# ---- mul_seq_unit ----
### The clock network, mul_seq_unit

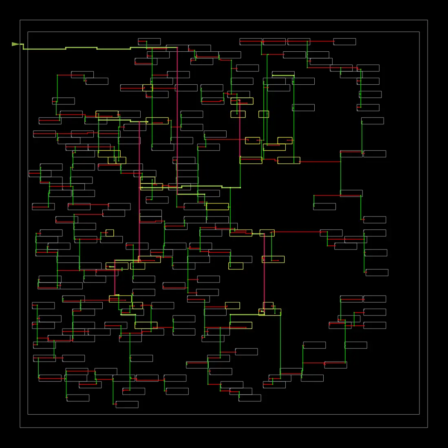

$ cat src/rtl/mul_pkg.sv
// Shared definitions for the iterative shift-and-add multiplier: state encoding,
// legal operand widths and the default width.
package mul_pkg;

    localparam int MUL_WIDTH_DEF = 16;
    localparam int MUL_WIDTH_MIN = 4;
    localparam int MUL_WIDTH_MAX = 32;

    typedef logic [2:0] mul_state_t;

    localparam mul_state_t ST_IDLE    = 3'd0;
    localparam mul_state_t ST_LOAD    = 3'd1;
    localparam mul_state_t ST_CHECK   = 3'd2;
    localparam mul_state_t ST_ITER    = 3'd3;
    localparam mul_state_t ST_FIXSIGN = 3'd4;
    localparam mul_state_t ST_DONE    = 3'd5;

endpackage

$ cat src/rtl/mul_datapath.sv
// Operand/magnitude registers, min/swap comparator, shift-and-add accumulator
// and final negation. Signed handling only when MUL_SIGNED_EN is defined.
module mul_datapath
    import mul_pkg::*;
#(
    parameter int WIDTH = MUL_WIDTH_DEF
) (
    input  logic               clock,
    input  logic               reset_n,
    input  logic               i_load,
    input  logic               i_conv,
    input  logic               i_setup,
    input  logic               i_step,
    input  logic               i_negate,
    input  logic [WIDTH-1:0]   i_op_a,
    input  logic [WIDTH-1:0]   i_op_b,
    input  logic               i_signed,
    output logic               o_zero,
    output logic               o_last,
    output logic               o_neg,
    output logic [2*WIDTH-1:0] o_acc_nxt
);

    localparam int PW = 2 * WIDTH;

    logic [WIDTH-1:0] r_op_a;
    logic [WIDTH-1:0] r_op_b;
    logic [WIDTH-1:0] r_mag_a;
    logic [WIDTH-1:0] r_mag_b;
    logic [WIDTH-1:0] r_mplier;
    logic [PW-1:0]    r_mcand;
    logic [PW-1:0]    r_acc;
    logic             r_neg;

    logic [WIDTH-1:0] w_mag_a;
    logic [WIDTH-1:0] w_mag_b;
    logic             w_neg;
    logic [PW-1:0]    w_acc_nxt;

`ifdef MUL_SIGNED_EN
    logic r_sgn;

    // The most negative value maps to 2^(WIDTH-1), which still fits unsigned.
    function automatic logic [WIDTH-1:0] f_mag(input logic [WIDTH-1:0] v, input logic s);
        return (s && v[WIDTH-1]) ? (~v + WIDTH'(1)) : v;
    endfunction

    assign w_mag_a = f_mag(r_op_a, r_sgn);
    assign w_mag_b = f_mag(r_op_b, r_sgn);
    assign w_neg   = r_sgn & (r_op_a[WIDTH-1] ^ r_op_b[WIDTH-1]);

    always_ff @(posedge clock or negedge reset_n) begin
        if (!reset_n) begin
            r_sgn <= 1'b0;
        end else if (i_load) begin
            r_sgn <= i_signed;
        end
    end
`else
    logic [1:0] w_unused_cfg;

    assign w_unused_cfg = {i_signed, i_negate};
    assign w_mag_a      = r_op_a;
    assign w_mag_b      = r_op_b;
    assign w_neg        = 1'b0;
`endif

    always_comb begin
        w_acc_nxt = r_acc;
        if (i_step && r_mplier[0]) begin
            w_acc_nxt = r_acc + r_mcand;
        end
`ifdef MUL_SIGNED_EN
        if (i_negate) begin
            w_acc_nxt = -r_acc;
        end
`endif
    end

    always_ff @(posedge clock or negedge reset_n) begin
        if (!reset_n) begin
            r_op_a   <= '0;
            r_op_b   <= '0;
            r_mag_a  <= '0;
            r_mag_b  <= '0;
            r_neg    <= 1'b0;
            r_mplier <= '0;
            r_mcand  <= '0;
            r_acc    <= '0;
        end else begin
            if (i_load) begin
                r_op_a <= i_op_a;
                r_op_b <= i_op_b;
            end
            if (i_conv) begin
                r_mag_a <= w_mag_a;
                r_mag_b <= w_mag_b;
                r_neg   <= w_neg;
            end
            // Smaller magnitude drives the iteration count; ties pick mag_b.
            if (i_setup) begin
                r_acc <= '0;
                if (r_mag_a < r_mag_b) begin
                    r_mplier <= r_mag_a;
                    r_mcand  <= {{WIDTH{1'b0}}, r_mag_b};
                end else begin
                    r_mplier <= r_mag_b;
                    r_mcand  <= {{WIDTH{1'b0}}, r_mag_a};
                end
            end else if (i_step) begin
                r_acc    <= w_acc_nxt;
                r_mcand  <= r_mcand << 1;
                r_mplier <= r_mplier >> 1;
            end
`ifdef MUL_SIGNED_EN
            else if (i_negate) begin
                r_acc <= w_acc_nxt;
            end
`endif
        end
    end

    assign o_zero    = (r_mag_a == '0) || (r_mag_b == '0);
    assign o_last    = (r_mplier[WIDTH-1:1] == '0);
    assign o_neg     = r_neg;
    assign o_acc_nxt = w_acc_nxt;

endmodule

$ cat src/rtl/mul_seq_unit.sv
// Iterative multiplier sequencer: start/done handshake, FSM and output registers.
// Optional signed mode is enabled by defining MUL_SIGNED_EN.
module mul_seq_unit
    import mul_pkg::*;
#(
    parameter int WIDTH = MUL_WIDTH_DEF
) (
    input  logic               clock,
    input  logic               reset_n,
    input  logic               start,
    input  logic [WIDTH-1:0]   op_a,
    input  logic [WIDTH-1:0]   op_b,
    input  logic               signed_op,
    output logic               busy,
    output logic               done,
    output logic [2*WIDTH-1:0] product,
    output logic               zero_skip
);

    localparam int CNT_W = $clog2(WIDTH + 1);

    if (WIDTH < MUL_WIDTH_MIN || WIDTH > MUL_WIDTH_MAX) begin : g_width_bad
        $error("mul_seq_unit: WIDTH out of range");
    end

    mul_state_t         r_state;
    logic [CNT_W-1:0]   r_cnt;
    logic [2*WIDTH-1:0] r_product;
    logic               r_zero_skip;

    logic               w_load;
    logic               w_conv;
    logic               w_setup;
    logic               w_step;
    logic               w_negate;
    logic               w_zero;
    logic               w_last;
    logic               w_neg;
    logic               w_iter_end;
    logic [2*WIDTH-1:0] w_acc_nxt;

    assign w_load  = (r_state == ST_IDLE) && start;
    assign w_conv  = (r_state == ST_LOAD);
    assign w_setup = (r_state == ST_CHECK) && !w_zero;
    assign w_step  = (r_state == ST_ITER);
`ifdef MUL_SIGNED_EN
    assign w_negate = (r_state == ST_FIXSIGN);
`else
    logic w_unused_neg;

    assign w_negate     = 1'b0;
    assign w_unused_neg = w_neg;
`endif

    // The step counter is a hard bound; the multiplier running dry ends ITER first.
    assign w_iter_end = w_last || (r_cnt == CNT_W'(WIDTH - 1));

    mul_datapath #(
        .WIDTH(WIDTH)
    ) u_datapath (
        .clock     (clock),
        .reset_n   (reset_n),
        .i_load    (w_load),
        .i_conv    (w_conv),
        .i_setup   (w_setup),
        .i_step    (w_step),
        .i_negate  (w_negate),
        .i_op_a    (op_a),
        .i_op_b    (op_b),
        .i_signed  (signed_op),
        .o_zero    (w_zero),
        .o_last    (w_last),
        .o_neg     (w_neg),
        .o_acc_nxt (w_acc_nxt)
    );

    always_ff @(posedge clock or negedge reset_n) begin
        if (!reset_n) begin
            r_state     <= ST_IDLE;
            r_cnt       <= '0;
            r_product   <= '0;
            r_zero_skip <= 1'b0;
        end else begin
            case (r_state)
                ST_IDLE: begin
                    if (start) begin
                        r_state <= ST_LOAD;
                    end
                end
                ST_LOAD: begin
                    r_state <= ST_CHECK;
                end
                ST_CHECK: begin
                    if (w_zero) begin
                        r_product   <= '0;
                        r_zero_skip <= 1'b1;
                        r_state     <= ST_DONE;
                    end else begin
                        r_cnt   <= '0;
                        r_state <= ST_ITER;
                    end
                end
                ST_ITER: begin
                    r_cnt <= r_cnt + CNT_W'(1);
                    if (w_iter_end) begin
`ifdef MUL_SIGNED_EN
                        if (w_neg) begin
                            r_state <= ST_FIXSIGN;
                        end else
`endif
                        begin
                            r_product   <= w_acc_nxt;
                            r_zero_skip <= 1'b0;
                            r_state     <= ST_DONE;
                        end
                    end
                end
`ifdef MUL_SIGNED_EN
                ST_FIXSIGN: begin
                    r_product   <= w_acc_nxt;
                    r_zero_skip <= 1'b0;
                    r_state     <= ST_DONE;
                end
`endif
                ST_DONE: begin
                    r_state <= ST_IDLE;
                end
                default: begin
                    r_state <= ST_IDLE;
                end
            endcase
        end
    end

    assign busy      = (r_state == ST_LOAD) || (r_state == ST_CHECK) ||
                       (r_state == ST_ITER) || (r_state == ST_FIXSIGN);
    assign done      = (r_state == ST_DONE);
    assign product   = r_product;
    assign zero_skip = r_zero_skip;

endmodule

$ cat config.mk
export PLATFORM = sky130hd
export DESIGN_NAME = mul_seq_unit
export DESIGN_NICKNAME = d
export VERILOG_FILES = /design/src/rtl/mul_pkg.sv /design/src/rtl/mul_datapath.sv /design/src/rtl/mul_seq_unit.sv
export SDC_FILE = /design/constraint.sdc
export NUM_CORES = 1
export LEC_CHECK = 0
export ABC_AREA = 1
export CORE_MARGIN = 3
export CORE_UTILIZATION = 41
export CTS_CLUSTER_SIZE = 25
export DETAILED_ROUTE_END_ITERATION = 12
export PLACE_DENSITY_LB_ADDON = 0.25
export SLEW_MARGIN = 10
export SYNTH_ARGS = -nofsm -noshare
export SYNTH_HDL_FRONTEND = slang
export SYNTH_HIERARCHICAL = 1
export SYNTH_SLANG_ARGS = --single-unit
$ cat constraint.sdc
create_clock -name clock -period 2.9 [get_ports clock]
set_clock_uncertainty 0.15 [all_clocks]
set_input_delay 0.58 -clock clock [delete_from_list [all_inputs] [get_ports clock]]
set_output_delay 0.58 -clock clock [all_outputs]
set_load 0.005 [all_outputs]
# ---- uart_hex_display_ctrl ----
<file path="src/rtl/uart_disp_pkg.sv">
// rtl/uart_disp_pkg.sv - ASCII constants, scan state enum and hex character decode
package uart_disp_pkg;

   localparam logic [7:0] ASCII_CR   = 8'h0D;
   localparam logic [7:0] ASCII_LF   = 8'h0A;
   localparam logic [7:0] ASCII_ESC  = 8'h1B;
   localparam logic [7:0] ASCII_0    = 8'h30;
   localparam logic [7:0] ASCII_9    = 8'h39;
   localparam logic [7:0] ASCII_UC_A = 8'h41;
   localparam logic [7:0] ASCII_UC_F = 8'h46;
   localparam logic [7:0] ASCII_LC_A = 8'h61;
   localparam logic [7:0] ASCII_LC_F = 8'h66;

   typedef enum logic {S_GUARD, S_DRIVE} scan_state_t;

   // Returns {valid, nibble}; nibble is 0 when the byte is not a hex digit.
   function automatic logic [4:0] ascii_to_nibble(input logic [7:0] c);
      logic [7:0] d;
      d = 8'h00;
      ascii_to_nibble = 5'b0_0000;
      if (c >= ASCII_0 && c <= ASCII_9) begin
         d = c - ASCII_0;
         ascii_to_nibble = {1'b1, d[3:0]};
      end else if (c >= ASCII_UC_A && c <= ASCII_UC_F) begin
         d = c - ASCII_UC_A + 8'd10;
         ascii_to_nibble = {1'b1, d[3:0]};
      end else if (c >= ASCII_LC_A && c <= ASCII_LC_F) begin
         d = c - ASCII_LC_A + 8'd10;
         ascii_to_nibble = {1'b1, d[3:0]};
      end
   endfunction

endpackage

</file>
<file path="src/rtl/digit_scan_sched.sv">
// rtl/digit_scan_sched.sv - per-digit slot timer and guard/drive scan FSM
module digit_scan_sched
   import uart_disp_pkg::*;
#(
   parameter int NUM_DIGITS   = 4,
   parameter int SLOT_CYCLES  = 3000,
   parameter int GUARD_CYCLES = 120,
   localparam int IW          = $clog2(NUM_DIGITS)
) (
   input  logic                  clk,
   input  logic                  rst,
   output logic [NUM_DIGITS-1:0] digit_en,
   output logic                  blank,
   output logic                  latch,
   output logic [IW-1:0]         latch_idx
);

   localparam int CNT_W = $clog2(SLOT_CYCLES);
   localparam logic [CNT_W-1:0] CNT_LAST  = CNT_W'(SLOT_CYCLES - 1);
   localparam logic [CNT_W-1:0] CNT_GUARD = CNT_W'(GUARD_CYCLES);
   localparam logic [IW-1:0]    IDX_LAST  = IW'(NUM_DIGITS - 1);

   scan_state_t      state, state_nxt;
   logic [CNT_W-1:0] count, count_nxt;
   logic [IW-1:0]    idx, idx_nxt;

   always_ff @(posedge clk or posedge rst) begin
      if (rst) begin
         state <= S_GUARD;
         count <= '0;
         idx   <= '0;
      end else begin
         state <= state_nxt;
         count <= count_nxt;
         idx   <= idx_nxt;
      end
   end

   // The nibble is captured on the edge that enters S_DRIVE, either from the
   // guard phase or straight from the previous slot when there is no guard.
   always_comb begin
      count_nxt = count + CNT_W'(1);
      idx_nxt   = idx;
      if (count == CNT_LAST) begin
         count_nxt = '0;
         idx_nxt   = (idx == IDX_LAST) ? '0 : idx + IW'(1);
      end
      state_nxt = (count_nxt < CNT_GUARD) ? S_GUARD : S_DRIVE;
      latch     = (state_nxt == S_DRIVE) && ((state == S_GUARD) || (count == CNT_LAST));
      latch_idx = idx_nxt;
      digit_en  = '0;
      blank     = 1'b1;
      if (state == S_DRIVE) begin
         digit_en = NUM_DIGITS'(1) << idx;
         blank    = 1'b0;
      end
   end

endmodule

</file>
<file path="src/rtl/uart_hex_display_ctrl.sv">
// rtl/uart_hex_display_ctrl.sv - UART hex line parser driving a multiplexed display; LEADING_ZERO_BLANK_EN blanks leading zeros
module uart_hex_display_ctrl
   import uart_disp_pkg::*;
#(
   parameter int CLK_FREQ     = 12000000,
   parameter int REFRESH_HZ   = 250,
   parameter int NUM_DIGITS   = 4,
   parameter int GUARD_CYCLES = 120
) (
   input  logic                  clk,
   input  logic                  rst,
   input  logic [7:0]            rx_data,
   input  logic                  rx_done,
   output logic [3:0]            hex_out,
   output logic                  blank,
   output logic [NUM_DIGITS-1:0] digit_en,
   output logic                  err
);

   localparam int SLOT_CYCLES = CLK_FREQ / (REFRESH_HZ * NUM_DIGITS);
   localparam int DW = 4 * NUM_DIGITS;
   localparam int CW = $clog2(NUM_DIGITS + 1);
   localparam int IW = $clog2(NUM_DIGITS);
   localparam logic [CW-1:0] CNT_MAX = CW'(NUM_DIGITS);

   logic [DW-1:0] display, staging;
   logic [CW-1:0] stage_cnt;
   logic [4:0]    rx_nib;
   logic          scan_blank, latch;
   logic [IW-1:0] latch_idx;

   assign rx_nib = ascii_to_nibble(rx_data);

   always_ff @(posedge clk or posedge rst) begin
      if (rst) begin
         display   <= '0;
         staging   <= '0;
         stage_cnt <= '0;
         err       <= 1'b0;
      end else if (rx_done) begin
         if (rx_nib[4]) begin
            staging <= {staging[DW-5:0], rx_nib[3:0]};
            if (stage_cnt != CNT_MAX)
               stage_cnt <= stage_cnt + CW'(1);
         end else if (rx_data == ASCII_CR || rx_data == ASCII_LF) begin
            // An empty line is ignored so a CR+LF pair commits only once.
            if (stage_cnt != '0) begin
               display   <= staging;
               staging   <= '0;
               stage_cnt <= '0;
               err       <= 1'b0;
            end
         end else if (rx_data == ASCII_ESC) begin
            staging   <= '0;
            stage_cnt <= '0;
            err       <= 1'b0;
         end else begin
            err <= 1'b1;
         end
      end
   end

   digit_scan_sched #(
      .NUM_DIGITS   (NUM_DIGITS),
      .SLOT_CYCLES  (SLOT_CYCLES),
      .GUARD_CYCLES (GUARD_CYCLES)
   ) u_sched (
      .clk       (clk),
      .rst       (rst),
      .digit_en  (digit_en),
      .blank     (scan_blank),
      .latch     (latch),
      .latch_idx (latch_idx)
   );

`ifdef LEADING_ZERO_BLANK_EN
   logic [NUM_DIGITS-1:0] lz_vec;
   logic                  zero_above;
   logic                  lz_q;

   // lz_vec[i]: digit i and every digit above it are zero; digit 0 is always shown.
   always_comb begin
      lz_vec     = '0;
      zero_above = 1'b1;
      for (int i = NUM_DIGITS - 1; i >= 0; i--) begin
         zero_above = zero_above & (display[4*i +: 4] == 4'h0);
         lz_vec[i]  = (i != 0) && zero_above;
      end
   end

   always_ff @(posedge clk or posedge rst) begin
      if (rst) begin
         hex_out <= 4'h0;
         lz_q    <= 1'b0;
      end else if (latch) begin
         hex_out <= display[4*int'(latch_idx) +: 4];
         lz_q    <= lz_vec[latch_idx];
      end
   end

   assign blank = scan_blank | lz_q;
`else
   always_ff @(posedge clk or posedge rst) begin
      if (rst)
         hex_out <= 4'h0;
      else if (latch)
         hex_out <= display[4*int'(latch_idx) +: 4];
   end

   assign blank = scan_blank;
`endif

endmodule
</file>
<file path="config.mk">
export PLATFORM = sky130hd
export DESIGN_NAME = uart_hex_display_ctrl
export DESIGN_NICKNAME = d
export VERILOG_FILES = /design/src/rtl/uart_disp_pkg.sv /design/src/rtl/digit_scan_sched.sv /design/src/rtl/uart_hex_display_ctrl.sv
export SDC_FILE = /design/constraint.sdc
export NUM_CORES = 1
export LEC_CHECK = 0
export CORE_ASPECT_RATIO = 2
export CORE_MARGIN = 5
export CORE_UTILIZATION = 50
export CTS_CLUSTER_SIZE = 30
export DETAILED_ROUTE_END_ITERATION = 8
export HOLD_SLACK_MARGIN = 0.1
export PLACE_DENSITY = 0.76
export SLEW_MARGIN = 20
export SYNTH_ARGS = -nofsm -noshare
export SYNTH_HDL_FRONTEND = slang
export SYNTH_SLANG_ARGS = --single-unit
</file>
<file path="constraint.sdc">
create_clock -name clk -period 3.2 [get_ports clk]
set_clock_uncertainty 0.05 [all_clocks]
set_input_delay 0.96 -clock clk [delete_from_list [all_inputs] [get_ports clk]]
set_output_delay 0.96 -clock clk [all_outputs]
set_load 0.005 [all_outputs]
</file>
# ---- arb_mux_rr ----
$ cat src/rtl/arb_mux_rr.sv
// N-channel arbitrating mux: fixed-priority or round-robin grant into a
// one-entry registered output stage with valid/ready on every port.
module arb_mux_rr #(
  parameter int N_CH  = 4,
  parameter int WIDTH = 4,
  parameter int CW    = $clog2(N_CH)
) (
  input  logic                  clk,
  input  logic                  rst_n,
  input  logic                  mode,
  input  logic [N_CH-1:0]       in_valid,
  input  logic [N_CH*WIDTH-1:0] in_data,
  output logic [N_CH-1:0]       in_ready,
  output logic                  out_valid,
  output logic [WIDTH-1:0]      out_data,
  output logic [CW-1:0]         out_ch,
  input  logic                  out_ready
);

  logic             out_valid_q, out_valid_d;
  logic [WIDTH-1:0] out_data_q, out_data_d;
  logic [CW-1:0]    out_ch_q, out_ch_d;
  logic [CW-1:0]    last_grant_q, last_grant_d;

  logic             load;
  logic             xfer;
  logic             grant_any;
  logic [CW-1:0]    grant_idx;
  logic [N_CH-1:0]  grant;
  logic [WIDTH-1:0] grant_data;

  assign load = !out_valid_q || out_ready;

  // Both modes share one search loop; fixed priority is round-robin with the
  // pointer pinned at 0, so the order becomes N_CH-1 down to 0.
  always_comb begin : arbitrate
    logic [CW-1:0] idx_c;
    idx_c      = '0;
    grant_any  = 1'b0;
    grant_idx  = '0;
    grant      = '0;
    grant_data = '0;
    for (int k = 1; k <= N_CH; k++) begin
      if (mode) begin
        idx_c = CW'((int'(last_grant_q) + N_CH - k) % N_CH);
      end else begin
        idx_c = CW'(N_CH - k);
      end
      if (!grant_any && in_valid[idx_c]) begin
        grant_any = 1'b1;
        grant_idx = idx_c;
      end
    end
    for (int i = 0; i < N_CH; i++) begin
      if (grant_any && (grant_idx == CW'(i))) begin
        grant[i]   = 1'b1;
        grant_data = in_data[i*WIDTH +: WIDTH];
      end
    end
  end

  assign in_ready = grant & {N_CH{load}};
  assign xfer     = grant_any && load;

  always_comb begin
    out_valid_d  = out_valid_q;
    out_data_d   = out_data_q;
    out_ch_d     = out_ch_q;
    last_grant_d = last_grant_q;
    if (load) begin
      out_valid_d = grant_any;
    end
    if (xfer) begin
      out_data_d   = grant_data;
      out_ch_d     = grant_idx;
      last_grant_d = grant_idx;
    end
  end

  always_ff @(posedge clk or negedge rst_n) begin
    if (!rst_n) begin
      out_valid_q  <= 1'b0;
      out_data_q   <= '0;
      out_ch_q     <= '0;
      last_grant_q <= '0;
    end else begin
      out_valid_q  <= out_valid_d;
      out_data_q   <= out_data_d;
      out_ch_q     <= out_ch_d;
      last_grant_q <= last_grant_d;
    end
  end

  assign out_valid = out_valid_q;
  assign out_data  = out_data_q;
  assign out_ch    = out_ch_q;

endmodule

$ cat config.mk
export PLATFORM = sky130hd
export DESIGN_NAME = arb_mux_rr
export DESIGN_NICKNAME = d
export VERILOG_FILES = /design/src/rtl/arb_mux_rr.sv
export SDC_FILE = /design/constraint.sdc
export NUM_CORES = 1
export LEC_CHECK = 0
export CORE_MARGIN = 2
export CORE_UTILIZATION = 35
export DETAILED_ROUTE_END_ITERATION = 12
export PLACE_DENSITY = 0.84
export SLEW_MARGIN = 40
export SYNTH_ARGS = -nofsm -noshare
export SYNTH_HDL_FRONTEND = slang
export SYNTH_SLANG_ARGS = --single-unit
export TNS_END_PERCENT = 20
$ cat constraint.sdc
create_clock -name clk -period 2.7 [get_ports clk]
set_input_delay 0.675 -clock clk [delete_from_list [all_inputs] [get_ports clk]]
set_output_delay 0.675 -clock clk [all_outputs]
set_load 0.03 [all_outputs]
### Metal 1, arb_mux_rr

The bar under the picture is 10 um long. Cells faint in the background.
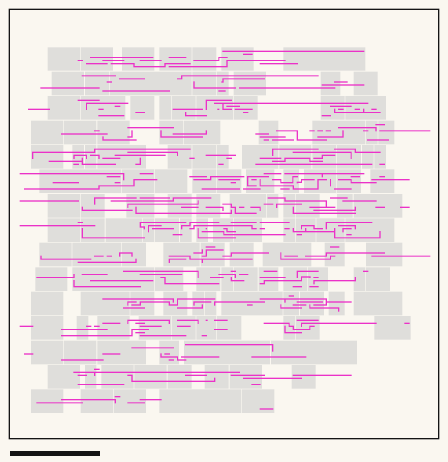
- share of all routed wire: 40%
- wire length on this layer: 979 um
met1 Use GR: 25.2%
total number of vias: 869
final WL: 2420 um

### Cells by drive strength, arb_mux_rr

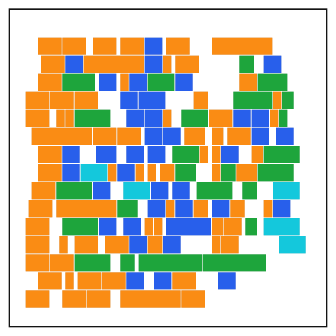
- blue: _3 and _4 cells (cells 39; most used buf_4)
- cyan: _6 and larger (cells 5; most used buf_6)
- orange: _0 and _1 cells (cells 72; most used clkdlybuf4s50_1)
- green: _2 cells (cells 24; most used o221ai_2)
setup ws final: 0.0259 ns
fin area: 1320 um2
Non-CTS buffers: 65

==> changes_impl.md, arb_mux_rr <==
### Implementation results

- Max Cap Viol: 0
- Fillers: 137
- Hold Startpoint: out_data[0]
- Hold_ws: 0.497 ns
- Layout cells sized above 1: 48.6%
- Routed Antenna Nets: 0
- Grt met3 use: 5.28%
- Synth Seq Share: 26.3%
- Status: finished, final reports clean
- CTS Buffer Depth: 2
- CTS Buf Count: 3
- Worst reg2reg path endpoint: out_data[1]
- Cell-internal power: 610 uW
- Wire per inst: 14.7 um
- Simple-gate portion of the synthesized area: 24.4%
- Final Hold Fails: 0
- P_clk: 104 uW
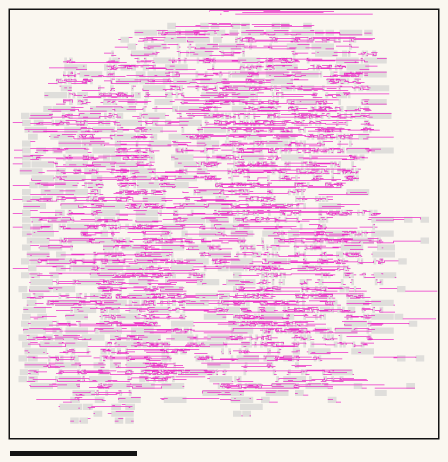
*Metal 1, mul_seq_unit*
The bar under the picture is 50 um long. Cells faint in the background.
- share of all routed wire: 49%
- wire length on this layer: 12800 um
- longest straight run: 53.8 um
- main direction: horizontal
- nets with wire on the layer: 1477
total number of vias: 9143
final WL: 26200 um

Notes on 'The clock network' of mul_seq_unit above:
later-pin clock latency in the skew report: 0.44 ns
CTS Buf Count: 17
# clk buffers: 17

==> changes_impl.md, mul_seq_unit <==
### Implementation results

- Status: finished, final reports clean
- Fin area: 12500 um2
- DRC viols: 0
- Cell-internal power: 7320 uW
- GRT Total Usage: 19.1%
- Post_cts resized: 0
- Worst slew pin tran: 0.692 ns
- H-tree lvl count: 4
- Psw: 5880 uW
- DR WL met3: 683 um
- Cell-by-cell trace of the critical path: nor4_1, nand4_1, o41ai_1, buf_4, inv_1, nand3_1, clkinv_1, inv_1, nand2_1, buf_12, o22ai_1, o21bai_1
- Fin util: 49.0%
- Top Consumer: combinational cells
- Multi-input logic cell count: 943
- Instance count on the critical path: 12
- Non-Filler Instances: 1832
- R2R Path Start: u_datapath/r_mag_b[6]
- Core area: 25500 um2
- Tot Pwr: 13200 uW
- GR Util met2: 32.3%
- DRT Pass-1 Iters: 5
- Area after DPL: 11800 um2
- Hold_ws: 0.333 ns
- Most frequent logic cell in the layout: nand2_1
- Max Cap Viol: 0
- Avg Inst Size Synth: 7.54 um2
- Register area: 4630 um2
- CTS Buffer Depth: 2
- Routed Antenna Nets: 0
- Type of the tightest min-delay check: flip-flop to flip-flop
- Met2 routed WL: 12400 um
- Die Height: 168 um
- Leakage: 0.00647 uW
- Crit Path Class: flip-flop to flip-flop
- Vias in the first global route: 9129
### Metal 1, uart_hex_display_ctrl

The bar under the picture is 20 um long. Cells faint in the background.
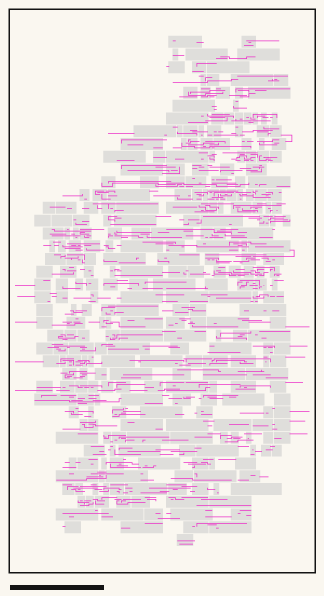
- main direction: horizontal
- share of all routed wire: 36%
- longest straight run: 13.8 um

==> changes_impl.md, uart_hex_display_ctrl <==
### Implementation results

- Layout clock area frac: 8.12%
- Maximum clock frequency: 350 MHz
- DRC viols: 0
- Ys flops: 57
- CTS Buffer Depth: 2
- Status: finished, final reports clean
- Setup ws final: 0.343 ns
- P_seq: 821 uW
- Fillers: 484
- Switching share of power: 22.8%
- Core area: 5960 um2
- Worst reg2reg path endpoint: hex_out[1]
- Non-CTS buffers: 33
- Seq area share: 38.9%
- Setup_tns: 0 ns
- Reg power frac: 42.7%
- Post-synth net total: 284
- Final WL: 5830 um
- Comb pwr share: 9.1%
- Worst slew pin tran: 0.613 ns
- Count of tool warnings: 33
- Top area contributor share: 47.5%
- XORs/XNORs by Area: 2.04%
- R2R setup slack: 0.34 ns
- Worst slack, placed: 0.00655 ns
- Fin area: 3670 um2
- Min Tclk post-route: 2.86 ns
- Most common library cells after synthesis: 57 x dfrtp_1, 16 x inv_1, 16 x mux2_2, 16 x nand2_1, 15 x mux2i_1
- Crit path buf inv count: 0
- Die x size: 64.8 um
- PortBufs: 20
- Cell-internal power: 1480 uW
- DRT iter0 DRCs: 128
- FP Util: 50.5%
- Simple-gate portion of the synthesized area: 14.7%
- Crit Path Class: flip-flop to flip-flop
- Hold-critical path depth: 1
- Grt total ovfl: 0
- Yosys Chip Area: 3010 um2

# ---- nibble_packer ----
## config.mk

```make
export PLATFORM = sky130hd
export DESIGN_NAME = nibble_packer
export DESIGN_NICKNAME = d
export VERILOG_FILES = /design/src/rtl/nibble_packer.sv
export SDC_FILE = /design/constraint.sdc
export NUM_CORES = 1
export LEC_CHECK = 0
export CORE_MARGIN = 4
export CORE_UTILIZATION = 42
export CTS_CLUSTER_SIZE = 14
export DETAILED_ROUTE_END_ITERATION = 16
export HOLD_SLACK_MARGIN = 0.12
export PLACE_DENSITY_LB_ADDON = 0.1
export SETUP_SLACK_MARGIN = 0.2
export SLEW_MARGIN = 20
export SYNTH_ARGS = -nofsm -noshare
export SYNTH_HDL_FRONTEND = slang
export SYNTH_SLANG_ARGS = --single-unit
```

## constraint.sdc

```tcl
create_clock -name clk -period 2 [get_ports clk]
set_input_delay 0.5 -clock clk [delete_from_list [all_inputs] [get_ports clk]]
set_output_delay 0.5 -clock clk [all_outputs]
set_load 0.03 [all_outputs]
```

## src/rtl/nibble_packer.sv

```systemverilog
// Reassembles a stream of NIB_W-bit fields into NIBS*NIB_W-bit words.
// The input side uses a valid/ready handshake, and one registered output slot supports early flush through in_last.
module nibble_packer #(
    parameter int NIB_W     = 4,
    parameter int NIBS      = 2,
    parameter int MSB_FIRST = 1,
    localparam int OUT_W    = NIB_W * NIBS,
    localparam int CNT_W    = $clog2(NIBS + 1)
) (
    input  logic             clk,
    input  logic             rst_n,
    input  logic             in_valid,
    output logic             in_ready,
    input  logic [NIB_W-1:0] in_nib,
    input  logic             in_last,
    output logic             out_valid,
    input  logic             out_ready,
    output logic [OUT_W-1:0] out_data,
    output logic [CNT_W-1:0] out_cnt
);

    typedef enum logic {EMPTY, PARTIAL} state_t;

    state_t           state, next_state;
    logic [CNT_W-1:0] fill, next_fill, fill_inc;
    logic [OUT_W-1:0] acc, next_acc, placed, word;
    logic             accept, complete;

    assign in_ready = !out_valid || out_ready;
    assign accept   = in_valid && in_ready;
    assign fill_inc = fill + CNT_W'(1);
    assign complete = accept && (in_last || (fill_inc == CNT_W'(NIBS)));

    // Position the incoming field in its slot within the word, based on the current fill count.
    always_comb begin
        placed = '0;
        for (int k = 0; k < NIBS; k++) begin
            if (fill == CNT_W'(k)) begin
                if (MSB_FIRST != 0)
                    placed[OUT_W-(k+1)*NIB_W +: NIB_W] = in_nib;
                else
                    placed[k*NIB_W +: NIB_W] = in_nib;
            end
        end
    end

    always_comb begin
        next_state = state;
        next_fill  = fill;
        next_acc   = acc;
        word       = placed;
        case (state)
            EMPTY: begin
                word = placed;
                if (accept && !complete) begin
                    next_state = PARTIAL;
                    next_fill  = fill_inc;
                    next_acc   = placed;
                end
            end
            PARTIAL: begin
                word = acc | placed;
                if (complete) begin
                    next_state = EMPTY;
                    next_fill  = '0;
                    next_acc   = '0;
                end else if (accept) begin
                    next_fill = fill_inc;
                    next_acc  = acc | placed;
                end
            end
            default: begin
                next_state = EMPTY;
                next_fill  = '0;
                next_acc   = '0;
            end
        endcase
    end

    always_ff @(posedge clk or negedge rst_n) begin
        if (!rst_n) begin
            state <= EMPTY;
            fill  <= '0;
            acc   <= '0;
        end else begin
            state <= next_state;
            fill  <= next_fill;
            acc   <= next_acc;
        end
    end

    // When a drain and a load occur together, the new word replaces the old one, so throughput stays at one field per cycle.
    always_ff @(posedge clk or negedge rst_n) begin
        if (!rst_n) begin
            out_valid <= 1'b0;
            out_data  <= '0;
            out_cnt   <= '0;
        end else if (complete) begin
            out_valid <= 1'b1;
            out_data  <= word;
            out_cnt   <= fill_inc;
        end else if (out_ready) begin
            out_valid <= 1'b0;
        end
    end

endmodule

```

# ---- regfile_rd_arbiter ----
[src/rtl/regfile_rd_arbiter.sv]
// Round-robin arbiter sharing one register-file read port between NUM_REQ requesters,
// with a one-entry registered response. Optional macro: ZERO_REG_BYPASS_EN (XZR reads as 0).
module regfile_rd_arbiter #(
    parameter int NUM_REQ = 4,
    parameter int ADDR_W  = 5,
    parameter int DATA_W  = 64,
    localparam int ID_W   = $clog2(NUM_REQ)
) (
    input  logic                      clk,
    input  logic                      rst_n,
    input  logic [NUM_REQ-1:0]        req_valid,
    input  logic [NUM_REQ*ADDR_W-1:0] req_addr,
    output logic [NUM_REQ-1:0]        req_ready,
    output logic [ADDR_W-1:0]         rf_rd_addr,
    input  logic [DATA_W-1:0]         rf_rd_data,
    output logic                      rsp_valid,
    output logic [ID_W-1:0]           rsp_id,
    output logic [DATA_W-1:0]         rsp_data,
    input  logic                      rsp_ready
);

    typedef enum logic {
        ST_EMPTY = 1'b0,
        ST_FULL  = 1'b1
    } state_t;

    state_t              state_reg;
    logic [ID_W-1:0]     rsp_id_reg;
    logic [DATA_W-1:0]   rsp_data_reg;
    logic [ID_W-1:0]     rr_ptr_reg;
    logic [ADDR_W-1:0]   last_addr_reg;

    logic [ADDR_W-1:0]   addr_arr [NUM_REQ];
    logic                can_issue;
    logic                grant_vld;
    logic [ID_W-1:0]     grant_idx;
    logic                grant_en;
    logic [ID_W-1:0]     rr_ptr_next;
    logic [DATA_W-1:0]   load_data;
    int                  scan_idx;

    generate
        for (genvar gi = 0; gi < NUM_REQ; gi++) begin : g_addr
            assign addr_arr[gi] = req_addr[gi*ADDR_W +: ADDR_W];
        end
    endgenerate

    assign can_issue = (state_reg == ST_EMPTY) || rsp_ready;

    // Scan from the highest rotated offset down so the entry nearest rr_ptr wins last.
    always_comb begin
        grant_vld = 1'b0;
        grant_idx = '0;
        scan_idx  = 0;
        for (int k = NUM_REQ - 1; k >= 0; k--) begin
            scan_idx = int'(rr_ptr_reg) + k;
            if (scan_idx >= NUM_REQ) begin
                scan_idx = scan_idx - NUM_REQ;
            end
            if (req_valid[ID_W'(scan_idx)]) begin
                grant_vld = 1'b1;
                grant_idx = ID_W'(scan_idx);
            end
        end
    end

    // Gating with rst_n keeps the port quiet while reset is asserted.
    assign grant_en = rst_n && can_issue && grant_vld;

    generate
        for (genvar gi = 0; gi < NUM_REQ; gi++) begin : g_ready
            assign req_ready[gi] = grant_en && (grant_idx == ID_W'(gi));
        end
    endgenerate

    assign rf_rd_addr  = grant_en ? addr_arr[grant_idx] : last_addr_reg;
    assign rr_ptr_next = (grant_idx == ID_W'(NUM_REQ - 1)) ? '0 : grant_idx + ID_W'(1);

    always_comb begin
        load_data = rf_rd_data;
`ifdef ZERO_REG_BYPASS_EN
        if (rf_rd_addr == ADDR_W'(31)) begin
            load_data = '0;
        end
`endif
    end

    always_ff @(posedge clk or negedge rst_n) begin
        if (!rst_n) begin
            state_reg     <= ST_EMPTY;
            rsp_id_reg    <= '0;
            rsp_data_reg  <= '0;
            rr_ptr_reg    <= '0;
            last_addr_reg <= '0;
        end else begin
            case (state_reg)
                ST_EMPTY: begin
                    if (grant_en) begin
                        state_reg <= ST_FULL;
                    end
                end
                ST_FULL: begin
                    if (!grant_en && rsp_ready) begin
                        state_reg <= ST_EMPTY;
                    end
                end
                default: state_reg <= ST_EMPTY;
            endcase
            // A grant always loads, which also covers the drain-and-refill case without a bubble.
            if (grant_en) begin
                rsp_id_reg    <= grant_idx;
                rsp_data_reg  <= load_data;
                rr_ptr_reg    <= rr_ptr_next;
                last_addr_reg <= rf_rd_addr;
            end
        end
    end

    assign rsp_valid = (state_reg == ST_FULL);
    assign rsp_id    = rsp_id_reg;
    assign rsp_data  = rsp_data_reg;

endmodule

[config.mk]
export PLATFORM = sky130hd
export DESIGN_NAME = regfile_rd_arbiter
export DESIGN_NICKNAME = d
export VERILOG_FILES = /design/src/rtl/regfile_rd_arbiter.sv
export SDC_FILE = /design/constraint.sdc
export NUM_CORES = 1
export LEC_CHECK = 0
export CAP_MARGIN = 20
export CORE_UTILIZATION = 39
export CTS_CLUSTER_SIZE = 8
export DETAILED_ROUTE_END_ITERATION = 7
export HOLD_SLACK_MARGIN = 0.15
export PLACE_DENSITY_LB_ADDON = 0.1
export SETUP_SLACK_MARGIN = 0.1
export SLEW_MARGIN = 5
export SYNTH_ARGS = -nofsm -noshare
export SYNTH_HDL_FRONTEND = slang
export SYNTH_SLANG_ARGS = --single-unit
[constraint.sdc]
create_clock -name clk -period 3.9 [get_ports clk]
set_clock_uncertainty 0.15 [all_clocks]
set_input_delay 1.17 -clock clk [delete_from_list [all_inputs] [get_ports clk]]
set_output_delay 1.17 -clock clk [all_outputs]
set_load 0.02 [all_outputs]
### Signal wires on met4, regfile_rd_arbiter

The bar under the picture is 20 um long.
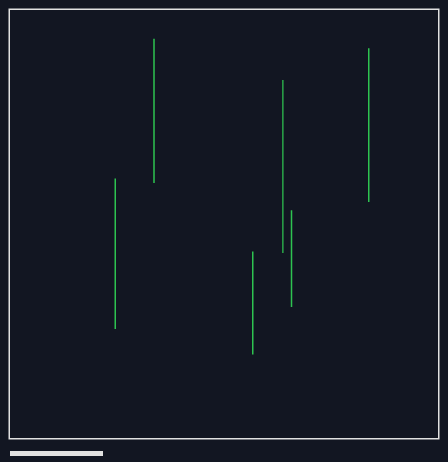
- wire length on this layer: 174 um
- longest straight run: 36.7 um

==> changes_impl.md, regfile_rd_arbiter <==
### Implementation results

- Status: finished, violations left
- Failing checks: negative setup slack
- Initial antenna violation count: 0
- Yosys aoi share: 5.71%
- H-tree lvl count: 3
- Grt met3 use: 6.47%
- Setup ws final: -0.0698 ns
- Switching share of power: 31.9%
- Reg power frac: 35.6%
- Mapped Cells: 344
- Sequential cells: 74
- CTS Buffer Depth: 2
- Worst slew pin tran: 0.937 ns
- Core area: 7770 um2
- Worst slew margin: 37.6%
- Max reg flops: 64
- RePlAce Congestion: 0.742
- P_seq: 974 uW
- Wire per inst: 14.3 um
- Yosys Chip Area: 3130 um2
- Placed insts: 615
- CP Max Fanout: 6
- Seq area share: 33.4%
- Dominant logic cell types in the final layout: 204 x nand2_1, 152 x clkdlybuf4s50_1, 74 x dfrtp_1
- Psw: 870 uW
- Crit start category: input pin
- Final setup fails: 6
- Met2 routed WL: 4530 um
- Clk sinks: 74
- DRC viols: 0
- Hold path endpoint: rsp_data[25]
- Vias in the first global route: 2929
- CTS clock-pin slew for the worst setup and hold paths: 0.07 ns
- Combinational logic power: 1090 uW
- FF-to-FF path depth: 8
- Peak VDD IR: 0.242 mV
- Top Ports: 167
- Comb pwr share: 39.8%
- Die x size: 91.6 um
- Highest Signal Layer: met4
### The clock network, nibble_packer

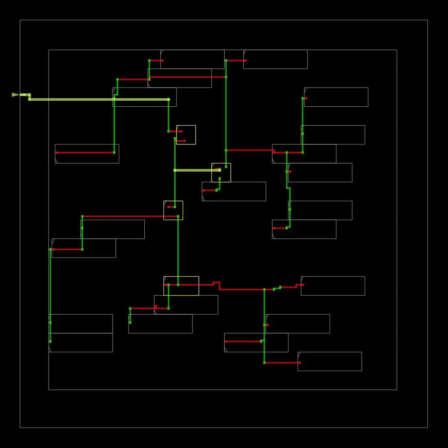
P_clk: 240 uW
clk sinks: 22

==> changes_impl.md, nibble_packer <==
### Implementation results

- Status: finished, final reports clean
- # diodes: 0
- Yosys top cell by area: dfrtp_1
- P&R area growth vs syn: 24.0%
- Dominant logic cell types in the final layout: 22 x dfrtp_1, 11 x dlygate4sd2_1, 9 x mux2_4
- Min Tclk post-route: 1.76 ns
- Yosys cell count: 80
- Vias in the first global route: 715
- Seq area share: 41.1%
- Die x size: 58.7 um
- Post-synth EDFFs: 0
- Wire per inst: 14.9 um
- Switching share of power: 38.8%
- Worst slew margin: 73.4%
- CP delay by family, top: buffers and inverters
- Peak VDD IR: 0.679 mV
- Non-Filler Instances: 134
- Core area: 2450 um2
- Final #Nets: 116
- XORs/XNORs by Area: 0%
- Placed insts: 128
- Later-pin clock latency in the skew report: 0.30 ns
- First-pass GRT wire length: 3310 um
- Multi-input logic cell count: 50
- CP Max Fanout: 5
- Hold-critical path depth: 1
- Worst setup EP type: primary output
- Met2 routed WL: 871 um
- Tot Pwr: 1950 uW
- DRT Pass-1 Iters: 4
- Synth unique cells: 25
- Main synth FF type: dfrtp_1
- Inverter count: 2
- RePlAce Congestion: 0.778
- Hold path endpoint: acc[6]
- Max Cap Viol: 0
- DRC viols: 0
- Maximum clock frequency: 569 MHz

# ---- r22sdf_frame_ctrl ----
### The metal 3 layer, r22sdf_frame_ctrl

The bar under the picture is 20 um long.
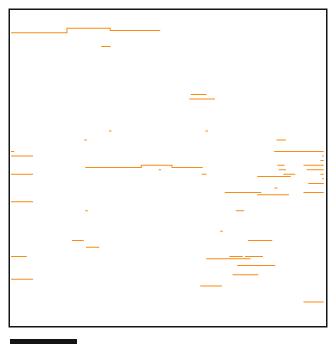

File: src/rtl/r22sdf_frame_ctrl.sv
// r22sdf_frame_ctrl
// Frame sequencer for the enable-gated R22SDF FFT pipeline. It admits a
// valid/ready sample stream, drives the shared pipeline advance enable,
// pads with zero-valued dummy blocks to push real frames out, and tags the
// pipeline output with valid/sop/eop/index.
//
// Ports
//   sys_clk   in   clock
//   sys_nrst  in   asynchronous active-low reset
//   fft_rdy   in   AND of all stage CORDIC ready flags
//   s_valid   in   upstream sample valid
//   s_ready   out  upstream sample accepted when s_valid & s_ready
//   fft_en    out  pipeline advance enable (drives sys_en)
//   din_sel   out  1 = pass upstream sample, 0 = force pipeline input to zero
//   m_valid   out  pipeline output holds a real-frame result
//   m_ready   in   downstream accepts result
//   m_sop     out  m_valid & output index 0
//   m_eop     out  m_valid & output index N-1
//   m_idx     out  output index within the frame (pipeline order)
//   busy      out  a real frame is inside the pipeline or partially input
module r22sdf_frame_ctrl #(
  parameter int LOG2N     = 14,
  parameter int PIPE_LAT  = 16400,
  parameter int TAG_DEPTH = 4
) (
  input  logic             sys_clk,
  input  logic             sys_nrst,
  input  logic             fft_rdy,
  input  logic             s_valid,
  output logic             s_ready,
  output logic             fft_en,
  output logic             din_sel,
  output logic             m_valid,
  input  logic             m_ready,
  output logic             m_sop,
  output logic             m_eop,
  output logic [LOG2N-1:0] m_idx,
  output logic             busy
);

  localparam int FILL_W = $clog2(PIPE_LAT + 1);
  localparam int PTR_W  = (TAG_DEPTH > 1) ? $clog2(TAG_DEPTH) : 1;
  localparam int CNT_W  = $clog2(TAG_DEPTH + 1);

  localparam logic [LOG2N-1:0]  IDX_LAST  = {LOG2N{1'b1}};
  localparam logic [FILL_W-1:0] FILL_FULL = FILL_W'(PIPE_LAT);
  localparam logic [PTR_W-1:0]  PTR_LAST  = PTR_W'(TAG_DEPTH - 1);
  localparam logic [CNT_W-1:0]  CNT_FULL  = CNT_W'(TAG_DEPTH);

  typedef enum logic [1:0] {
    ST_WAIT_RDY = 2'd0,
    ST_IDLE     = 2'd1,
    ST_RUN      = 2'd2,
    ST_FLUSH    = 2'd3
  } state_t;

  state_t              state_r, state_s, resume_r;
  logic [LOG2N-1:0]    in_idx_r, out_idx_r;
  logic [FILL_W-1:0]   fill_r;
  logic [TAG_DEPTH-1:0] tag_mem_r;
  logic [PTR_W-1:0]    wr_ptr_r, rd_ptr_r;
  logic [CNT_W-1:0]    tag_cnt_r, real_cnt_r;
  logic                m_valid_r, m_sop_r, m_eop_r;
  logic [LOG2N-1:0]    m_idx_r;

  logic stall_s, en_s, s_ready_s, din_sel_s, busy_s;
  logic push_s, pop_s, out_fire_s, head_tag_s, full_s;

  assign stall_s    = m_valid_r & ~m_ready;
  assign busy_s     = (real_cnt_r != {CNT_W{1'b0}}) | (state_r == ST_RUN);
  // A new block begins whenever the pipeline advances with in_idx at zero.
  assign push_s     = en_s & (in_idx_r == {LOG2N{1'b0}});
  // Output samples only exist once the pipeline has been filled.
  assign out_fire_s = en_s & (fill_r == FILL_FULL);
  assign head_tag_s = (tag_cnt_r != {CNT_W{1'b0}}) & tag_mem_r[rd_ptr_r];
  assign pop_s      = out_fire_s & (out_idx_r == IDX_LAST) & (tag_cnt_r != {CNT_W{1'b0}});
  assign full_s     = (tag_cnt_r == CNT_FULL);

  // Next-state and stream/enable decode.
  always_comb begin
    state_s   = state_r;
    en_s      = 1'b0;
    s_ready_s = 1'b0;
    din_sel_s = 1'b0;
    case (state_r)
      ST_WAIT_RDY: begin
        if (fft_rdy) state_s = resume_r;
        else         state_s = ST_WAIT_RDY;
      end
      ST_IDLE: begin
        din_sel_s = 1'b1;
        s_ready_s = fft_rdy & ~stall_s;
        en_s      = s_valid & fft_rdy & ~stall_s;
        if (!fft_rdy)     state_s = ST_WAIT_RDY;
        else if (s_valid) state_s = stall_s ? ST_IDLE : ST_RUN;
        else if (busy_s)  state_s = ST_FLUSH;
        else              state_s = ST_IDLE;
      end
      ST_RUN: begin
        din_sel_s = 1'b1;
        s_ready_s = fft_rdy & ~stall_s;
        en_s      = s_valid & fft_rdy & ~stall_s;
        if (!fft_rdy)                          state_s = ST_WAIT_RDY;
        else if (en_s && in_idx_r == IDX_LAST) state_s = ST_IDLE;
        else                                   state_s = ST_RUN;
      end
      ST_FLUSH: begin
        en_s = fft_rdy & ~stall_s;
        if (!fft_rdy)                          state_s = ST_WAIT_RDY;
        else if (en_s && in_idx_r == IDX_LAST) state_s = ST_IDLE;
        else                                   state_s = ST_FLUSH;
      end
      default: state_s = ST_WAIT_RDY;
    endcase
  end

  // State register; remembers where to resume after a ready drop.
  always_ff @(posedge sys_clk or negedge sys_nrst) begin
    if (!sys_nrst) begin
      state_r  <= ST_WAIT_RDY;
      resume_r <= ST_IDLE;
    end else begin
      state_r <= state_s;
      if (state_r != ST_WAIT_RDY && state_s == ST_WAIT_RDY) resume_r <= state_r;
      else                                                   resume_r <= resume_r;
    end
  end

  // Input index, fill level and output index all advance only on enabled cycles.
  always_ff @(posedge sys_clk or negedge sys_nrst) begin
    if (!sys_nrst) begin
      in_idx_r  <= {LOG2N{1'b0}};
      out_idx_r <= {LOG2N{1'b0}};
      fill_r    <= {FILL_W{1'b0}};
    end else begin
      if (en_s) in_idx_r <= in_idx_r + LOG2N'(1);
      if (en_s && fill_r != FILL_FULL) fill_r <= fill_r + FILL_W'(1);
      if (out_fire_s) out_idx_r <= out_idx_r + LOG2N'(1);
    end
  end

  // Frame-tag FIFO (1 = real block, 0 = dummy) plus a count of real tags.
  always_ff @(posedge sys_clk or negedge sys_nrst) begin
    if (!sys_nrst) begin
      tag_mem_r  <= {TAG_DEPTH{1'b0}};
      wr_ptr_r   <= {PTR_W{1'b0}};
      rd_ptr_r   <= {PTR_W{1'b0}};
      tag_cnt_r  <= {CNT_W{1'b0}};
      real_cnt_r <= {CNT_W{1'b0}};
    end else begin
      if (push_s) begin
        tag_mem_r[wr_ptr_r] <= din_sel_s;
        wr_ptr_r <= (wr_ptr_r == PTR_LAST) ? {PTR_W{1'b0}} : wr_ptr_r + PTR_W'(1);
      end
      if (pop_s) rd_ptr_r <= (rd_ptr_r == PTR_LAST) ? {PTR_W{1'b0}} : rd_ptr_r + PTR_W'(1);
      case ({push_s, pop_s})
        2'b10:   tag_cnt_r <= tag_cnt_r + CNT_W'(1);
        2'b01:   tag_cnt_r <= tag_cnt_r - CNT_W'(1);
        default: tag_cnt_r <= tag_cnt_r;
      endcase
      real_cnt_r <= real_cnt_r + CNT_W'(push_s & din_sel_s) - CNT_W'(pop_s & head_tag_s);
    end
  end

  // Output tagging; the presented sample is frozen while downstream stalls.
  always_ff @(posedge sys_clk or negedge sys_nrst) begin
    if (!sys_nrst) begin
      m_valid_r <= 1'b0;
      m_sop_r   <= 1'b0;
      m_eop_r   <= 1'b0;
      m_idx_r   <= {LOG2N{1'b0}};
    end else if (stall_s) begin
      m_valid_r <= m_valid_r;
    end else if (out_fire_s) begin
      m_valid_r <= head_tag_s;
      m_idx_r   <= out_idx_r;
      m_sop_r   <= head_tag_s & (out_idx_r == {LOG2N{1'b0}});
      m_eop_r   <= head_tag_s & (out_idx_r == IDX_LAST);
    end else begin
      m_valid_r <= 1'b0;
      m_sop_r   <= 1'b0;
      m_eop_r   <= 1'b0;
    end
  end

  assign fft_en  = en_s;
  assign s_ready = s_ready_s;
  assign din_sel = din_sel_s;
  assign busy    = busy_s;
  assign m_valid = m_valid_r;
  assign m_sop   = m_sop_r;
  assign m_eop   = m_eop_r;
  assign m_idx   = m_idx_r;

  r22sdf_frame_ctrl_chk u_chk (
    .clk   (sys_clk),
    .rst_n (sys_nrst),
    .push  (push_s),
    .pop   (pop_s),
    .full  (full_s)
  );

endmodule

// Checker: a push into a full tag FIFO means TAG_DEPTH is too small for PIPE_LAT.
module r22sdf_frame_ctrl_chk (
  input logic clk,
  input logic rst_n,
  input logic push,
  input logic pop,
  input logic full
);
  a_no_tag_overflow: assert property (@(posedge clk) disable iff (!rst_n) !(push && full && !pop));
endmodule

File: config.mk
export PLATFORM = sky130hd
export DESIGN_NAME = r22sdf_frame_ctrl
export DESIGN_NICKNAME = d
export VERILOG_FILES = /design/src/rtl/r22sdf_frame_ctrl.sv
export SDC_FILE = /design/constraint.sdc
export NUM_CORES = 1
export LEC_CHECK = 0
export ABC_AREA = 1
export CORE_UTILIZATION = 50
export CTS_BUF_LIST = sky130_fd_sc_hd__clkbuf_8
export DETAILED_ROUTE_END_ITERATION = 7
export PLACE_DENSITY = 0.65
export REMOVE_ABC_BUFFERS = 1
export SETUP_SLACK_MARGIN = 0.5
export SYNTH_ARGS = -nofsm -noshare
export SYNTH_HDL_FRONTEND = slang
export SYNTH_HIERARCHICAL = 1
export SYNTH_SLANG_ARGS = --single-unit
File: constraint.sdc
create_clock -name sys_clk -period 3.3 [get_ports sys_clk]
set_input_delay 0.495 -clock sys_clk [delete_from_list [all_inputs] [get_ports sys_clk]]
set_output_delay 0.495 -clock sys_clk [all_outputs]
set_load 0.01 [all_outputs]
# ---- dram_request_arbiter ----
**src/rtl/dram_request_arbiter.sv**
```systemverilog
// Two-port arbiter in front of a single-outstanding-read DRAM controller port.
// Holds the granted request stable for the whole transaction and monitors the controller handshake.
module dram_request_arbiter #(
    parameter int unsigned FIXED_PRIORITY = 0,
    parameter int unsigned TIMEOUT_CYCLES = 1023
) (
    input  logic         main_clk,
    input  logic         main_rst_n,
    input  logic         req0_valid,
    input  logic [21:0]  req0_addr_read,
    input  logic [10:0]  req0_addr_write_upper,
    input  logic [127:0] req0_lane_wb,
    input  logic         req0_dirty,
    output logic         req0_ack,
    input  logic         req1_valid,
    input  logic [21:0]  req1_addr_read,
    input  logic [10:0]  req1_addr_write_upper,
    input  logic [127:0] req1_lane_wb,
    input  logic         req1_dirty,
    output logic         req1_ack,
    output logic [127:0] rd_lane,
    output logic [10:0]  addr_req_read_dram_side_dram,
    output logic [10:0]  addr_req_write_dram_side_dram,
    output logic [10:0]  addr_req_common_side_dram,
    output logic [127:0] lane_from_cache_to_dram_side_dram,
    output logic         dram_controller_entry_dirty_side_dram,
    output logic         dram_controller_req_read_pulse_side_dram,
    input  logic         dram_controller_ack_read_pulse_side_dram,
    input  logic [127:0] lane_from_dram_to_cache_side_dram,
    output logic         busy,
    output logic         grant_id,
    output logic         timeout_err,
    output logic         proto_err
);
    localparam int unsigned      CNT_W  = $clog2(TIMEOUT_CYCLES + 1);
    localparam logic [CNT_W-1:0] TO_MAX = CNT_W'(TIMEOUT_CYCLES);

    localparam logic [1:0] S_IDLE = 2'd0;
    localparam logic [1:0] S_WAIT = 2'd1;
    localparam logic [1:0] S_RESP = 2'd2;

    logic [1:0]       state;
    logic             last_grant;
    logic             armed;
    logic [CNT_W-1:0] wait_cnt;
    logic [CNT_W-1:0] wait_cnt_next;
    logic             any_valid;
    logic             win;
    logic [21:0]      win_addr_read;
    logic [10:0]      win_addr_write_upper;
    logic [127:0]     win_lane_wb;
    logic             win_dirty;

    always_comb begin
        any_valid = req0_valid | req1_valid;
        win       = req1_valid & ~req0_valid;
        if (req0_valid && req1_valid) begin
            win = (FIXED_PRIORITY != 0) ? 1'b0 : ~last_grant;
        end
        win_addr_read        = win ? req1_addr_read        : req0_addr_read;
        win_addr_write_upper = win ? req1_addr_write_upper : req0_addr_write_upper;
        win_lane_wb          = win ? req1_lane_wb          : req0_lane_wb;
        win_dirty            = win ? req1_dirty            : req0_dirty;
        wait_cnt_next        = (wait_cnt == TO_MAX) ? wait_cnt : wait_cnt + 1'b1;
    end

    always_ff @(posedge main_clk) begin
        if (!main_rst_n) begin
            state                                    <= S_IDLE;
            last_grant                               <= 1'b1;
            armed                                    <= 1'b0;
            wait_cnt                                 <= '0;
            req0_ack                                 <= 1'b0;
            req1_ack                                 <= 1'b0;
            rd_lane                                  <= '0;
            addr_req_read_dram_side_dram             <= '0;
            addr_req_write_dram_side_dram            <= '0;
            addr_req_common_side_dram                <= '0;
            lane_from_cache_to_dram_side_dram        <= '0;
            dram_controller_entry_dirty_side_dram    <= 1'b0;
            dram_controller_req_read_pulse_side_dram <= 1'b0;
            busy                                     <= 1'b0;
            grant_id                                 <= 1'b0;
            timeout_err                              <= 1'b0;
            proto_err                                <= 1'b0;
        end else begin
            dram_controller_req_read_pulse_side_dram <= 1'b0;
            req0_ack                                 <= 1'b0;
            req1_ack                                 <= 1'b0;
            if (dram_controller_ack_read_pulse_side_dram && state != S_WAIT) begin
                proto_err <= 1'b1;
            end
            case (state)
                S_IDLE: begin
                    if (any_valid) begin
                        // Side outputs are only written here, so they hold until the next grant.
                        addr_req_read_dram_side_dram             <= win_addr_read[21:11];
                        addr_req_write_dram_side_dram            <= win_addr_write_upper;
                        addr_req_common_side_dram                <= win_addr_read[10:0];
                        lane_from_cache_to_dram_side_dram        <= win_lane_wb;
                        dram_controller_entry_dirty_side_dram    <= win_dirty;
                        dram_controller_req_read_pulse_side_dram <= 1'b1;
                        grant_id                                 <= win;
                        wait_cnt                                 <= '0;
                        busy                                     <= 1'b1;
                        state                                    <= S_WAIT;
                    end
                end
                S_WAIT: begin
                    if (dram_controller_ack_read_pulse_side_dram) begin
                        rd_lane <= lane_from_dram_to_cache_side_dram;
                        armed   <= 1'b1;
                        state   <= S_RESP;
                    end else begin
                        wait_cnt <= wait_cnt_next;
                        // Timeout is suppressed until the controller has answered once (init period).
                        if (armed && wait_cnt_next == TO_MAX) begin
                            timeout_err <= 1'b1;
                        end
                    end
                end
                S_RESP: begin
                    if (grant_id) begin
                        req1_ack <= 1'b1;
                    end else begin
                        req0_ack <= 1'b1;
                    end
                    last_grant <= grant_id;
                    busy       <= 1'b0;
                    state      <= S_IDLE;
                end
                default: begin
                    busy  <= 1'b0;
                    state <= S_IDLE;
                end
            endcase
        end
    end
endmodule

```
**config.mk**
```make
export PLATFORM = sky130hd
export DESIGN_NAME = dram_request_arbiter
export DESIGN_NICKNAME = d
export VERILOG_FILES = /design/src/rtl/dram_request_arbiter.sv
export SDC_FILE = /design/constraint.sdc
export NUM_CORES = 1
export LEC_CHECK = 0
export CELL_PAD_IN_SITES_DETAIL_PLACEMENT = 1
export CELL_PAD_IN_SITES_GLOBAL_PLACEMENT = 1
export CORE_AREA = 4 4 288 290
export CTS_BUF_LIST = sky130_fd_sc_hd__clkbuf_16
export DETAILED_ROUTE_END_ITERATION = 8
export DIE_AREA = 0 0 292 294
export PLACE_DENSITY = 0.59
export SETUP_SLACK_MARGIN = 0.2
export SLEW_MARGIN = 40
export SYNTH_ARGS = -nofsm -noshare
export SYNTH_HDL_FRONTEND = slang
export SYNTH_SLANG_ARGS = --single-unit
export TNS_END_PERCENT = 30
```
**constraint.sdc**
```tcl
create_clock -name main_clk -period 2.3 [get_ports main_clk]
set_input_delay 0.345 -clock main_clk [delete_from_list [all_inputs] [get_ports main_clk]]
set_output_delay 0.345 -clock main_clk [all_outputs]
set_load 0.03 [all_outputs]
```
# ---- ex_seg_reg ----
[src/rtl/ex_seg_reg.sv]
// ---------------------------------------------------------------------------
// ex_seg_reg
//   ID->EX pipeline segment register. Captures the decoded control word,
//   operands and register addresses at the end of ID and presents them to EX
//   one cycle later. Supports stall (hold), flush (bubble insertion) and a
//   valid tag per slot. Also keeps a saturating count of the bubbles that
//   enter EX.
//
// Parameters
//   DATA_W   width of PC, immediate and register operands
//   RADDR_W  register-file address width
//   CNT_W    width of the bubble counter
//
// Ports
//   clk, rst                  clock, synchronous active-high reset
//   en                        1 = advance slot, 0 = hold (stall)
//   clear                     1 = load a bubble (flush)
//   valid_d, ctrl_d           ID valid tag and packed 22-bit decode word
//   pc_d, imm_d               ID PC and extended immediate
//   rs1v_d, rs2v_d            ID register operand values
//   rd_d, rs1_d, rs2_d        ID destination / source register addresses
//   valid_e, ctrl_e, ...      registered copies presented to EX
//   bubble_cnt                bubbles entered into EX since reset, saturating
//
// ctrl map: [21]Jalr [20:18]RegWrite [17]MemToReg [16:13]MemWrite
//   [12]LoadNpc [11:10]RegRead [9:7]BranchType [6:3]AluContrl [2]AluSrc1
//   [1:0]AluSrc2. The all-zero word is the NOP, so a bubble is all zeros.
// ---------------------------------------------------------------------------
module ex_seg_reg #(
  parameter int DATA_W  = 32,
  parameter int RADDR_W = 5,
  parameter int CNT_W   = 16
) (
  input  logic               clk,
  input  logic               rst,
  input  logic               en,
  input  logic               clear,
  input  logic               valid_d,
  input  logic [21:0]        ctrl_d,
  input  logic [DATA_W-1:0]  pc_d,
  input  logic [DATA_W-1:0]  imm_d,
  input  logic [DATA_W-1:0]  rs1v_d,
  input  logic [DATA_W-1:0]  rs2v_d,
  input  logic [RADDR_W-1:0] rd_d,
  input  logic [RADDR_W-1:0] rs1_d,
  input  logic [RADDR_W-1:0] rs2_d,
  output logic               valid_e,
  output logic [21:0]        ctrl_e,
  output logic [DATA_W-1:0]  pc_e,
  output logic [DATA_W-1:0]  imm_e,
  output logic [DATA_W-1:0]  rs1v_e,
  output logic [DATA_W-1:0]  rs2v_e,
  output logic [RADDR_W-1:0] rd_e,
  output logic [RADDR_W-1:0] rs1_e,
  output logic [RADDR_W-1:0] rs2_e,
  output logic [CNT_W-1:0]   bubble_cnt
);

  typedef struct packed {
    logic               valid;
    logic [21:0]        ctrl;
    logic [DATA_W-1:0]  pc;
    logic [DATA_W-1:0]  imm;
    logic [DATA_W-1:0]  rs1v;
    logic [DATA_W-1:0]  rs2v;
    logic [RADDR_W-1:0] rd;
    logic [RADDR_W-1:0] rs1;
    logic [RADDR_W-1:0] rs2;
  } slot_t;

  slot_t              slot_q, slot_d;
  logic [CNT_W-1:0]   cnt_q, cnt_d;
  logic               bubble;

  // Increment that sticks at all-ones instead of wrapping.
  function automatic logic [CNT_W-1:0] sat_inc(input logic [CNT_W-1:0] v);
    return (&v) ? v : v + 1'b1;
  endfunction

  // Next-slot selection: clear beats stall, so a flushed stalled slot still
  // turns into a bubble. Bubbles zero the addresses too, keeping forwarding
  // logic in EX inert without it having to look at valid_e.
  always_comb begin
    slot_d = slot_q;
    bubble = 1'b0;
    if (clear) begin
      slot_d = '0;
      bubble = 1'b1;
    end else if (en) begin
      if (valid_d) begin
        slot_d = '{valid: 1'b1, ctrl: ctrl_d, pc: pc_d, imm: imm_d,
                   rs1v: rs1v_d, rs2v: rs2v_d, rd: rd_d, rs1: rs1_d,
                   rs2: rs2_d};
      end else begin
        slot_d = '0;
        bubble = 1'b1;
      end
    end
    cnt_d = bubble ? sat_inc(cnt_q) : cnt_q;
  end

  // ID -> EX boundary
  always_ff @(posedge clk) begin
    if (rst) begin
      slot_q <= '0;
      cnt_q  <= '0;
    end else begin
      slot_q <= slot_d;
      cnt_q  <= cnt_d;
    end
  end

  assign valid_e    = slot_q.valid;
  assign ctrl_e     = slot_q.ctrl;
  assign pc_e       = slot_q.pc;
  assign imm_e      = slot_q.imm;
  assign rs1v_e     = slot_q.rs1v;
  assign rs2v_e     = slot_q.rs2v;
  assign rd_e       = slot_q.rd;
  assign rs1_e      = slot_q.rs1;
  assign rs2_e      = slot_q.rs2;
  assign bubble_cnt = cnt_q;

endmodule

[config.mk]
export PLATFORM = sky130hd
export DESIGN_NAME = ex_seg_reg
export DESIGN_NICKNAME = d
export VERILOG_FILES = /design/src/rtl/ex_seg_reg.sv
export SDC_FILE = /design/constraint.sdc
export NUM_CORES = 1
export LEC_CHECK = 0
export ABC_CLOCK_PERIOD_IN_PS = 1800
export CORE_AREA = 2 2 136 138
export DETAILED_ROUTE_END_ITERATION = 10
export DIE_AREA = 0 0 138 140
export GPL_ROUTABILITY_DRIVEN = 0
export PLACE_DENSITY = 0.75
export SLEW_MARGIN = 25
export SYNTH_ARGS = -nofsm -noshare
export SYNTH_HDL_FRONTEND = slang
export SYNTH_SLANG_ARGS = --single-unit
export TNS_END_PERCENT = 30
[constraint.sdc]
create_clock -name clk -period 1.8 [get_ports clk]
set_input_delay 0.36 -clock clk [delete_from_list [all_inputs] [get_ports clk]]
set_output_delay 0.36 -clock clk [all_outputs]
set_load 0.01 [all_outputs]
### Signal wires on met4, dram_request_arbiter

The bar under the picture is 100 um long.
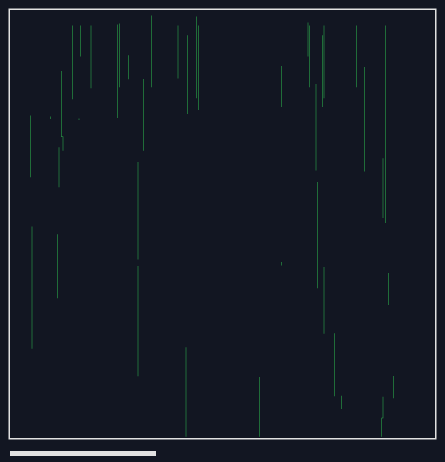
- nets with wire on the layer: 28
- share of all routed wire: 3.0%
- wire length on this layer: 1810 um

==> changes_impl.md, dram_request_arbiter <==
### Implementation results

- Combinational logic power: 4180 uW
- FF-to-FF path depth: 4
- Maximum clock frequency: 478 MHz
- Instance count on the critical path: 1
- Mux area share: 13.2%
- Met2 routed WL: 31900 um
- DRT iter0 DRCs: 295
- Max Cap Viol: 0
- H-tree lvl count: 2
- Final setup fails: 0
- Yosys cell count: 1402
- Final Hold Fails: 0
- # diodes: 7
- Initial antenna violation count: 9
- Worst slew margin: 63.6%
- DR WL met3: 4120 um
- # clk buffers: 40
- Min Tclk post-route: 2.09 ns
- Wire per inst: 18.7 um
- Seq area share: 27.3%
- Layout clock area frac: 5.74%
- Inverter count: 4
- Largest net degree at the start of global routing: 51
- Via-to-Cell Ratio: 4.07
- Tot Pwr: 16600 uW
- Grt met3 use: 3.96%
- Yosys aoi share: 17.0%
- Main area contributors: dfxtp_1 50%, mux2i_1 13%, a211oi_1 9.9%
- Fin area: 22800 um2
- Die x size: 292 um
- Pins over their slew limit: 0
- Core area: 80300 um2
- Top area contributor share: 50.2%
- PwrDens: 727 nW/um2
- Peak VDD IR: 0.393 mV
- Top Ports: 754
- Fillers: 9301
- Vias in the first global route: 14400
- Synthesized cell area: 12400 um2
- Status: finished, final reports clean
- Crit Path Class: flip-flop to primary output
- Regs by FF count: lane_from_cache_to_dram_side_dram: 128 flops, rd_lane: 128 flops
- WP data required: 1.96 ns
- Met1 wire length: 23000 um
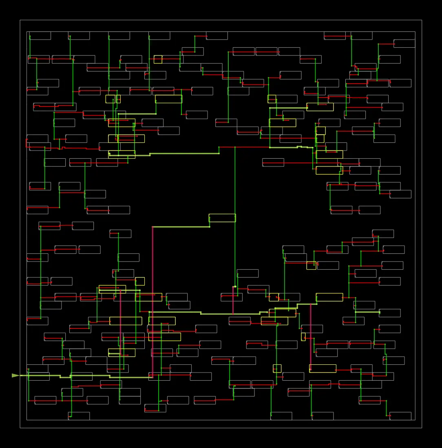
*The clock network, ex_seg_reg*
CTS Buf Count: 17
skew final: 0.00971 ns
P_clk: 3690 uW
# clk buffers: 19
clk sinks: 182

==> changes_impl.md, ex_seg_reg <==
### Implementation results

- Post_cts resized: 11
- CP arrival: 1.38 ns
- Largest net degree at the start of global routing: 73
- Type of the tightest min-delay check: flip-flop to flip-flop
- Yosys top cell by area: dfxtp_1
- NonClk Buf Share: 36.4%
- Final #Nets: 1181
- Via-to-Cell Ratio: 5.04
- Post-CTS Setup Bufs: 0
- Top Ports: 352
- GR Util met2: 36.6%
- Routed Antenna Nets: 0
- Min Tclk post-route: 1.74 ns
- Ys flops: 182
- Comb pwr share: 11.9%
- Layout clock area frac: 5.24%
- Adder Share, Synth: 0.198%
- Crit start category: flip-flop
- Pins over their slew limit: 0
- Highest Signal Layer: met4
- Tot Pwr: 8900 uW
- Synth Warn #: 0
- Hold-critical path depth: 2
- WP data required: 1.44 ns
- Status: finished, final reports clean
- Worst slew pin tran: 0.381 ns
- DR WL met3: 1840 um
- Die Height: 140 um
- DRT iter0 DRCs: 359
- Final setup fails: 0
- Crit path buf inv count: 1
- Peak VDD IR: 0.601 mV
- FP Util: 35.6%
- Cell-internal power: 6810 uW
- Die x size: 138 um
- Met2 routed WL: 10300 um
- PwrDens: 811 nW/um2
- Initial antenna violation count: 0
- Ys async rst share: 0%
### Signal wires on met4, r22sdf_frame_ctrl

The bar under the picture is 20 um long.
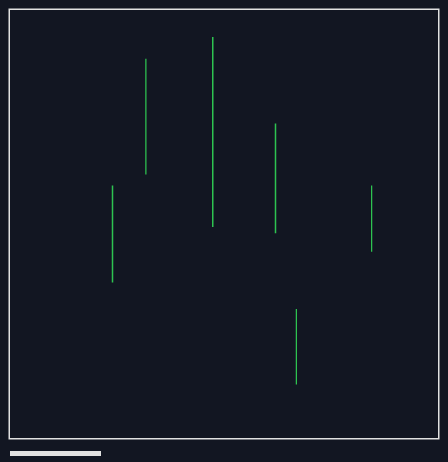
- share of all routed wire: 1.6%
- wire length on this layer: 142 um
- longest straight run: 41.5 um
- nets with wire on the layer: 5
- main direction: vertical
total number of vias: 3282
final WL: 8650 um

Notes on 'The metal 3 layer' of r22sdf_frame_ctrl above:
- longest straight run: 16.6 um
- share of all routed wire: 3.2%
- nets with wire on the layer: 35
- main direction: horizontal
grt met3 use: 3.56%

==> changes_impl.md, r22sdf_frame_ctrl <==
### Implementation results

- CTS clock-pin slew for the worst setup and hold paths: 0.08 ns
- Simple-gate portion of the synthesized area: 24.7%
- Vias in the first global route: 3300
- Crit Path Class: flip-flop to flip-flop
- Type of the tightest min-delay check: input pin to async pin
- Met2 routed WL: 4230 um
- Avg Inst Size Synth: 8.72 um2
- Crit start category: flip-flop
- Reg power frac: 50.5%
- Status: finished, final reports clean
- Top area contributor share: 45.4%
- Min Tclk post-route: 2.75 ns
- Yosys aoi share: 5.80%
- DRC viols: 0
- Area after DPL: 4580 um2
- Post_cts resized: 4
- Worst Setup SP: state_r[0]

# ---- hamming_enc_stream_flat ----
### Metal 1, hamming_enc_stream_flat

The bar under the picture is 20 um long. Cells faint in the background.
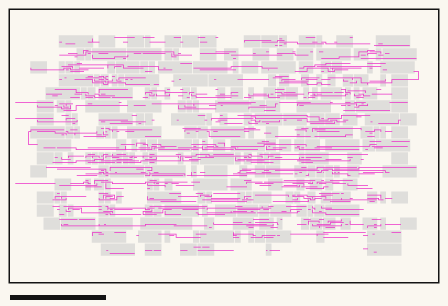

<file path="config.mk">
export PLATFORM = sky130hd
export DESIGN_NAME = hamming_enc_stream_flat
export DESIGN_NICKNAME = d
export VERILOG_FILES = /design/src/rtl/hamming_enc_stream_if.sv /design/src/rtl/hamming_enc_stream.sv /design/src/flat_wrapper.sv
export SDC_FILE = /design/constraint.sdc
export NUM_CORES = 1
export LEC_CHECK = 0
export CAP_MARGIN = 10
export CORE_ASPECT_RATIO = 0.6
export CORE_MARGIN = 4
export CORE_UTILIZATION = 51
export CTS_CLUSTER_DIAMETER = 30
export CTS_CLUSTER_SIZE = 24
export DETAILED_ROUTE_END_ITERATION = 16
export PLACE_DENSITY = 0.77
export SKIP_CTS_REPAIR_TIMING = 1
export SLEW_MARGIN = 20
export SYNTH_ARGS = -nofsm -noshare
export SYNTH_HDL_FRONTEND = slang
export SYNTH_SLANG_ARGS = --single-unit
</file>
<file path="constraint.sdc">
create_clock -name clk -period 3.4 [get_ports clk]
set_input_delay 0.51 -clock clk [delete_from_list [all_inputs] [get_ports clk]]
set_output_delay 0.51 -clock clk [all_outputs]
set_load 0.1 [all_outputs]
</file>
<file path="src/rtl/hamming_enc_stream_if.sv">
// Valid/ready bundle for the streaming Hamming encoder: word-in port,
// codeword-out port and the delivered-codeword counter.
// Optional macro HAMMING_ENC_ERR_INJECT_EN adds the err_pos input.
interface hamming_enc_stream_if #(
  parameter int unsigned IP_BIT = 8
);
  logic              in_valid;
  logic              in_ready;
  logic [IP_BIT-1:0] in_data;
  logic              out_valid;
  logic              out_ready;
  logic [IP_BIT+3:0] out_code;
  logic [7:0]        enc_cnt;
`ifdef HAMMING_ENC_ERR_INJECT_EN
  logic [3:0]        err_pos;

  // Encoder side
  modport slave (
    input  in_valid, in_data, out_ready, err_pos,
    output in_ready, out_valid, out_code, enc_cnt
  );

  // Producer/consumer side
  modport master (
    output in_valid, in_data, out_ready, err_pos,
    input  in_ready, out_valid, out_code, enc_cnt
  );
`else
  // Encoder side
  modport slave (
    input  in_valid, in_data, out_ready,
    output in_ready, out_valid, out_code, enc_cnt
  );

  // Producer/consumer side
  modport master (
    output in_valid, in_data, out_ready,
    input  in_ready, out_valid, out_code, enc_cnt
  );
`endif
endinterface

</file>
<file path="src/rtl/hamming_enc_stream.sv">
// Streaming Hamming(IP_BIT+4, IP_BIT) encoder. Parity is accumulated one
// data bit per cycle; the codeword is presented on a registered valid/ready
// port in the layout the team's Hamming decoder consumes (position 1 = MSB,
// parity at positions 1, 2, 4, 8).
// Optional macro HAMMING_ENC_ERR_INJECT_EN: adds err_pos, which flips one
// chosen codeword position to exercise the decoder.
module hamming_enc_stream #(
  parameter int unsigned IP_BIT = 8
) (
  input  logic               clk,
  input  logic               rst,
  hamming_enc_stream_if.slave bus
);

  localparam int unsigned CW       = IP_BIT + 4;
  localparam logic [3:0]  LAST_BIT = 4'(IP_BIT - 1);
  localparam logic [CW-1:0] MSB_ONE = {1'b1, {(CW-1){1'b0}}};

  typedef enum logic [1:0] {
    IDLE,
    CALC,
    HOLD
  } state_t;

  state_t            state_q, state_d;
  logic [IP_BIT-1:0] data_q, data_d;
  logic [IP_BIT-1:0] sh_q, sh_d;
  logic [3:0]        cnt_q, cnt_d;
  logic [3:0]        acc_q, acc_d;
  logic [CW-1:0]     code_q, code_d;
  logic [7:0]        enc_q, enc_d;
  logic              in_ready_q;
  logic              out_valid_q;
  logic [3:0]        pos;
  logic [3:0]        acc_fin;
  logic [CW-1:0]     flip_mask;

  // Codeword position of the data bit processed at counter value cnt_q
  always_comb begin
    if (cnt_q == 4'd0) begin
      pos = 4'd3;
    end else if (cnt_q < 4'd4) begin
      pos = cnt_q + 4'd4;
    end else begin
      pos = cnt_q + 4'd5;
    end
  end

  assign acc_fin = acc_q ^ (sh_q[IP_BIT-1] ? pos : 4'd0);

`ifdef HAMMING_ENC_ERR_INJECT_EN
  localparam logic [4:0] CW5 = 5'(CW);
  logic [3:0] err_q, err_d;

  // Single-bit corruption mask; out-of-range positions leave the code clean
  always_comb begin
    if ((err_q != 4'd0) && ({1'b0, err_q} <= CW5)) begin
      flip_mask = MSB_ONE >> (err_q - 4'd1);
    end else begin
      flip_mask = '0;
    end
  end
`else
  assign flip_mask = '0;
`endif

  // Next-state and datapath update
  always_comb begin
    state_d = state_q;
    data_d  = data_q;
    sh_d    = sh_q;
    cnt_d   = cnt_q;
    acc_d   = acc_q;
    code_d  = code_q;
    enc_d   = enc_q;
`ifdef HAMMING_ENC_ERR_INJECT_EN
    err_d   = err_q;
`endif
    case (state_q)
      IDLE: begin
        if (bus.in_valid && in_ready_q) begin
          data_d  = bus.in_data;
          sh_d    = bus.in_data;
          cnt_d   = 4'd0;
          acc_d   = 4'd0;
`ifdef HAMMING_ENC_ERR_INJECT_EN
          err_d   = bus.err_pos;
`endif
          state_d = CALC;
        end
      end
      CALC: begin
        acc_d = acc_fin;
        sh_d  = sh_q << 1;
        cnt_d = cnt_q + 4'd1;
        if (cnt_q == LAST_BIT) begin
          code_d  = {acc_fin[0], acc_fin[1], data_q[IP_BIT-1], acc_fin[2],
                     data_q[IP_BIT-2:IP_BIT-4], acc_fin[3],
                     data_q[IP_BIT-5:0]} ^ flip_mask;
          state_d = HOLD;
        end
      end
      HOLD: begin
        if (bus.out_ready) begin
          enc_d   = enc_q + 8'd1;
          state_d = IDLE;
        end
      end
      default: state_d = IDLE;
    endcase
  end

  // State, datapath and registered handshake outputs
  always_ff @(posedge clk) begin
    if (rst) begin
      state_q     <= IDLE;
      data_q      <= '0;
      sh_q        <= '0;
      cnt_q       <= 4'd0;
      acc_q       <= 4'd0;
      code_q      <= '0;
      enc_q       <= 8'd0;
      in_ready_q  <= 1'b1;
      out_valid_q <= 1'b0;
`ifdef HAMMING_ENC_ERR_INJECT_EN
      err_q       <= 4'd0;
`endif
    end else begin
      state_q     <= state_d;
      data_q      <= data_d;
      sh_q        <= sh_d;
      cnt_q       <= cnt_d;
      acc_q       <= acc_d;
      code_q      <= code_d;
      enc_q       <= enc_d;
      in_ready_q  <= (state_d == IDLE);
      out_valid_q <= (state_d == HOLD);
`ifdef HAMMING_ENC_ERR_INJECT_EN
      err_q       <= err_d;
`endif
    end
  end

  assign bus.in_ready  = in_ready_q;
  assign bus.out_valid = out_valid_q;
  assign bus.out_code  = code_q;
  assign bus.enc_cnt   = enc_q;

endmodule

</file>
<file path="src/flat_wrapper.sv">
// flat-port wrapper written by rule: the top's interface ports become plain ports
module hamming_enc_stream_flat 
#(
  parameter int unsigned IP_BIT = 8
)
  (clk, rst, bus_in_valid, bus_in_data, bus_out_ready, bus_in_ready, bus_out_valid, bus_out_code, bus_enc_cnt);
  hamming_enc_stream_if #(.IP_BIT(IP_BIT)) bus_i ();
  input  logic clk;
  input  logic rst;
  input wire logic [$bits(bus_i.in_valid)-1:0] bus_in_valid;
  input wire logic [$bits(bus_i.in_data)-1:0] bus_in_data;
  input wire logic [$bits(bus_i.out_ready)-1:0] bus_out_ready;
  output wire logic [$bits(bus_i.in_ready)-1:0] bus_in_ready;
  output wire logic [$bits(bus_i.out_valid)-1:0] bus_out_valid;
  output wire logic [$bits(bus_i.out_code)-1:0] bus_out_code;
  output wire logic [$bits(bus_i.enc_cnt)-1:0] bus_enc_cnt;
  assign bus_i.in_valid = bus_in_valid;
  assign bus_i.in_data = bus_in_data;
  assign bus_i.out_ready = bus_out_ready;
  assign bus_in_ready = bus_i.in_ready;
  assign bus_out_valid = bus_i.out_valid;
  assign bus_out_code = bus_i.out_code;
  assign bus_enc_cnt = bus_i.enc_cnt;
  hamming_enc_stream #(.IP_BIT(IP_BIT)) u_core (.clk(clk), .rst(rst), .bus(bus_i));
endmodule
</file>
# ---- lcd_sequencer ----
$ cat src/rtl/lcd_sequencer.sv
// rtl/lcd_sequencer.sv - ILI9341 power-up, init/loop command and pixel phase sequencer
// One shared down-counter times the reset/sleep delays and doubles as the busy watchdog.
module lcd_sequencer #(
  parameter int T_RST_LOW     = 10,
  parameter int T_RST_WAIT    = 120,
  parameter int T_SLPOUT_WAIT = 120,
  parameter int T_TIMEOUT     = 4096,
  parameter int MAX_RETRY     = 3,
  parameter int FCW           = 16
) (
  input  logic           clk,
  input  logic           rst,
  input  logic           i_restart,
  input  logic           i_comm_array_sent,
  input  logic           i_frame_done,
  output logic           o_lcd_rst_n,
  output logic           o_send_comm_ena,
  output logic           o_command,
  output logic           o_pixel_ena,
  output logic           o_init_done,
  output logic           o_error,
  output logic [FCW-1:0] o_frame_cnt
);

  localparam logic INI_COMM  = 1'b0;
  localparam logic LOOP_COMM = 1'b1;

  localparam int MAX_A   = (T_RST_LOW > T_RST_WAIT) ? T_RST_LOW : T_RST_WAIT;
  localparam int MAX_B   = (T_SLPOUT_WAIT > T_TIMEOUT) ? T_SLPOUT_WAIT : T_TIMEOUT;
  localparam int DLY_MAX = (MAX_A > MAX_B) ? MAX_A : MAX_B;
  localparam int DW      = $clog2(DLY_MAX) + 1;
  localparam int RW      = (MAX_RETRY > 0) ? $clog2(MAX_RETRY + 1) : 1;

  localparam logic [DW-1:0] LD_RST_LOW  = DW'(T_RST_LOW - 1);
  localparam logic [DW-1:0] LD_RST_WAIT = DW'(T_RST_WAIT - 1);
  localparam logic [DW-1:0] LD_SLP_WAIT = DW'(T_SLPOUT_WAIT - 1);
  localparam logic [DW-1:0] LD_TIMEOUT  = DW'(T_TIMEOUT - 1);
  localparam logic [RW-1:0] RETRY_LIM   = RW'(MAX_RETRY);

  typedef enum logic [3:0] {
    S_RST_LOW, S_RST_WAIT, S_INIT_REQ, S_INIT_BUSY, S_SLP_WAIT,
    S_LOOP_REQ, S_LOOP_BUSY, S_PIXELS, S_ERROR
  } state_t;

  state_t         state_q, state_d;
  logic [DW-1:0]  dly_q, dly_d;
  logic [RW-1:0]  retry_q, retry_d;
  logic           lcd_rst_n_q, lcd_rst_n_d;
  logic           send_ena_q, send_ena_d;
  logic           command_q, command_d;
  logic           pixel_ena_q, pixel_ena_d;
  logic           init_done_q, init_done_d;
  logic           error_q, error_d;
  logic [FCW-1:0] frame_cnt_q, frame_cnt_d;
  logic           watchdog;

  always_comb begin
    state_d     = state_q;
    dly_d       = (dly_q != '0) ? dly_q - 1'b1 : dly_q;
    retry_d     = retry_q;
    init_done_d = init_done_q;
    error_d     = error_q;
    frame_cnt_d = frame_cnt_q;
    watchdog    = 1'b0;

    case (state_q)
      S_RST_LOW: if (dly_q == '0) begin
        state_d = S_RST_WAIT;
        dly_d   = LD_RST_WAIT;
      end
      S_RST_WAIT: if (dly_q == '0) state_d = S_INIT_REQ;
      S_INIT_REQ: begin
        state_d = S_INIT_BUSY;
        dly_d   = LD_TIMEOUT;
      end
      S_INIT_BUSY: begin
        if (i_comm_array_sent) begin
          state_d = S_SLP_WAIT;
          dly_d   = LD_SLP_WAIT;
        end else if (dly_q == '0) begin
          watchdog = 1'b1;
        end
      end
      S_SLP_WAIT: if (dly_q == '0) begin
        state_d     = S_LOOP_REQ;
        init_done_d = 1'b1;
        retry_d     = '0;
      end
      S_LOOP_REQ: begin
        state_d = S_LOOP_BUSY;
        dly_d   = LD_TIMEOUT;
      end
      S_LOOP_BUSY: begin
        if (i_comm_array_sent) state_d = S_PIXELS;
        else if (dly_q == '0)  watchdog = 1'b1;
      end
      S_PIXELS: if (i_frame_done) begin
        frame_cnt_d = frame_cnt_q + 1'b1;
        state_d     = S_LOOP_REQ;
      end
      S_ERROR: state_d = S_ERROR;
      default: begin
        state_d = S_RST_LOW;
        dly_d   = LD_RST_LOW;
      end
    endcase

    if (watchdog) begin
      if (retry_q < RETRY_LIM) begin
        retry_d = retry_q + 1'b1;
        state_d = S_RST_LOW;
        dly_d   = LD_RST_LOW;
      end else begin
        error_d = 1'b1;
        state_d = S_ERROR;
      end
    end

    // Restart overrides every other transition decided above.
    if (i_restart) begin
      state_d = S_RST_LOW;
      dly_d   = LD_RST_LOW;
      error_d = 1'b0;
      retry_d = '0;
    end

    if (state_d == S_RST_LOW) begin
      init_done_d = 1'b0;
      frame_cnt_d = '0;
    end

    // Outputs are decoded from the next state so they line up with state entry.
    lcd_rst_n_d = (state_d != S_RST_LOW);
    send_ena_d  = (state_d == S_INIT_REQ) || (state_d == S_LOOP_REQ);
    pixel_ena_d = (state_d == S_PIXELS);
    command_d   = command_q;
    if ((state_d == S_INIT_REQ) || (state_d == S_INIT_BUSY)) command_d = INI_COMM;
    if ((state_d == S_LOOP_REQ) || (state_d == S_LOOP_BUSY)) command_d = LOOP_COMM;
  end

  always_ff @(posedge clk) begin
    if (rst) begin
      state_q     <= S_RST_LOW;
      dly_q       <= LD_RST_LOW;
      retry_q     <= '0;
      lcd_rst_n_q <= 1'b0;
      send_ena_q  <= 1'b0;
      command_q   <= INI_COMM;
      pixel_ena_q <= 1'b0;
      init_done_q <= 1'b0;
      error_q     <= 1'b0;
      frame_cnt_q <= '0;
    end else begin
      state_q     <= state_d;
      dly_q       <= dly_d;
      retry_q     <= retry_d;
      lcd_rst_n_q <= lcd_rst_n_d;
      send_ena_q  <= send_ena_d;
      command_q   <= command_d;
      pixel_ena_q <= pixel_ena_d;
      init_done_q <= init_done_d;
      error_q     <= error_d;
      frame_cnt_q <= frame_cnt_d;
    end
  end

  assign o_lcd_rst_n     = lcd_rst_n_q;
  assign o_send_comm_ena = send_ena_q;
  assign o_command       = command_q;
  assign o_pixel_ena     = pixel_ena_q;
  assign o_init_done     = init_done_q;
  assign o_error         = error_q;
  assign o_frame_cnt     = frame_cnt_q;

endmodule
$ cat config.mk
export PLATFORM = sky130hd
export DESIGN_NAME = lcd_sequencer
export DESIGN_NICKNAME = d
export VERILOG_FILES = /design/src/rtl/lcd_sequencer.sv
export SDC_FILE = /design/constraint.sdc
export NUM_CORES = 1
export LEC_CHECK = 0
export ABC_AREA = 0
export ABC_CLOCK_PERIOD_IN_PS = 4470
export CORE_MARGIN = 3
export CORE_UTILIZATION = 40
export CTS_CLUSTER_DIAMETER = 100
export CTS_CLUSTER_SIZE = 16
export DETAILED_ROUTE_END_ITERATION = 8
export PLACE_DENSITY = 0.57
export SLEW_MARGIN = 30
export SYNTH_ARGS = -nofsm -noshare
export SYNTH_HDL_FRONTEND = slang
export SYNTH_SLANG_ARGS = --single-unit
$ cat constraint.sdc
create_clock -name clk -period 4.47 [get_ports clk]
set_input_delay 0.447 -clock clk [delete_from_list [all_inputs] [get_ports clk]]
set_output_delay 0.447 -clock clk [all_outputs]
set_load 0.01 [all_outputs]
# ---- mul_int_seq_flat ----
## config.mk

```make
export PLATFORM = sky130hd
export DESIGN_NAME = mul_int_seq_flat
export DESIGN_NICKNAME = d
export VERILOG_FILES = /design/src/rtl/mul_int_seq_pkg.sv /design/src/rtl/mul_int_seq_if.sv /design/src/rtl/mul_int_seq_dp.sv /design/src/rtl/mul_int_seq.sv /design/src/flat_wrapper.sv
export SDC_FILE = /design/constraint.sdc
export NUM_CORES = 1
export LEC_CHECK = 0
export ABC_AREA = 1
export CORE_MARGIN = 4
export CORE_UTILIZATION = 40
export CTS_BUF_LIST = sky130_fd_sc_hd__clkbuf_4
export CTS_CLUSTER_DIAMETER = 80
export CTS_CLUSTER_SIZE = 28
export DETAILED_ROUTE_END_ITERATION = 12
export PLACE_DENSITY_LB_ADDON = 0.25
export SLEW_MARGIN = 5
export SYNTH_ARGS = -nofsm -noshare
export SYNTH_HDL_FRONTEND = slang
export SYNTH_SLANG_ARGS = --single-unit
```

## constraint.sdc

```tcl
create_clock -name clk -period 2.48 [get_ports clk]
set_clock_uncertainty 0.15 [all_clocks]
set_input_delay 0.496 -clock clk [delete_from_list [all_inputs] [get_ports clk]]
set_output_delay 0.496 -clock clk [all_outputs]
set_load 0.01 [all_outputs]
```

## src/rtl/mul_int_seq_pkg.sv

```systemverilog
// Shared definitions for the sequential integer multiplier and the float units
// that consume its mantissa product.
package mul_int_seq_pkg;

  // Control FSM state encoding
  typedef enum logic [1:0] {
    ST_IDLE = 2'd0,
    ST_RUN  = 2'd1,
    ST_DONE = 2'd2
  } state_e;

  // Mantissa width ({hidden bit, fraction}) used by the single-precision float units
  localparam int MANT_W = 24;

endpackage

```

## src/rtl/mul_int_seq_if.sv

```systemverilog
// Start/done handshake and operand/product bus of the sequential multiplier.
interface mul_int_seq_if #(
  parameter int WIDTH = 32
) ();

  logic                 start;
  logic [WIDTH-1:0]     a;
  logic [WIDTH-1:0]     b;
  logic                 busy;
  logic                 done;
  logic [2*WIDTH-1:0]   p;

  // Requester side: issues operands, observes status and product
  modport master (
    output start, a, b,
    input  busy, done, p
  );

  // Multiplier side
  modport slave (
    input  start, a, b,
    output busy, done, p
  );

endinterface

```

## src/rtl/mul_int_seq_dp.sv

```systemverilog
// Shift-add datapath: multiplicand register, (2*WIDTH+1)-bit product/multiplier
// shift register and the WIDTH+1-bit accumulate adder. Sequencing comes from the top.
module mul_int_seq_dp #(
  parameter int WIDTH = 32
) (
  input  logic                 clk,
  input  logic                 rst_n,
  input  logic                 i_load,
  input  logic                 i_step,
  input  logic [WIDTH-1:0]     i_a,
  input  logic [WIDTH-1:0]     i_b,
  output logic [2*WIDTH-1:0]   o_prod_nxt
);

  logic [WIDTH-1:0]   r_mcand;
  logic [2*WIDTH:0]   r_prod;
  logic [WIDTH:0]     w_sum;
  logic [2*WIDTH:0]   w_acc;
  logic [2*WIDTH:0]   w_shift;

  // One radix-2 iteration: conditional add into the upper half, then shift right
  always_comb begin
    w_sum = {1'b0, r_prod[2*WIDTH-1:WIDTH]} + {1'b0, r_mcand};
    if (r_prod[0]) begin
      w_acc = {w_sum, r_prod[WIDTH-1:0]};
    end else begin
      w_acc = r_prod;
    end
    w_shift    = w_acc >> 1'b1;
    // Low 2*WIDTH bits after this iteration; on the last step this is the product
    o_prod_nxt = w_shift[2*WIDTH-1:0];
  end

  // Operand capture on load, one iteration per step, hold otherwise
  always_ff @(posedge clk or negedge rst_n) begin
    if (!rst_n) begin
      r_mcand <= '0;
      r_prod  <= '0;
    end else if (i_load) begin
      r_mcand <= i_a;
      r_prod  <= {{(WIDTH+1){1'b0}}, i_b};
    end else if (i_step) begin
      r_prod  <= w_shift;
    end else begin
      r_prod  <= r_prod;
    end
  end

endmodule

```

## src/rtl/mul_int_seq.sv

```systemverilog
// Sequential radix-2 unsigned multiplier: control FSM, iteration counter and
// registered handshake outputs. One product every WIDTH+1 cycles.
module mul_int_seq
  import mul_int_seq_pkg::*;
#(
  parameter int WIDTH = 32
) (
  input  logic          clk,
  input  logic          rst_n,
  mul_int_seq_if.slave  bus
);

  localparam int               CNT_W    = (WIDTH > 1) ? $clog2(WIDTH) : 1;
  localparam logic [CNT_W-1:0] CNT_LAST = CNT_W'(WIDTH - 1);

  state_e               r_state;
  state_e               w_state_nxt;
  logic [CNT_W-1:0]     r_cnt;
  logic                 w_load;
  logic                 w_step;
  logic                 w_last;
  logic                 r_busy;
  logic                 r_done;
  logic [2*WIDTH-1:0]   r_p;
  logic [2*WIDTH-1:0]   w_prod_nxt;

  mul_int_seq_dp #(
    .WIDTH (WIDTH)
  ) u_dp (
    .clk        (clk),
    .rst_n      (rst_n),
    .i_load     (w_load),
    .i_step     (w_step),
    .i_a        (bus.a),
    .i_b        (bus.b),
    .o_prod_nxt (w_prod_nxt)
  );

  // FSM state register
  always_ff @(posedge clk or negedge rst_n) begin
    if (!rst_n) begin
      r_state <= ST_IDLE;
    end else begin
      r_state <= w_state_nxt;
    end
  end

  // Next-state: DONE accepts a new start just like IDLE, giving back-to-back operation
  always_comb begin
    w_last      = (r_cnt == CNT_LAST);
    w_state_nxt = r_state;
    case (r_state)
      ST_IDLE: begin
        if (bus.start) begin
          w_state_nxt = ST_RUN;
        end else begin
          w_state_nxt = ST_IDLE;
        end
      end
      ST_RUN: begin
        if (w_last) begin
          w_state_nxt = ST_DONE;
        end else begin
          w_state_nxt = ST_RUN;
        end
      end
      ST_DONE: begin
        if (bus.start) begin
          w_state_nxt = ST_RUN;
        end else begin
          w_state_nxt = ST_IDLE;
        end
      end
      default: begin
        w_state_nxt = ST_IDLE;
      end
    endcase
  end

  // Datapath controls: start is only honoured while not running
  always_comb begin
    w_load = 1'b0;
    w_step = 1'b0;
    case (r_state)
      ST_IDLE: w_load = bus.start;
      ST_RUN:  w_step = 1'b1;
      ST_DONE: w_load = bus.start;
      default: begin
        w_load = 1'b0;
        w_step = 1'b0;
      end
    endcase
  end

  // Iteration counter and registered outputs, aligned with the state they describe
  always_ff @(posedge clk or negedge rst_n) begin
    if (!rst_n) begin
      r_cnt  <= '0;
      r_busy <= 1'b0;
      r_done <= 1'b0;
      r_p    <= '0;
    end else begin
      r_busy <= (w_state_nxt == ST_RUN);
      r_done <= (w_state_nxt == ST_DONE);
      if (w_load) begin
        r_cnt <= '0;
      end else if (w_step && !w_last) begin
        r_cnt <= r_cnt + 1'b1;
      end else begin
        r_cnt <= r_cnt;
      end
      // Product is taken straight from the final iteration so it appears with done
      if (w_step && w_last) begin
        r_p <= w_prod_nxt;
      end else begin
        r_p <= r_p;
      end
    end
  end

  assign bus.busy = r_busy;
  assign bus.done = r_done;
  assign bus.p    = r_p;

endmodule
```

## src/flat_wrapper.sv

```systemverilog
// flat-port wrapper written by rule: the top's interface ports become plain ports
module mul_int_seq_flat import mul_int_seq_pkg::*;
#(
  parameter int WIDTH = 32
)
  (clk, rst_n, bus_start, bus_a, bus_b, bus_busy, bus_done, bus_p);
  mul_int_seq_if #(.WIDTH(WIDTH)) bus_i ();
  input  logic clk;
  input  logic rst_n;
  input wire logic [$bits(bus_i.start)-1:0] bus_start;
  input wire logic [$bits(bus_i.a)-1:0] bus_a;
  input wire logic [$bits(bus_i.b)-1:0] bus_b;
  output wire logic [$bits(bus_i.busy)-1:0] bus_busy;
  output wire logic [$bits(bus_i.done)-1:0] bus_done;
  output wire logic [$bits(bus_i.p)-1:0] bus_p;
  assign bus_i.start = bus_start;
  assign bus_i.a = bus_a;
  assign bus_i.b = bus_b;
  assign bus_busy = bus_i.busy;
  assign bus_done = bus_i.done;
  assign bus_p = bus_i.p;
  mul_int_seq #(.WIDTH(WIDTH)) u_core (.clk(clk), .rst_n(rst_n), .bus(bus_i));
endmodule
```

### Cells by drive strength, hamming_enc_stream_flat

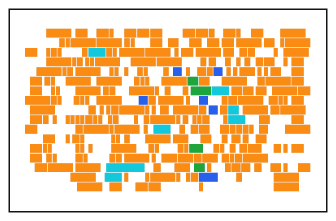
- green: _2 cells (cells 4)
- orange: _0 and _1 cells (cells 261; most used nand2_1)
- blue: _3 and _4 cells (cells 6; most used buf_4)
- cyan: _6 and larger (cells 7; most used clkbuf_8)
P&R area growth vs syn: 24.1%
Non-CTS buffers: 37
setup ws final: 0.988 ns

## Picture notes: 'Metal 1' of hamming_enc_stream_flat
- share of all routed wire: 50%
- wire length on this layer: 2140 um
met1 Use GR: 23.5%
total number of vias: 1739
final WL: 4260 um

==> changes_impl.md, hamming_enc_stream_flat <==
### Implementation results

- Main synth FF type: dfxtp_1
- Setup_tns: 0 ns
- FF-to-FF path depth: 6
- Sequential cells: 48
- CP Max Fanout: 7
- Fillers: 335
- Layout clock area frac: 4.57%
- Tap Count: 47
- Dominant logic cell types in the final layout: 56 x nand2_1, 48 x dfxtp_1, 33 x clkdlybuf4s50_1
- CTS Buf Count: 5
- Final Hold Fails: 0
- Instance count on the critical path: 1
- Clock root buffer: clkbuf_8
- Met2 routed WL: 1870 um
- GRT Total Usage: 18.1%
- XORs/XNORs by Area: 4.32%
- Count leader, synth: nand2_1
- CP max-delay cell: clkdlybuf4s50_1
- Psw: 279 uW
- Crit start category: flip-flop
- Yosys aoi share: 13.5%
- Final setup fails: 0
- Placed insts: 317
- Ys async rst share: 0%
- CTS tree: done
- Type of the tightest min-delay check: flip-flop to flip-flop
- Layout cells sized above 1: 6.12%
- Met1 wire length: 2140 um
- Status: finished, final reports clean
- Yosys Chip Area: 2030 um2
- Tot Pwr: 1120 uW
- Hold path endpoint: u_core.bus.out_code[9]
- Die area: 5090 um2
- Register area: 961 um2
- Clk sinks: 48
- Routed Antenna Nets: 0
- Area after DPL: 2400 um2
- Fin util: 67.3%
- WP data required: 2.89 ns
- Count of tool warnings: 29
- Synth Seq Share: 47.3%
- Non-Filler Instances: 325
- NonClk Buf Share: 14.3%
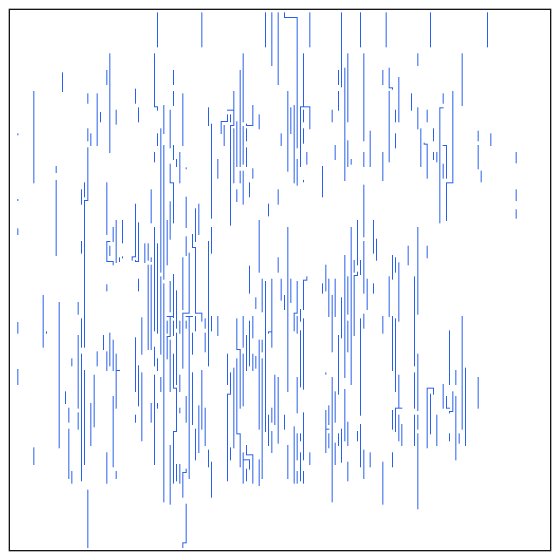
*Signal wires on met2, lcd_sequencer*
- main direction: vertical
- wire length on this layer: 2030 um
- nets with wire on the layer: 233
- share of all routed wire: 47%
- longest straight run: 31.6 um

### Metal 1, lcd_sequencer

The bar under the picture is 20 um long. Cells faint in the background.
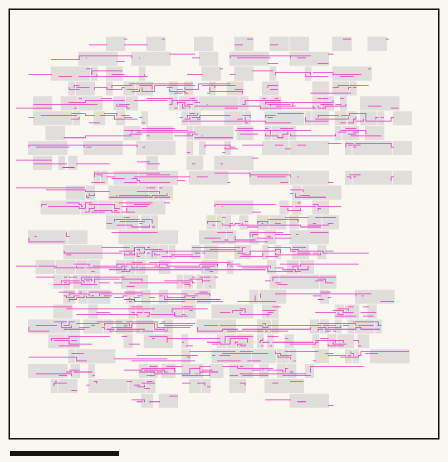
- nets with wire on the layer: 259
- wire length on this layer: 2120 um
- share of all routed wire: 49%
- main direction: horizontal
- longest straight run: 19.8 um
final WL: 4360 um
met1 Use GR: 19.7%
total number of vias: 1791

==> changes_impl.md, lcd_sequencer <==
### Implementation results

- Post-layout period usage: 60.9%
- Clock share of power: 42.4%
- Post-synth EDFFs: 0
- XORs/XNORs by Area: 8.38%
- Comb. cell area: 1160 um2
- DRT Pass-1 Iters: 4
- Yosys cell count: 251
- Die x size: 78.3 um
- Post_cts resized: 0
- DRC viols: 0
- Setup ws final: 1.75 ns
- CTS Buffer Depth: 2
- Largest net degree at the start of global routing: 19
- Hold Startpoint: o_error
- FP Util: 42.8%
- Worst slew pin tran: 0.716 ns
- Status: finished, final reports clean
- Main area contributors: dfxtp_1 39%, nor2_1 5.0%, xor2_1 5.0%
- FF-to-FF path depth: 6
- Met2 routed WL: 2030 um
- Max incr delay on CP: 0.69 ns
- Unrepaired setup endpoints after global routing: no
- Sequential cells: 41
### Signal wires on met4, mul_int_seq_flat

The bar under the picture is 50 um long.
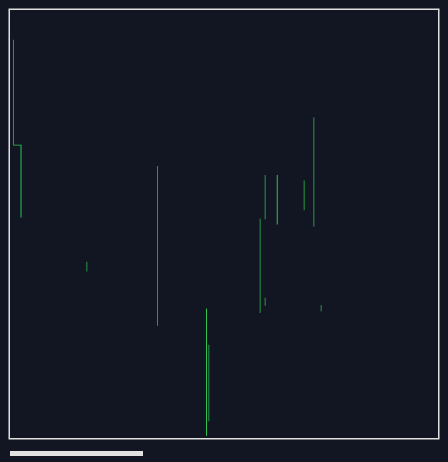
- nets with wire on the layer: 9
- main direction: vertical
- longest straight run: 59.8 um
- wire length on this layer: 335 um
- share of all routed wire: 1.3%
total number of vias: 8192
final WL: 26100 um

==> changes_impl.md, mul_int_seq_flat <==
### Implementation results

- WP data required: 1.83 ns
- Pins over their slew limit: 0
- Synth unique cells: 37
- DRT Pass-1 Iters: 5
- Core area: 22900 um2
- Switching share of power: 49.5%
- P_clk: 1730 uW
- First-pass GRT wire length: 42500 um
- Die x size: 161 um
- Avg Inst Size Synth: 7.43 um2
- Worst slack, placed: 0.170 ns
- NonClk Buf Share: 13.1%
- CP arrival: 1.67 ns
- Comb pwr share: 60.3%
- # diodes: 1
- Via-to-Cell Ratio: 4.78
- DRC viols: 0
- Status: finished, final reports clean
- Fillers: 2238
- FF-to-FF path depth: 12
- Worst slew margin: 47.4%
- XORs/XNORs by Area: 1.21%
- CTS Buffer Depth: 2
- Mapped Cells: 1266
- DP HPWL: 18600 um
- Final setup fails: 0
- Met1 wire length: 12500 um
- PwrDens: 1440 nW/um2
- Met2 routed WL: 11700 um

==> notes/layouts.md <==
Pictures saved along the way, in no particular order.

The clock network.
picture 1
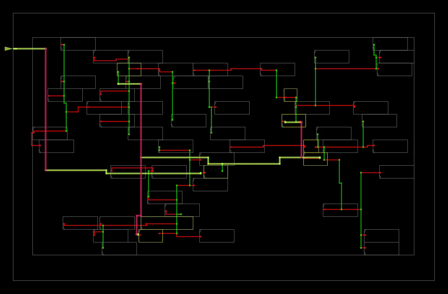
picture 2
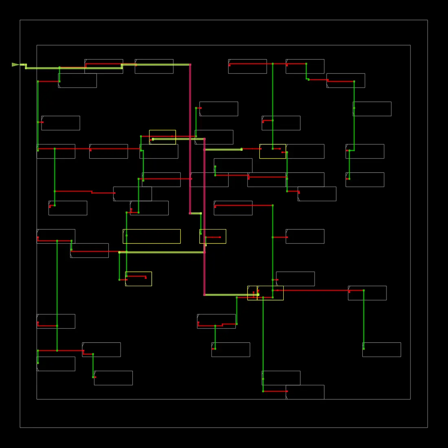
picture 3
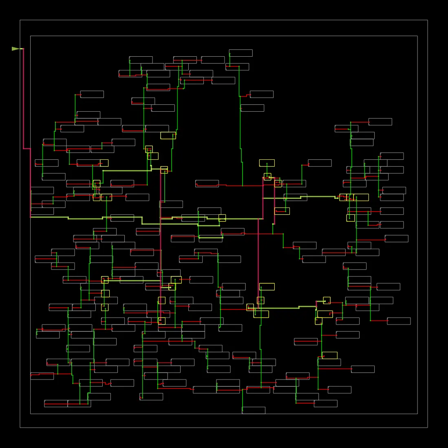
| from | picture |
|---|---|
| hamming_enc_stream_flat | picture 1 |
| mul_int_seq_flat | picture 3 |
| lcd_sequencer | picture 2 |


# ---- video_mode_ctrl_flat ----
### Metal 1, video_mode_ctrl_flat

The bar under the picture is 20 um long. Cells faint in the background.
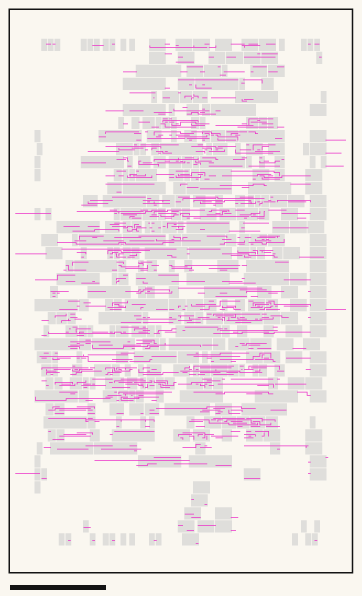

**src/rtl/video_modes_pkg.sv**
```systemverilog
// Shared video mode definitions: timing parameter record, the supported mode
// table and the mode controller state encoding.
package video_modes_pkg;

  localparam int TIMING_W = 12;

  typedef struct packed {
    logic [TIMING_W-1:0] h_total;
    logic [TIMING_W-1:0] h_active;
    logic [TIMING_W-1:0] h_front_porch;
    logic [TIMING_W-1:0] h_sync;
    logic [TIMING_W-1:0] v_total;
    logic [TIMING_W-1:0] v_active;
    logic [TIMING_W-1:0] v_front_porch;
    logic [TIMING_W-1:0] v_sync;
    logic                h_sync_pol;
    logic                v_sync_pol;
  } mode_t;

  typedef enum logic [2:0] {
    IDLE,
    WAIT_EOF,
    APPLY,
    MUTE,
    ACK
  } state_t;

  // 0: 640x480p60, 1: 720x480p60, 2: 1280x720p60, 3: 1920x1080p60
  localparam mode_t MODE_TABLE [4] = '{
    '{12'd800,  12'd640,  12'd16,  12'd96, 12'd525,  12'd480,  12'd10, 12'd2, 1'b0, 1'b0},
    '{12'd858,  12'd720,  12'd16,  12'd62, 12'd525,  12'd480,  12'd9,  12'd6, 1'b0, 1'b0},
    '{12'd1650, 12'd1280, 12'd110, 12'd40, 12'd750,  12'd720,  12'd5,  12'd5, 1'b1, 1'b1},
    '{12'd2200, 12'd1920, 12'd88,  12'd44, 12'd1125, 12'd1080, 12'd4,  12'd5, 1'b1, 1'b1}
  };

endpackage

```
**src/rtl/video_mode_ctrl_if.sv**
```systemverilog
// Mode-change request channel between a host and the video mode controller.
// 4-phase handshake: host raises mode_req with mode_sel stable; controller
// raises mode_ack when the mode is in effect; host drops mode_req; controller
// drops mode_ack; only then may the host raise mode_req again.
interface video_mode_ctrl_if;
  logic       mode_req;
  logic [1:0] mode_sel;
  logic       mode_ack;

  modport master (output mode_req, output mode_sel, input mode_ack);
  modport slave  (input mode_req, input mode_sel, output mode_ack);
endinterface

```
**src/rtl/video_mode_ctrl_frame_counter.sv**
```systemverilog
// Counts frame_end pulses while enabled; done flags the COUNT-th pulse in the
// same cycle and the count wraps so the counter is ready for the next run.
module frame_counter #(
  parameter int COUNT = 2
) (
  input  logic clock,
  input  logic reset,
  input  logic clear,
  input  logic enable,
  input  logic frame_end,
  output logic done
);

  localparam int CW = (COUNT > 1) ? $clog2(COUNT) : 1;
  localparam logic [CW-1:0] LAST = CW'((COUNT > 0) ? COUNT - 1 : 0);

  logic [CW-1:0] count;

  assign done = enable && frame_end && (count == LAST);

  always_ff @(posedge clock or posedge reset) begin
    if (reset) begin
      count <= '0;
    end else if (clear || done) begin
      count <= '0;
    end else if (enable && frame_end) begin
      count <= count + 1'b1;
    end
  end

endmodule

```
**src/rtl/video_mode_ctrl.sv**
```systemverilog
// Video mode controller: accepts a mode request, applies it atomically at a
// frame boundary (or on timeout), mutes video for MUTE_FRAMES frames, then acks.
module video_mode_ctrl
  import video_modes_pkg::*;
#(
  parameter int MUTE_FRAMES  = 2,
  parameter int WAIT_TIMEOUT = 2_000_000
) (
  input  logic                clock,
  input  logic                reset,
  video_mode_ctrl_if.slave    req_bus,
  input  logic                frame_end,
  output logic                busy,
  output logic [1:0]          current_mode,
  output logic [TIMING_W-1:0] h_total,
  output logic [TIMING_W-1:0] h_active,
  output logic [TIMING_W-1:0] h_front_porch,
  output logic [TIMING_W-1:0] h_sync,
  output logic [TIMING_W-1:0] v_total,
  output logic [TIMING_W-1:0] v_active,
  output logic [TIMING_W-1:0] v_front_porch,
  output logic [TIMING_W-1:0] v_sync,
  output logic                h_sync_pol,
  output logic                v_sync_pol,
  output logic                timing_reset,
  output logic                video_mute,
  output state_t              dbg_state
);

  localparam int TW = $clog2(WAIT_TIMEOUT + 1);
  localparam logic [TW-1:0] T_LAST = TW'(WAIT_TIMEOUT - 1);
  localparam logic [TW-1:0] T_SAT  = TW'(WAIT_TIMEOUT);

  state_t        state;
  state_t        next_state;
  logic [1:0]    pending;
  logic          ack_owed;
  logic [TW-1:0] wait_count;
  mode_t         timing;
  logic          mute_tc;
  logic          mute_done;

  frame_counter #(.COUNT(MUTE_FRAMES)) u_frame_counter (
    .clock     (clock),
    .reset     (reset),
    .clear     (state == APPLY),
    .enable    (state == MUTE),
    .frame_end (frame_end),
    .done      (mute_tc)
  );

  // With no mute frames the MUTE state (entered from reset) is left at once.
  assign mute_done = (MUTE_FRAMES == 0) || mute_tc;

  always_comb begin
    next_state = state;
    unique case (state)
      IDLE: begin
        if (req_bus.mode_req) begin
          next_state = (req_bus.mode_sel == current_mode) ? ACK : WAIT_EOF;
        end
      end
      WAIT_EOF: begin
        if (frame_end || (wait_count == T_LAST)) next_state = APPLY;
      end
      APPLY: begin
        next_state = (MUTE_FRAMES == 0) ? ACK : MUTE;
      end
      MUTE: begin
        if (mute_done) next_state = ack_owed ? ACK : IDLE;
      end
      ACK: begin
        if (!req_bus.mode_req) next_state = IDLE;
      end
      default: next_state = IDLE;
    endcase
  end

  // Outputs are registered from next_state so they line up with the state.
  always_ff @(posedge clock or posedge reset) begin
    if (reset) begin
      state            <= MUTE;
      pending          <= 2'd0;
      ack_owed         <= 1'b0;
      wait_count       <= '0;
      timing           <= MODE_TABLE[0];
      current_mode     <= 2'd0;
      timing_reset     <= 1'b0;
      video_mute       <= 1'b1;
      busy             <= 1'b1;
      req_bus.mode_ack <= 1'b0;
    end else begin
      state <= next_state;
      if (state == IDLE && req_bus.mode_req) begin
        pending  <= req_bus.mode_sel;
        ack_owed <= 1'b1;
      end else if (state == ACK) begin
        ack_owed <= 1'b0;
      end
      if (state == IDLE && next_state == WAIT_EOF) begin
        wait_count <= '0;
      end else if (wait_count != T_SAT) begin
        wait_count <= wait_count + 1'b1;
      end
      if (next_state == APPLY) begin
        timing       <= MODE_TABLE[pending];
        current_mode <= pending;
      end
      timing_reset     <= (next_state == APPLY);
      video_mute       <= (next_state == APPLY) || (next_state == MUTE);
      busy             <= (next_state != IDLE);
      req_bus.mode_ack <= (state == ACK);
    end
  end

  assign h_total       = timing.h_total;
  assign h_active      = timing.h_active;
  assign h_front_porch = timing.h_front_porch;
  assign h_sync        = timing.h_sync;
  assign v_total       = timing.v_total;
  assign v_active      = timing.v_active;
  assign v_front_porch = timing.v_front_porch;
  assign v_sync        = timing.v_sync;
  assign h_sync_pol    = timing.h_sync_pol;
  assign v_sync_pol    = timing.v_sync_pol;
  assign dbg_state     = state;

endmodule

```
**src/flat_wrapper.sv**
```systemverilog
// flat-port wrapper written by rule: the top's interface ports become plain ports
module video_mode_ctrl_flat import video_modes_pkg::*;
#(
  parameter int MUTE_FRAMES  = 2,
  parameter int WAIT_TIMEOUT = 2_000_000
)
  (clock, reset, frame_end, busy, current_mode, h_total, h_active, h_front_porch, h_sync, v_total, v_active, v_front_porch, v_sync, h_sync_pol, v_sync_pol, timing_reset, video_mute, dbg_state, req_bus_mode_req, req_bus_mode_sel, req_bus_mode_ack);
  video_mode_ctrl_if req_bus_i ();
  input  logic clock;
  input  logic reset;
  input  logic frame_end;
  output logic busy;
  output logic [1:0] current_mode;
  output logic [TIMING_W-1:0] h_total;
  output logic [TIMING_W-1:0] h_active;
  output logic [TIMING_W-1:0] h_front_porch;
  output logic [TIMING_W-1:0] h_sync;
  output logic [TIMING_W-1:0] v_total;
  output logic [TIMING_W-1:0] v_active;
  output logic [TIMING_W-1:0] v_front_porch;
  output logic [TIMING_W-1:0] v_sync;
  output logic h_sync_pol;
  output logic v_sync_pol;
  output logic timing_reset;
  output logic video_mute;
  output state_t dbg_state;
  input wire logic [$bits(req_bus_i.mode_req)-1:0] req_bus_mode_req;
  input wire logic [$bits(req_bus_i.mode_sel)-1:0] req_bus_mode_sel;
  output wire logic [$bits(req_bus_i.mode_ack)-1:0] req_bus_mode_ack;
  assign req_bus_i.mode_req = req_bus_mode_req;
  assign req_bus_i.mode_sel = req_bus_mode_sel;
  assign req_bus_mode_ack = req_bus_i.mode_ack;
  video_mode_ctrl #(.MUTE_FRAMES(MUTE_FRAMES), .WAIT_TIMEOUT(WAIT_TIMEOUT)) u_core (.clock(clock), .reset(reset), .req_bus(req_bus_i), .frame_end(frame_end), .busy(busy), .current_mode(current_mode), .h_total(h_total), .h_active(h_active), .h_front_porch(h_front_porch), .h_sync(h_sync), .v_total(v_total), .v_active(v_active), .v_front_porch(v_front_porch), .v_sync(v_sync), .h_sync_pol(h_sync_pol), .v_sync_pol(v_sync_pol), .timing_reset(timing_reset), .video_mute(video_mute), .dbg_state(dbg_state));
endmodule
```
**config.mk**
```make
export PLATFORM = sky130hd
export DESIGN_NAME = video_mode_ctrl_flat
export DESIGN_NICKNAME = d
export VERILOG_FILES = /design/src/rtl/video_modes_pkg.sv /design/src/rtl/video_mode_ctrl_if.sv /design/src/rtl/video_mode_ctrl_frame_counter.sv /design/src/rtl/video_mode_ctrl.sv /design/src/flat_wrapper.sv
export SDC_FILE = /design/constraint.sdc
export NUM_CORES = 1
export LEC_CHECK = 0
export CORE_ASPECT_RATIO = 1.75
export CORE_MARGIN = 5
export CORE_UTILIZATION = 50
export DETAILED_ROUTE_END_ITERATION = 10
export PLACE_DENSITY = 0.84
export SLEW_MARGIN = 20
export SYNTH_ARGS = -nofsm -noshare
export SYNTH_HDL_FRONTEND = slang
export SYNTH_HIERARCHICAL = 1
export SYNTH_SLANG_ARGS = --single-unit
```
**constraint.sdc**
```tcl
create_clock -name clock -period 3.6 [get_ports clock]
set_input_delay 1.08 -clock clock [delete_from_list [all_inputs] [get_ports clock]]
set_output_delay 1.08 -clock clock [all_outputs]
set_load 0.01 [all_outputs]
```
# ---- pc_ctrl ----
$ cat config.mk
export PLATFORM = sky130hd
export DESIGN_NAME = pc_ctrl
export DESIGN_NICKNAME = d
export VERILOG_FILES = /design/src/rtl/pc_ctrl.sv
export SDC_FILE = /design/constraint.sdc
export NUM_CORES = 1
export LEC_CHECK = 0
export ABC_AREA = 0
export CAP_MARGIN = 20
export CORE_MARGIN = 1
export CORE_UTILIZATION = 42
export CTS_CLUSTER_DIAMETER = 30
export DETAILED_ROUTE_END_ITERATION = 7
export PLACE_DENSITY = 0.86
export REMOVE_ABC_BUFFERS = 1
export SLEW_MARGIN = 20
export SYNTH_ARGS = -nofsm -noshare
export SYNTH_HDL_FRONTEND = slang
export SYNTH_SLANG_ARGS = --single-unit
$ cat constraint.sdc
create_clock -name clk_i -period 7.5 [get_ports clk_i]
set_clock_uncertainty 0.05 [all_clocks]
set_input_delay 1.5 -clock clk_i [delete_from_list [all_inputs] [get_ports clk_i]]
set_output_delay 1.5 -clock clk_i [all_outputs]
set_load 0.02 [all_outputs]
$ cat src/rtl/pc_ctrl.sv
// -----------------------------------------------------------------------------
// pc_ctrl -- front-end sequencing controller for the 5-stage pipeline.
//
// Each cycle this block decides whether the PC loads (sequential or redirect)
// or holds, and whether IF/ID loads, holds or is flushed to a NOP. It covers
// start-up, load-use stalls, branch/jump redirects resolved in ID, and
// instruction-memory wait states. A redirect that shows up while a fetch is
// still outstanding is parked in pend_pc and applied when the fetch completes.
//
// Optional feature macro: PC_CTRL_PERF_EN (adds stall_cnt_o / miss_cnt_o).
//
// Ports:
//   clk_i            clock, rising edge
//   rst_i            asynchronous reset, active-low
//   start_i          CPU run enable; 0 returns the FSM to IDLE
//   imem_ready_i     fetch data for the current PC is valid
//   idex_memread_i   instruction in EX is a load
//   idex_rt_i        load destination register
//   ifid_rs_i/rt_i   source registers of the instruction in ID
//   branch_taken_i   taken branch resolved in ID
//   branch_target_i  branch target
//   jump_i           jump in ID (wins over a simultaneous branch)
//   jump_target_i    jump target
//   pc_plus4_i       sequential next PC
//   pc_next_o        value presented to the PC input
//   pc_hold_o        1 = PC keeps its value
//   ifid_hold_o      1 = IF/ID keeps its value (overrides ifid_flush_o)
//   ifid_flush_o     1 = IF/ID loads a NOP
//   bubble_o         1 = zero control fields into ID/EX
//   state_o          FSM state (0 IDLE, 1 RUN, 2 IMISS)
//   stall_cnt_o      (PC_CTRL_PERF_EN) saturating hazard-bubble cycle count
//   miss_cnt_o       (PC_CTRL_PERF_EN) saturating imem wait-cycle count
// -----------------------------------------------------------------------------
module pc_ctrl #(
  parameter int unsigned AW = 32,
  parameter int unsigned RW = 5
) (
  input  logic          clk_i,
  input  logic          rst_i,
  input  logic          start_i,
  input  logic          imem_ready_i,
  input  logic          idex_memread_i,
  input  logic [RW-1:0] idex_rt_i,
  input  logic [RW-1:0] ifid_rs_i,
  input  logic [RW-1:0] ifid_rt_i,
  input  logic          branch_taken_i,
  input  logic [AW-1:0] branch_target_i,
  input  logic          jump_i,
  input  logic [AW-1:0] jump_target_i,
  input  logic [AW-1:0] pc_plus4_i,
  output logic [AW-1:0] pc_next_o,
  output logic          pc_hold_o,
  output logic          ifid_hold_o,
  output logic          ifid_flush_o,
  output logic          bubble_o,
  output logic [1:0]    state_o
`ifdef PC_CTRL_PERF_EN
  ,
  output logic [15:0]   stall_cnt_o,
  output logic [15:0]   miss_cnt_o
`endif
);

  typedef enum logic [1:0] {
    ST_IDLE  = 2'd0,
    ST_RUN   = 2'd1,
    ST_IMISS = 2'd2
  } state_t;

  state_t        state_q, state_d;
  logic          pend_vld_q, pend_vld_d;
  logic [AW-1:0] pend_pc_q, pend_pc_d;

  logic          hazard;
  logic          redir;
  logic [AW-1:0] tgt;

  assign hazard = idex_memread_i && (idex_rt_i != '0) &&
                  ((idex_rt_i == ifid_rs_i) || (idex_rt_i == ifid_rt_i));
  assign redir  = branch_taken_i || jump_i;
  assign tgt    = jump_i ? jump_target_i : branch_target_i;

  assign state_o = state_q;

  // Outputs are combinational from registered state/pend and current inputs,
  // so the PC and IF/ID registers see the decision in the same cycle.
  always_comb begin
    pc_next_o    = pc_plus4_i;
    pc_hold_o    = 1'b0;
    ifid_hold_o  = 1'b0;
    ifid_flush_o = 1'b0;
    bubble_o     = 1'b0;
    state_d      = state_q;
    pend_vld_d   = pend_vld_q;
    pend_pc_d    = pend_pc_q;

    case (state_q)
      ST_IDLE: begin
        pc_hold_o    = 1'b1;
        ifid_flush_o = 1'b1;
        bubble_o     = 1'b1;
        if (start_i) state_d = ST_RUN;
      end

      ST_RUN, ST_IMISS: begin
        if (!imem_ready_i) begin
          // Fetch outstanding: freeze PC, feed NOPs into ID. A redirect seen
          // now (and not blocked by a hazard) is parked until the fetch lands;
          // a later one overwrites it since it is the younger decision.
          state_d      = ST_IMISS;
          pc_hold_o    = 1'b1;
          ifid_flush_o = 1'b1;
          if (hazard) begin
            ifid_hold_o = 1'b1;
            bubble_o    = 1'b1;
          end else if (redir) begin
            pend_vld_d = 1'b1;
            pend_pc_d  = tgt;
          end
        end else if (state_q == ST_RUN) begin
          if (hazard) begin
            // Redirect deliberately ignored: ID re-evaluates it next cycle.
            pc_hold_o   = 1'b1;
            ifid_hold_o = 1'b1;
            bubble_o    = 1'b1;
          end else if (redir) begin
            pc_next_o    = tgt;
            ifid_flush_o = 1'b1;
          end
        end else begin
          state_d = ST_RUN;
          if (pend_vld_q) begin
            // The word just fetched is wrong-path; discard it and jump.
            pc_next_o    = pend_pc_q;
            ifid_flush_o = 1'b1;
            pend_vld_d   = 1'b0;
            if (hazard) begin
              ifid_hold_o = 1'b1;
              bubble_o    = 1'b1;
            end
          end else if (hazard) begin
            pc_hold_o   = 1'b1;
            ifid_hold_o = 1'b1;
            bubble_o    = 1'b1;
          end
        end
      end

      default: begin
        state_d      = ST_IDLE;
        pc_hold_o    = 1'b1;
        ifid_flush_o = 1'b1;
        bubble_o     = 1'b1;
      end
    endcase

    if (!start_i) begin
      state_d    = ST_IDLE;
      pend_vld_d = 1'b0;
    end
  end

  always_ff @(posedge clk_i or negedge rst_i) begin
    if (!rst_i) begin
      state_q    <= ST_IDLE;
      pend_vld_q <= 1'b0;
      pend_pc_q  <= '0;
    end else begin
      state_q    <= state_d;
      pend_vld_q <= pend_vld_d;
      pend_pc_q  <= pend_pc_d;
    end
  end

`ifdef PC_CTRL_PERF_EN
  logic active;
  logic stall_inc;
  logic miss_inc;

  // Every non-IDLE cycle with a hazard raises a bubble, and every non-IDLE
  // cycle with imem not ready is a wait state.
  assign active    = (state_q != ST_IDLE);
  assign stall_inc = active && hazard;
  assign miss_inc  = active && !imem_ready_i;

  always_ff @(posedge clk_i or negedge rst_i) begin
    if (!rst_i) begin
      stall_cnt_o <= '0;
      miss_cnt_o  <= '0;
    end else begin
      if (stall_inc && (stall_cnt_o != '1)) stall_cnt_o <= stall_cnt_o + 16'd1;
      if (miss_inc && (miss_cnt_o != '1))   miss_cnt_o  <= miss_cnt_o + 16'd1;
    end
  end
`endif

endmodule

### The metal 3 layer, video_mode_ctrl_flat

The bar under the picture is 20 um long.
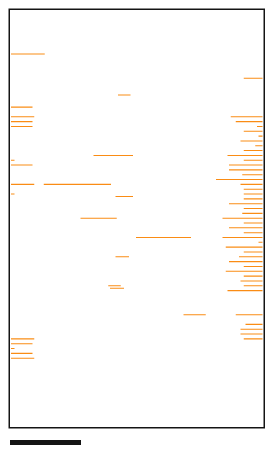
- wire length on this layer: 423 um
- nets with wire on the layer: 63
- main direction: horizontal
- share of all routed wire: 6.6%
grt met3 use: 3.08%
total number of vias: 2471
final WL: 6380 um

Notes on 'Metal 1' of video_mode_ctrl_flat above:
- wire length on this layer: 2390 um
- share of all routed wire: 37%
- main direction: horizontal
met1 Use GR: 15.6%

==> changes_impl.md, video_mode_ctrl_flat <==
### Implementation results

- Status: finished, final reports clean
- Peak VDD IR: 0.360 mV
- Avg Inst Size Synth: 8.87 um2
- Psw: 1040 uW
- # clk buffers: 7
- Layout cells sized above 1: 6.94%
- DP HPWL: 4670 um
- Worst Setup SP: frame_end
- Via-to-Cell Ratio: 5.25
- Combinational logic power: 1390 uW
- Mux area share: 0.607%
- Later-pin clock latency in the skew report: 0.28 ns
- CP arrival: 2.92 ns
- Ys async rst share: 100%
- Post-layout period usage: 76.6%
- Die Height: 117 um
- PwrDens: 750 nW/um2
- RePlAce Congestion: 0.779
- Vias in the first global route: 2336
- Max reg flops: 21
- Hold path endpoint: u_core/ack_owed
- FF-to-FF path depth: 5
- Count of tool warnings: 33
- Largest net degree at the start of global routing: 44
- Crit path buf inv count: 2
- CTS clock-pin slew for the worst setup and hold paths: 0.06 ns
- Min Tclk post-route: 2.76 ns
- Post-CTS Setup Bufs: 0
- Final setup fails: 0
- Post_cts resized: 0
- Hold Startpoint: u_core/ack_owed
- Non-Filler Instances: 471
- Switching share of power: 37.7%
### The clock network, pc_ctrl

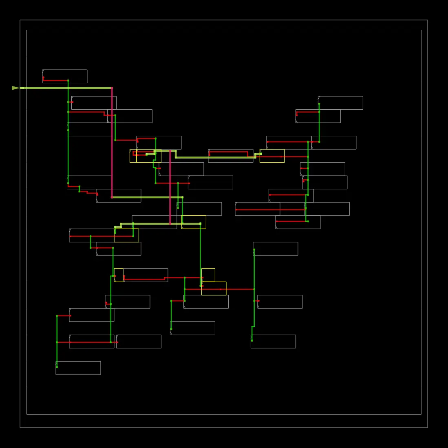
# clk buffers: 6
P_clk: 132 uW

==> changes_impl.md, pc_ctrl <==
### Implementation results

- Synth Seq Share: 31.3%
- Grt met3 use: 6.73%
- Post-CTS Setup Bufs: 0
- Largest combinational cell category by area: multiplexers
- Instance count on the critical path: 7
- Pins over their slew limit: 0
- Tot Pwr: 964 uW
- Most common library cells after synthesis: 59 x mux2_2, 38 x nor2_1, 35 x dfrtp_1
- Routed Antenna Nets: 0
- Comb. cell area: 1780 um2
- Cell-by-cell trace of the critical path: clkdlybuf4s50_1, or4_1, o21a_4, a21oi_2, buf_4, a221o_1, clkdlybuf4s50_1
- Ys async rst share: 100%
- Ys flops: 35
- CP max-delay cell: clkdlybuf4s50_1
- Worst slack, placed: 1.45 ns
- Register area: 876 um2
- Worst Setup SP: idex_rt_i[1]
- Status: finished, final reports clean
- Clk sinks: 35
- Count of tool warnings: 28
- Post-synth EDFFs: 0
- Hold Startpoint: pend_pc_q[14]
- Clock share of power: 13.7%
- Dominant logic cell types in the final layout: 154 x clkdlybuf4s50_1, 59 x mux2_2, 37 x nor2_1
- Final setup fails: 0
- Switching share of power: 35.2%
- Synthesized cell area: 2800 um2
- Post_cts resized: 0
- Vias in the first global route: 2977


==> screenshots <==
Signal wires on met2.
Plate I
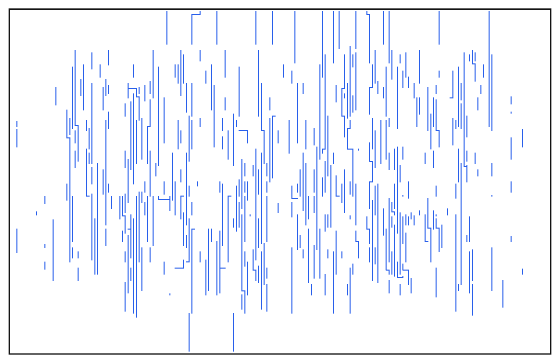
Plate II
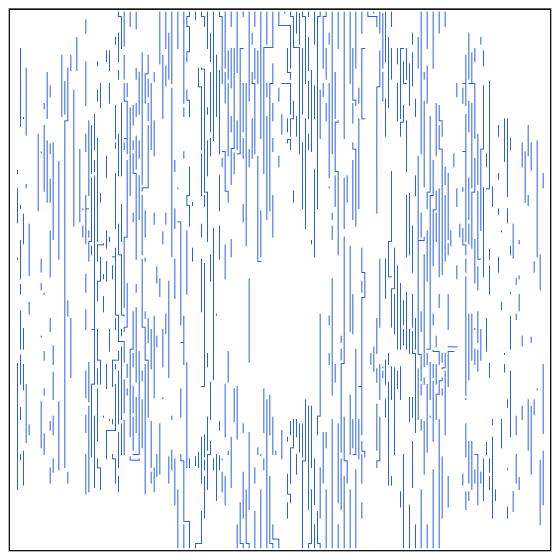
Plate III
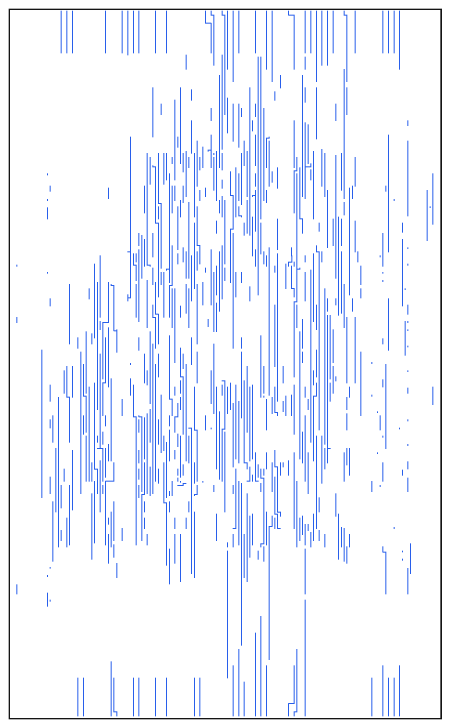
Plate IV
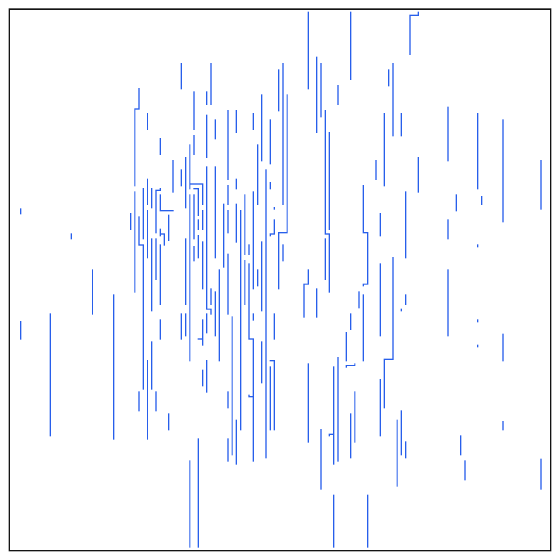
Plate V
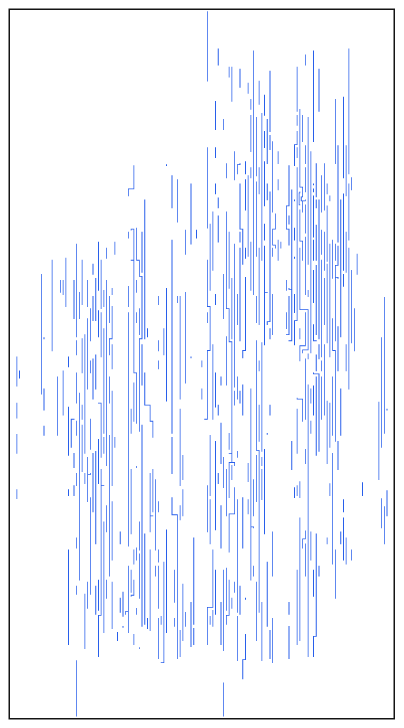
Plate VI
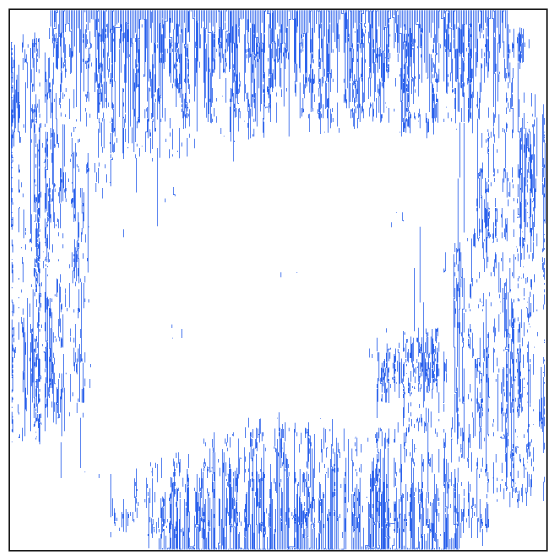
pc_ctrl: Plate II
uart_hex_display_ctrl: Plate V
hamming_enc_stream_flat: Plate I
dram_request_arbiter: Plate VI
nibble_packer: Plate IV
video_mode_ctrl_flat: Plate III


==> layout pictures side by side <==
Metal 1.
image #1
The bar under the picture is 100 um long. Cells faint in the background.
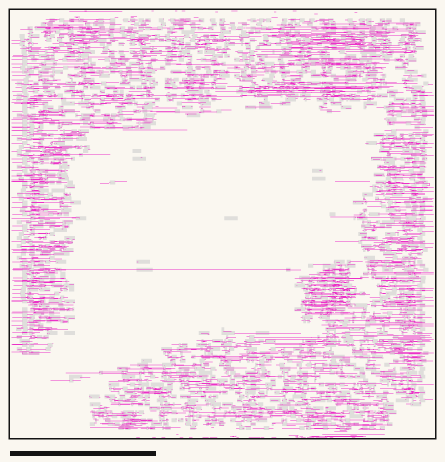
image #2
The bar under the picture is 50 um long. Cells faint in the background.
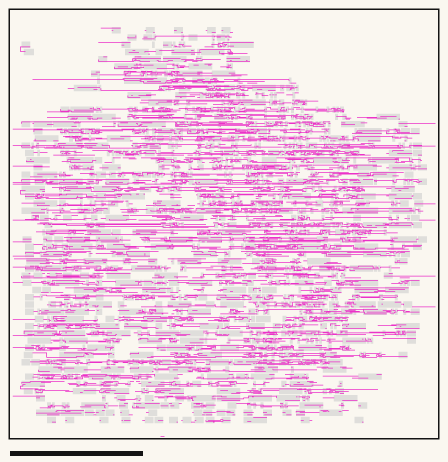
image #3
The bar under the picture is 50 um long. Cells faint in the background.
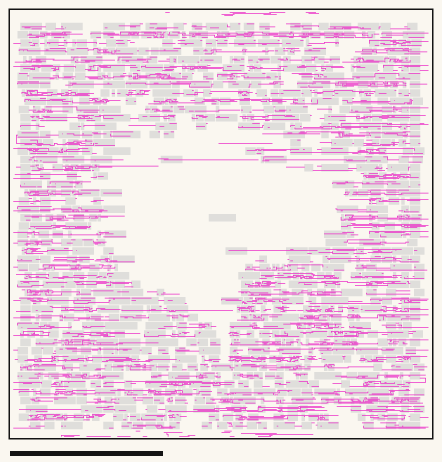
image #4
The bar under the picture is 20 um long. Cells faint in the background.
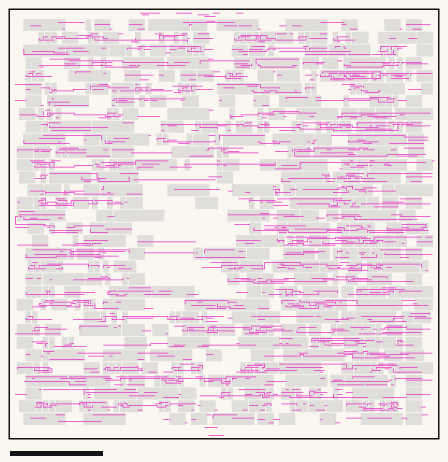
image #5
The bar under the picture is 20 um long. Cells faint in the background.
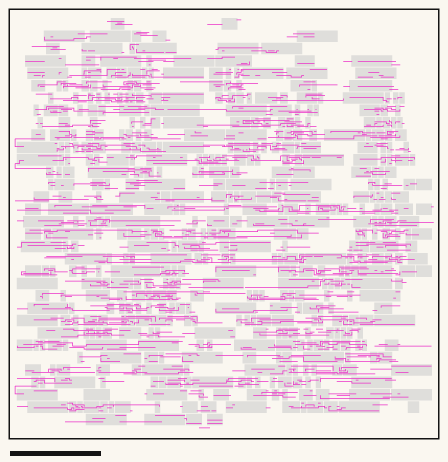
image #6
The bar under the picture is 20 um long. Cells faint in the background.
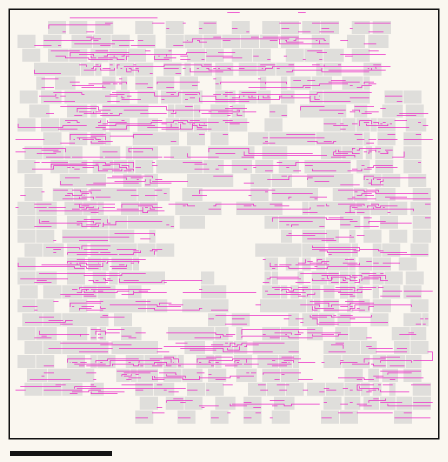
Of these, largest die: image #1
Of these, smallest die: image #6
For pc_ctrl, see image #6.
For ex_seg_reg, see image #3.
For mul_int_seq_flat, see image #2.
For r22sdf_frame_ctrl, see image #5.
For dram_request_arbiter, see image #1.
For regfile_rd_arbiter, see image #4.

Power is estimated from default activity; no workload was simulated.
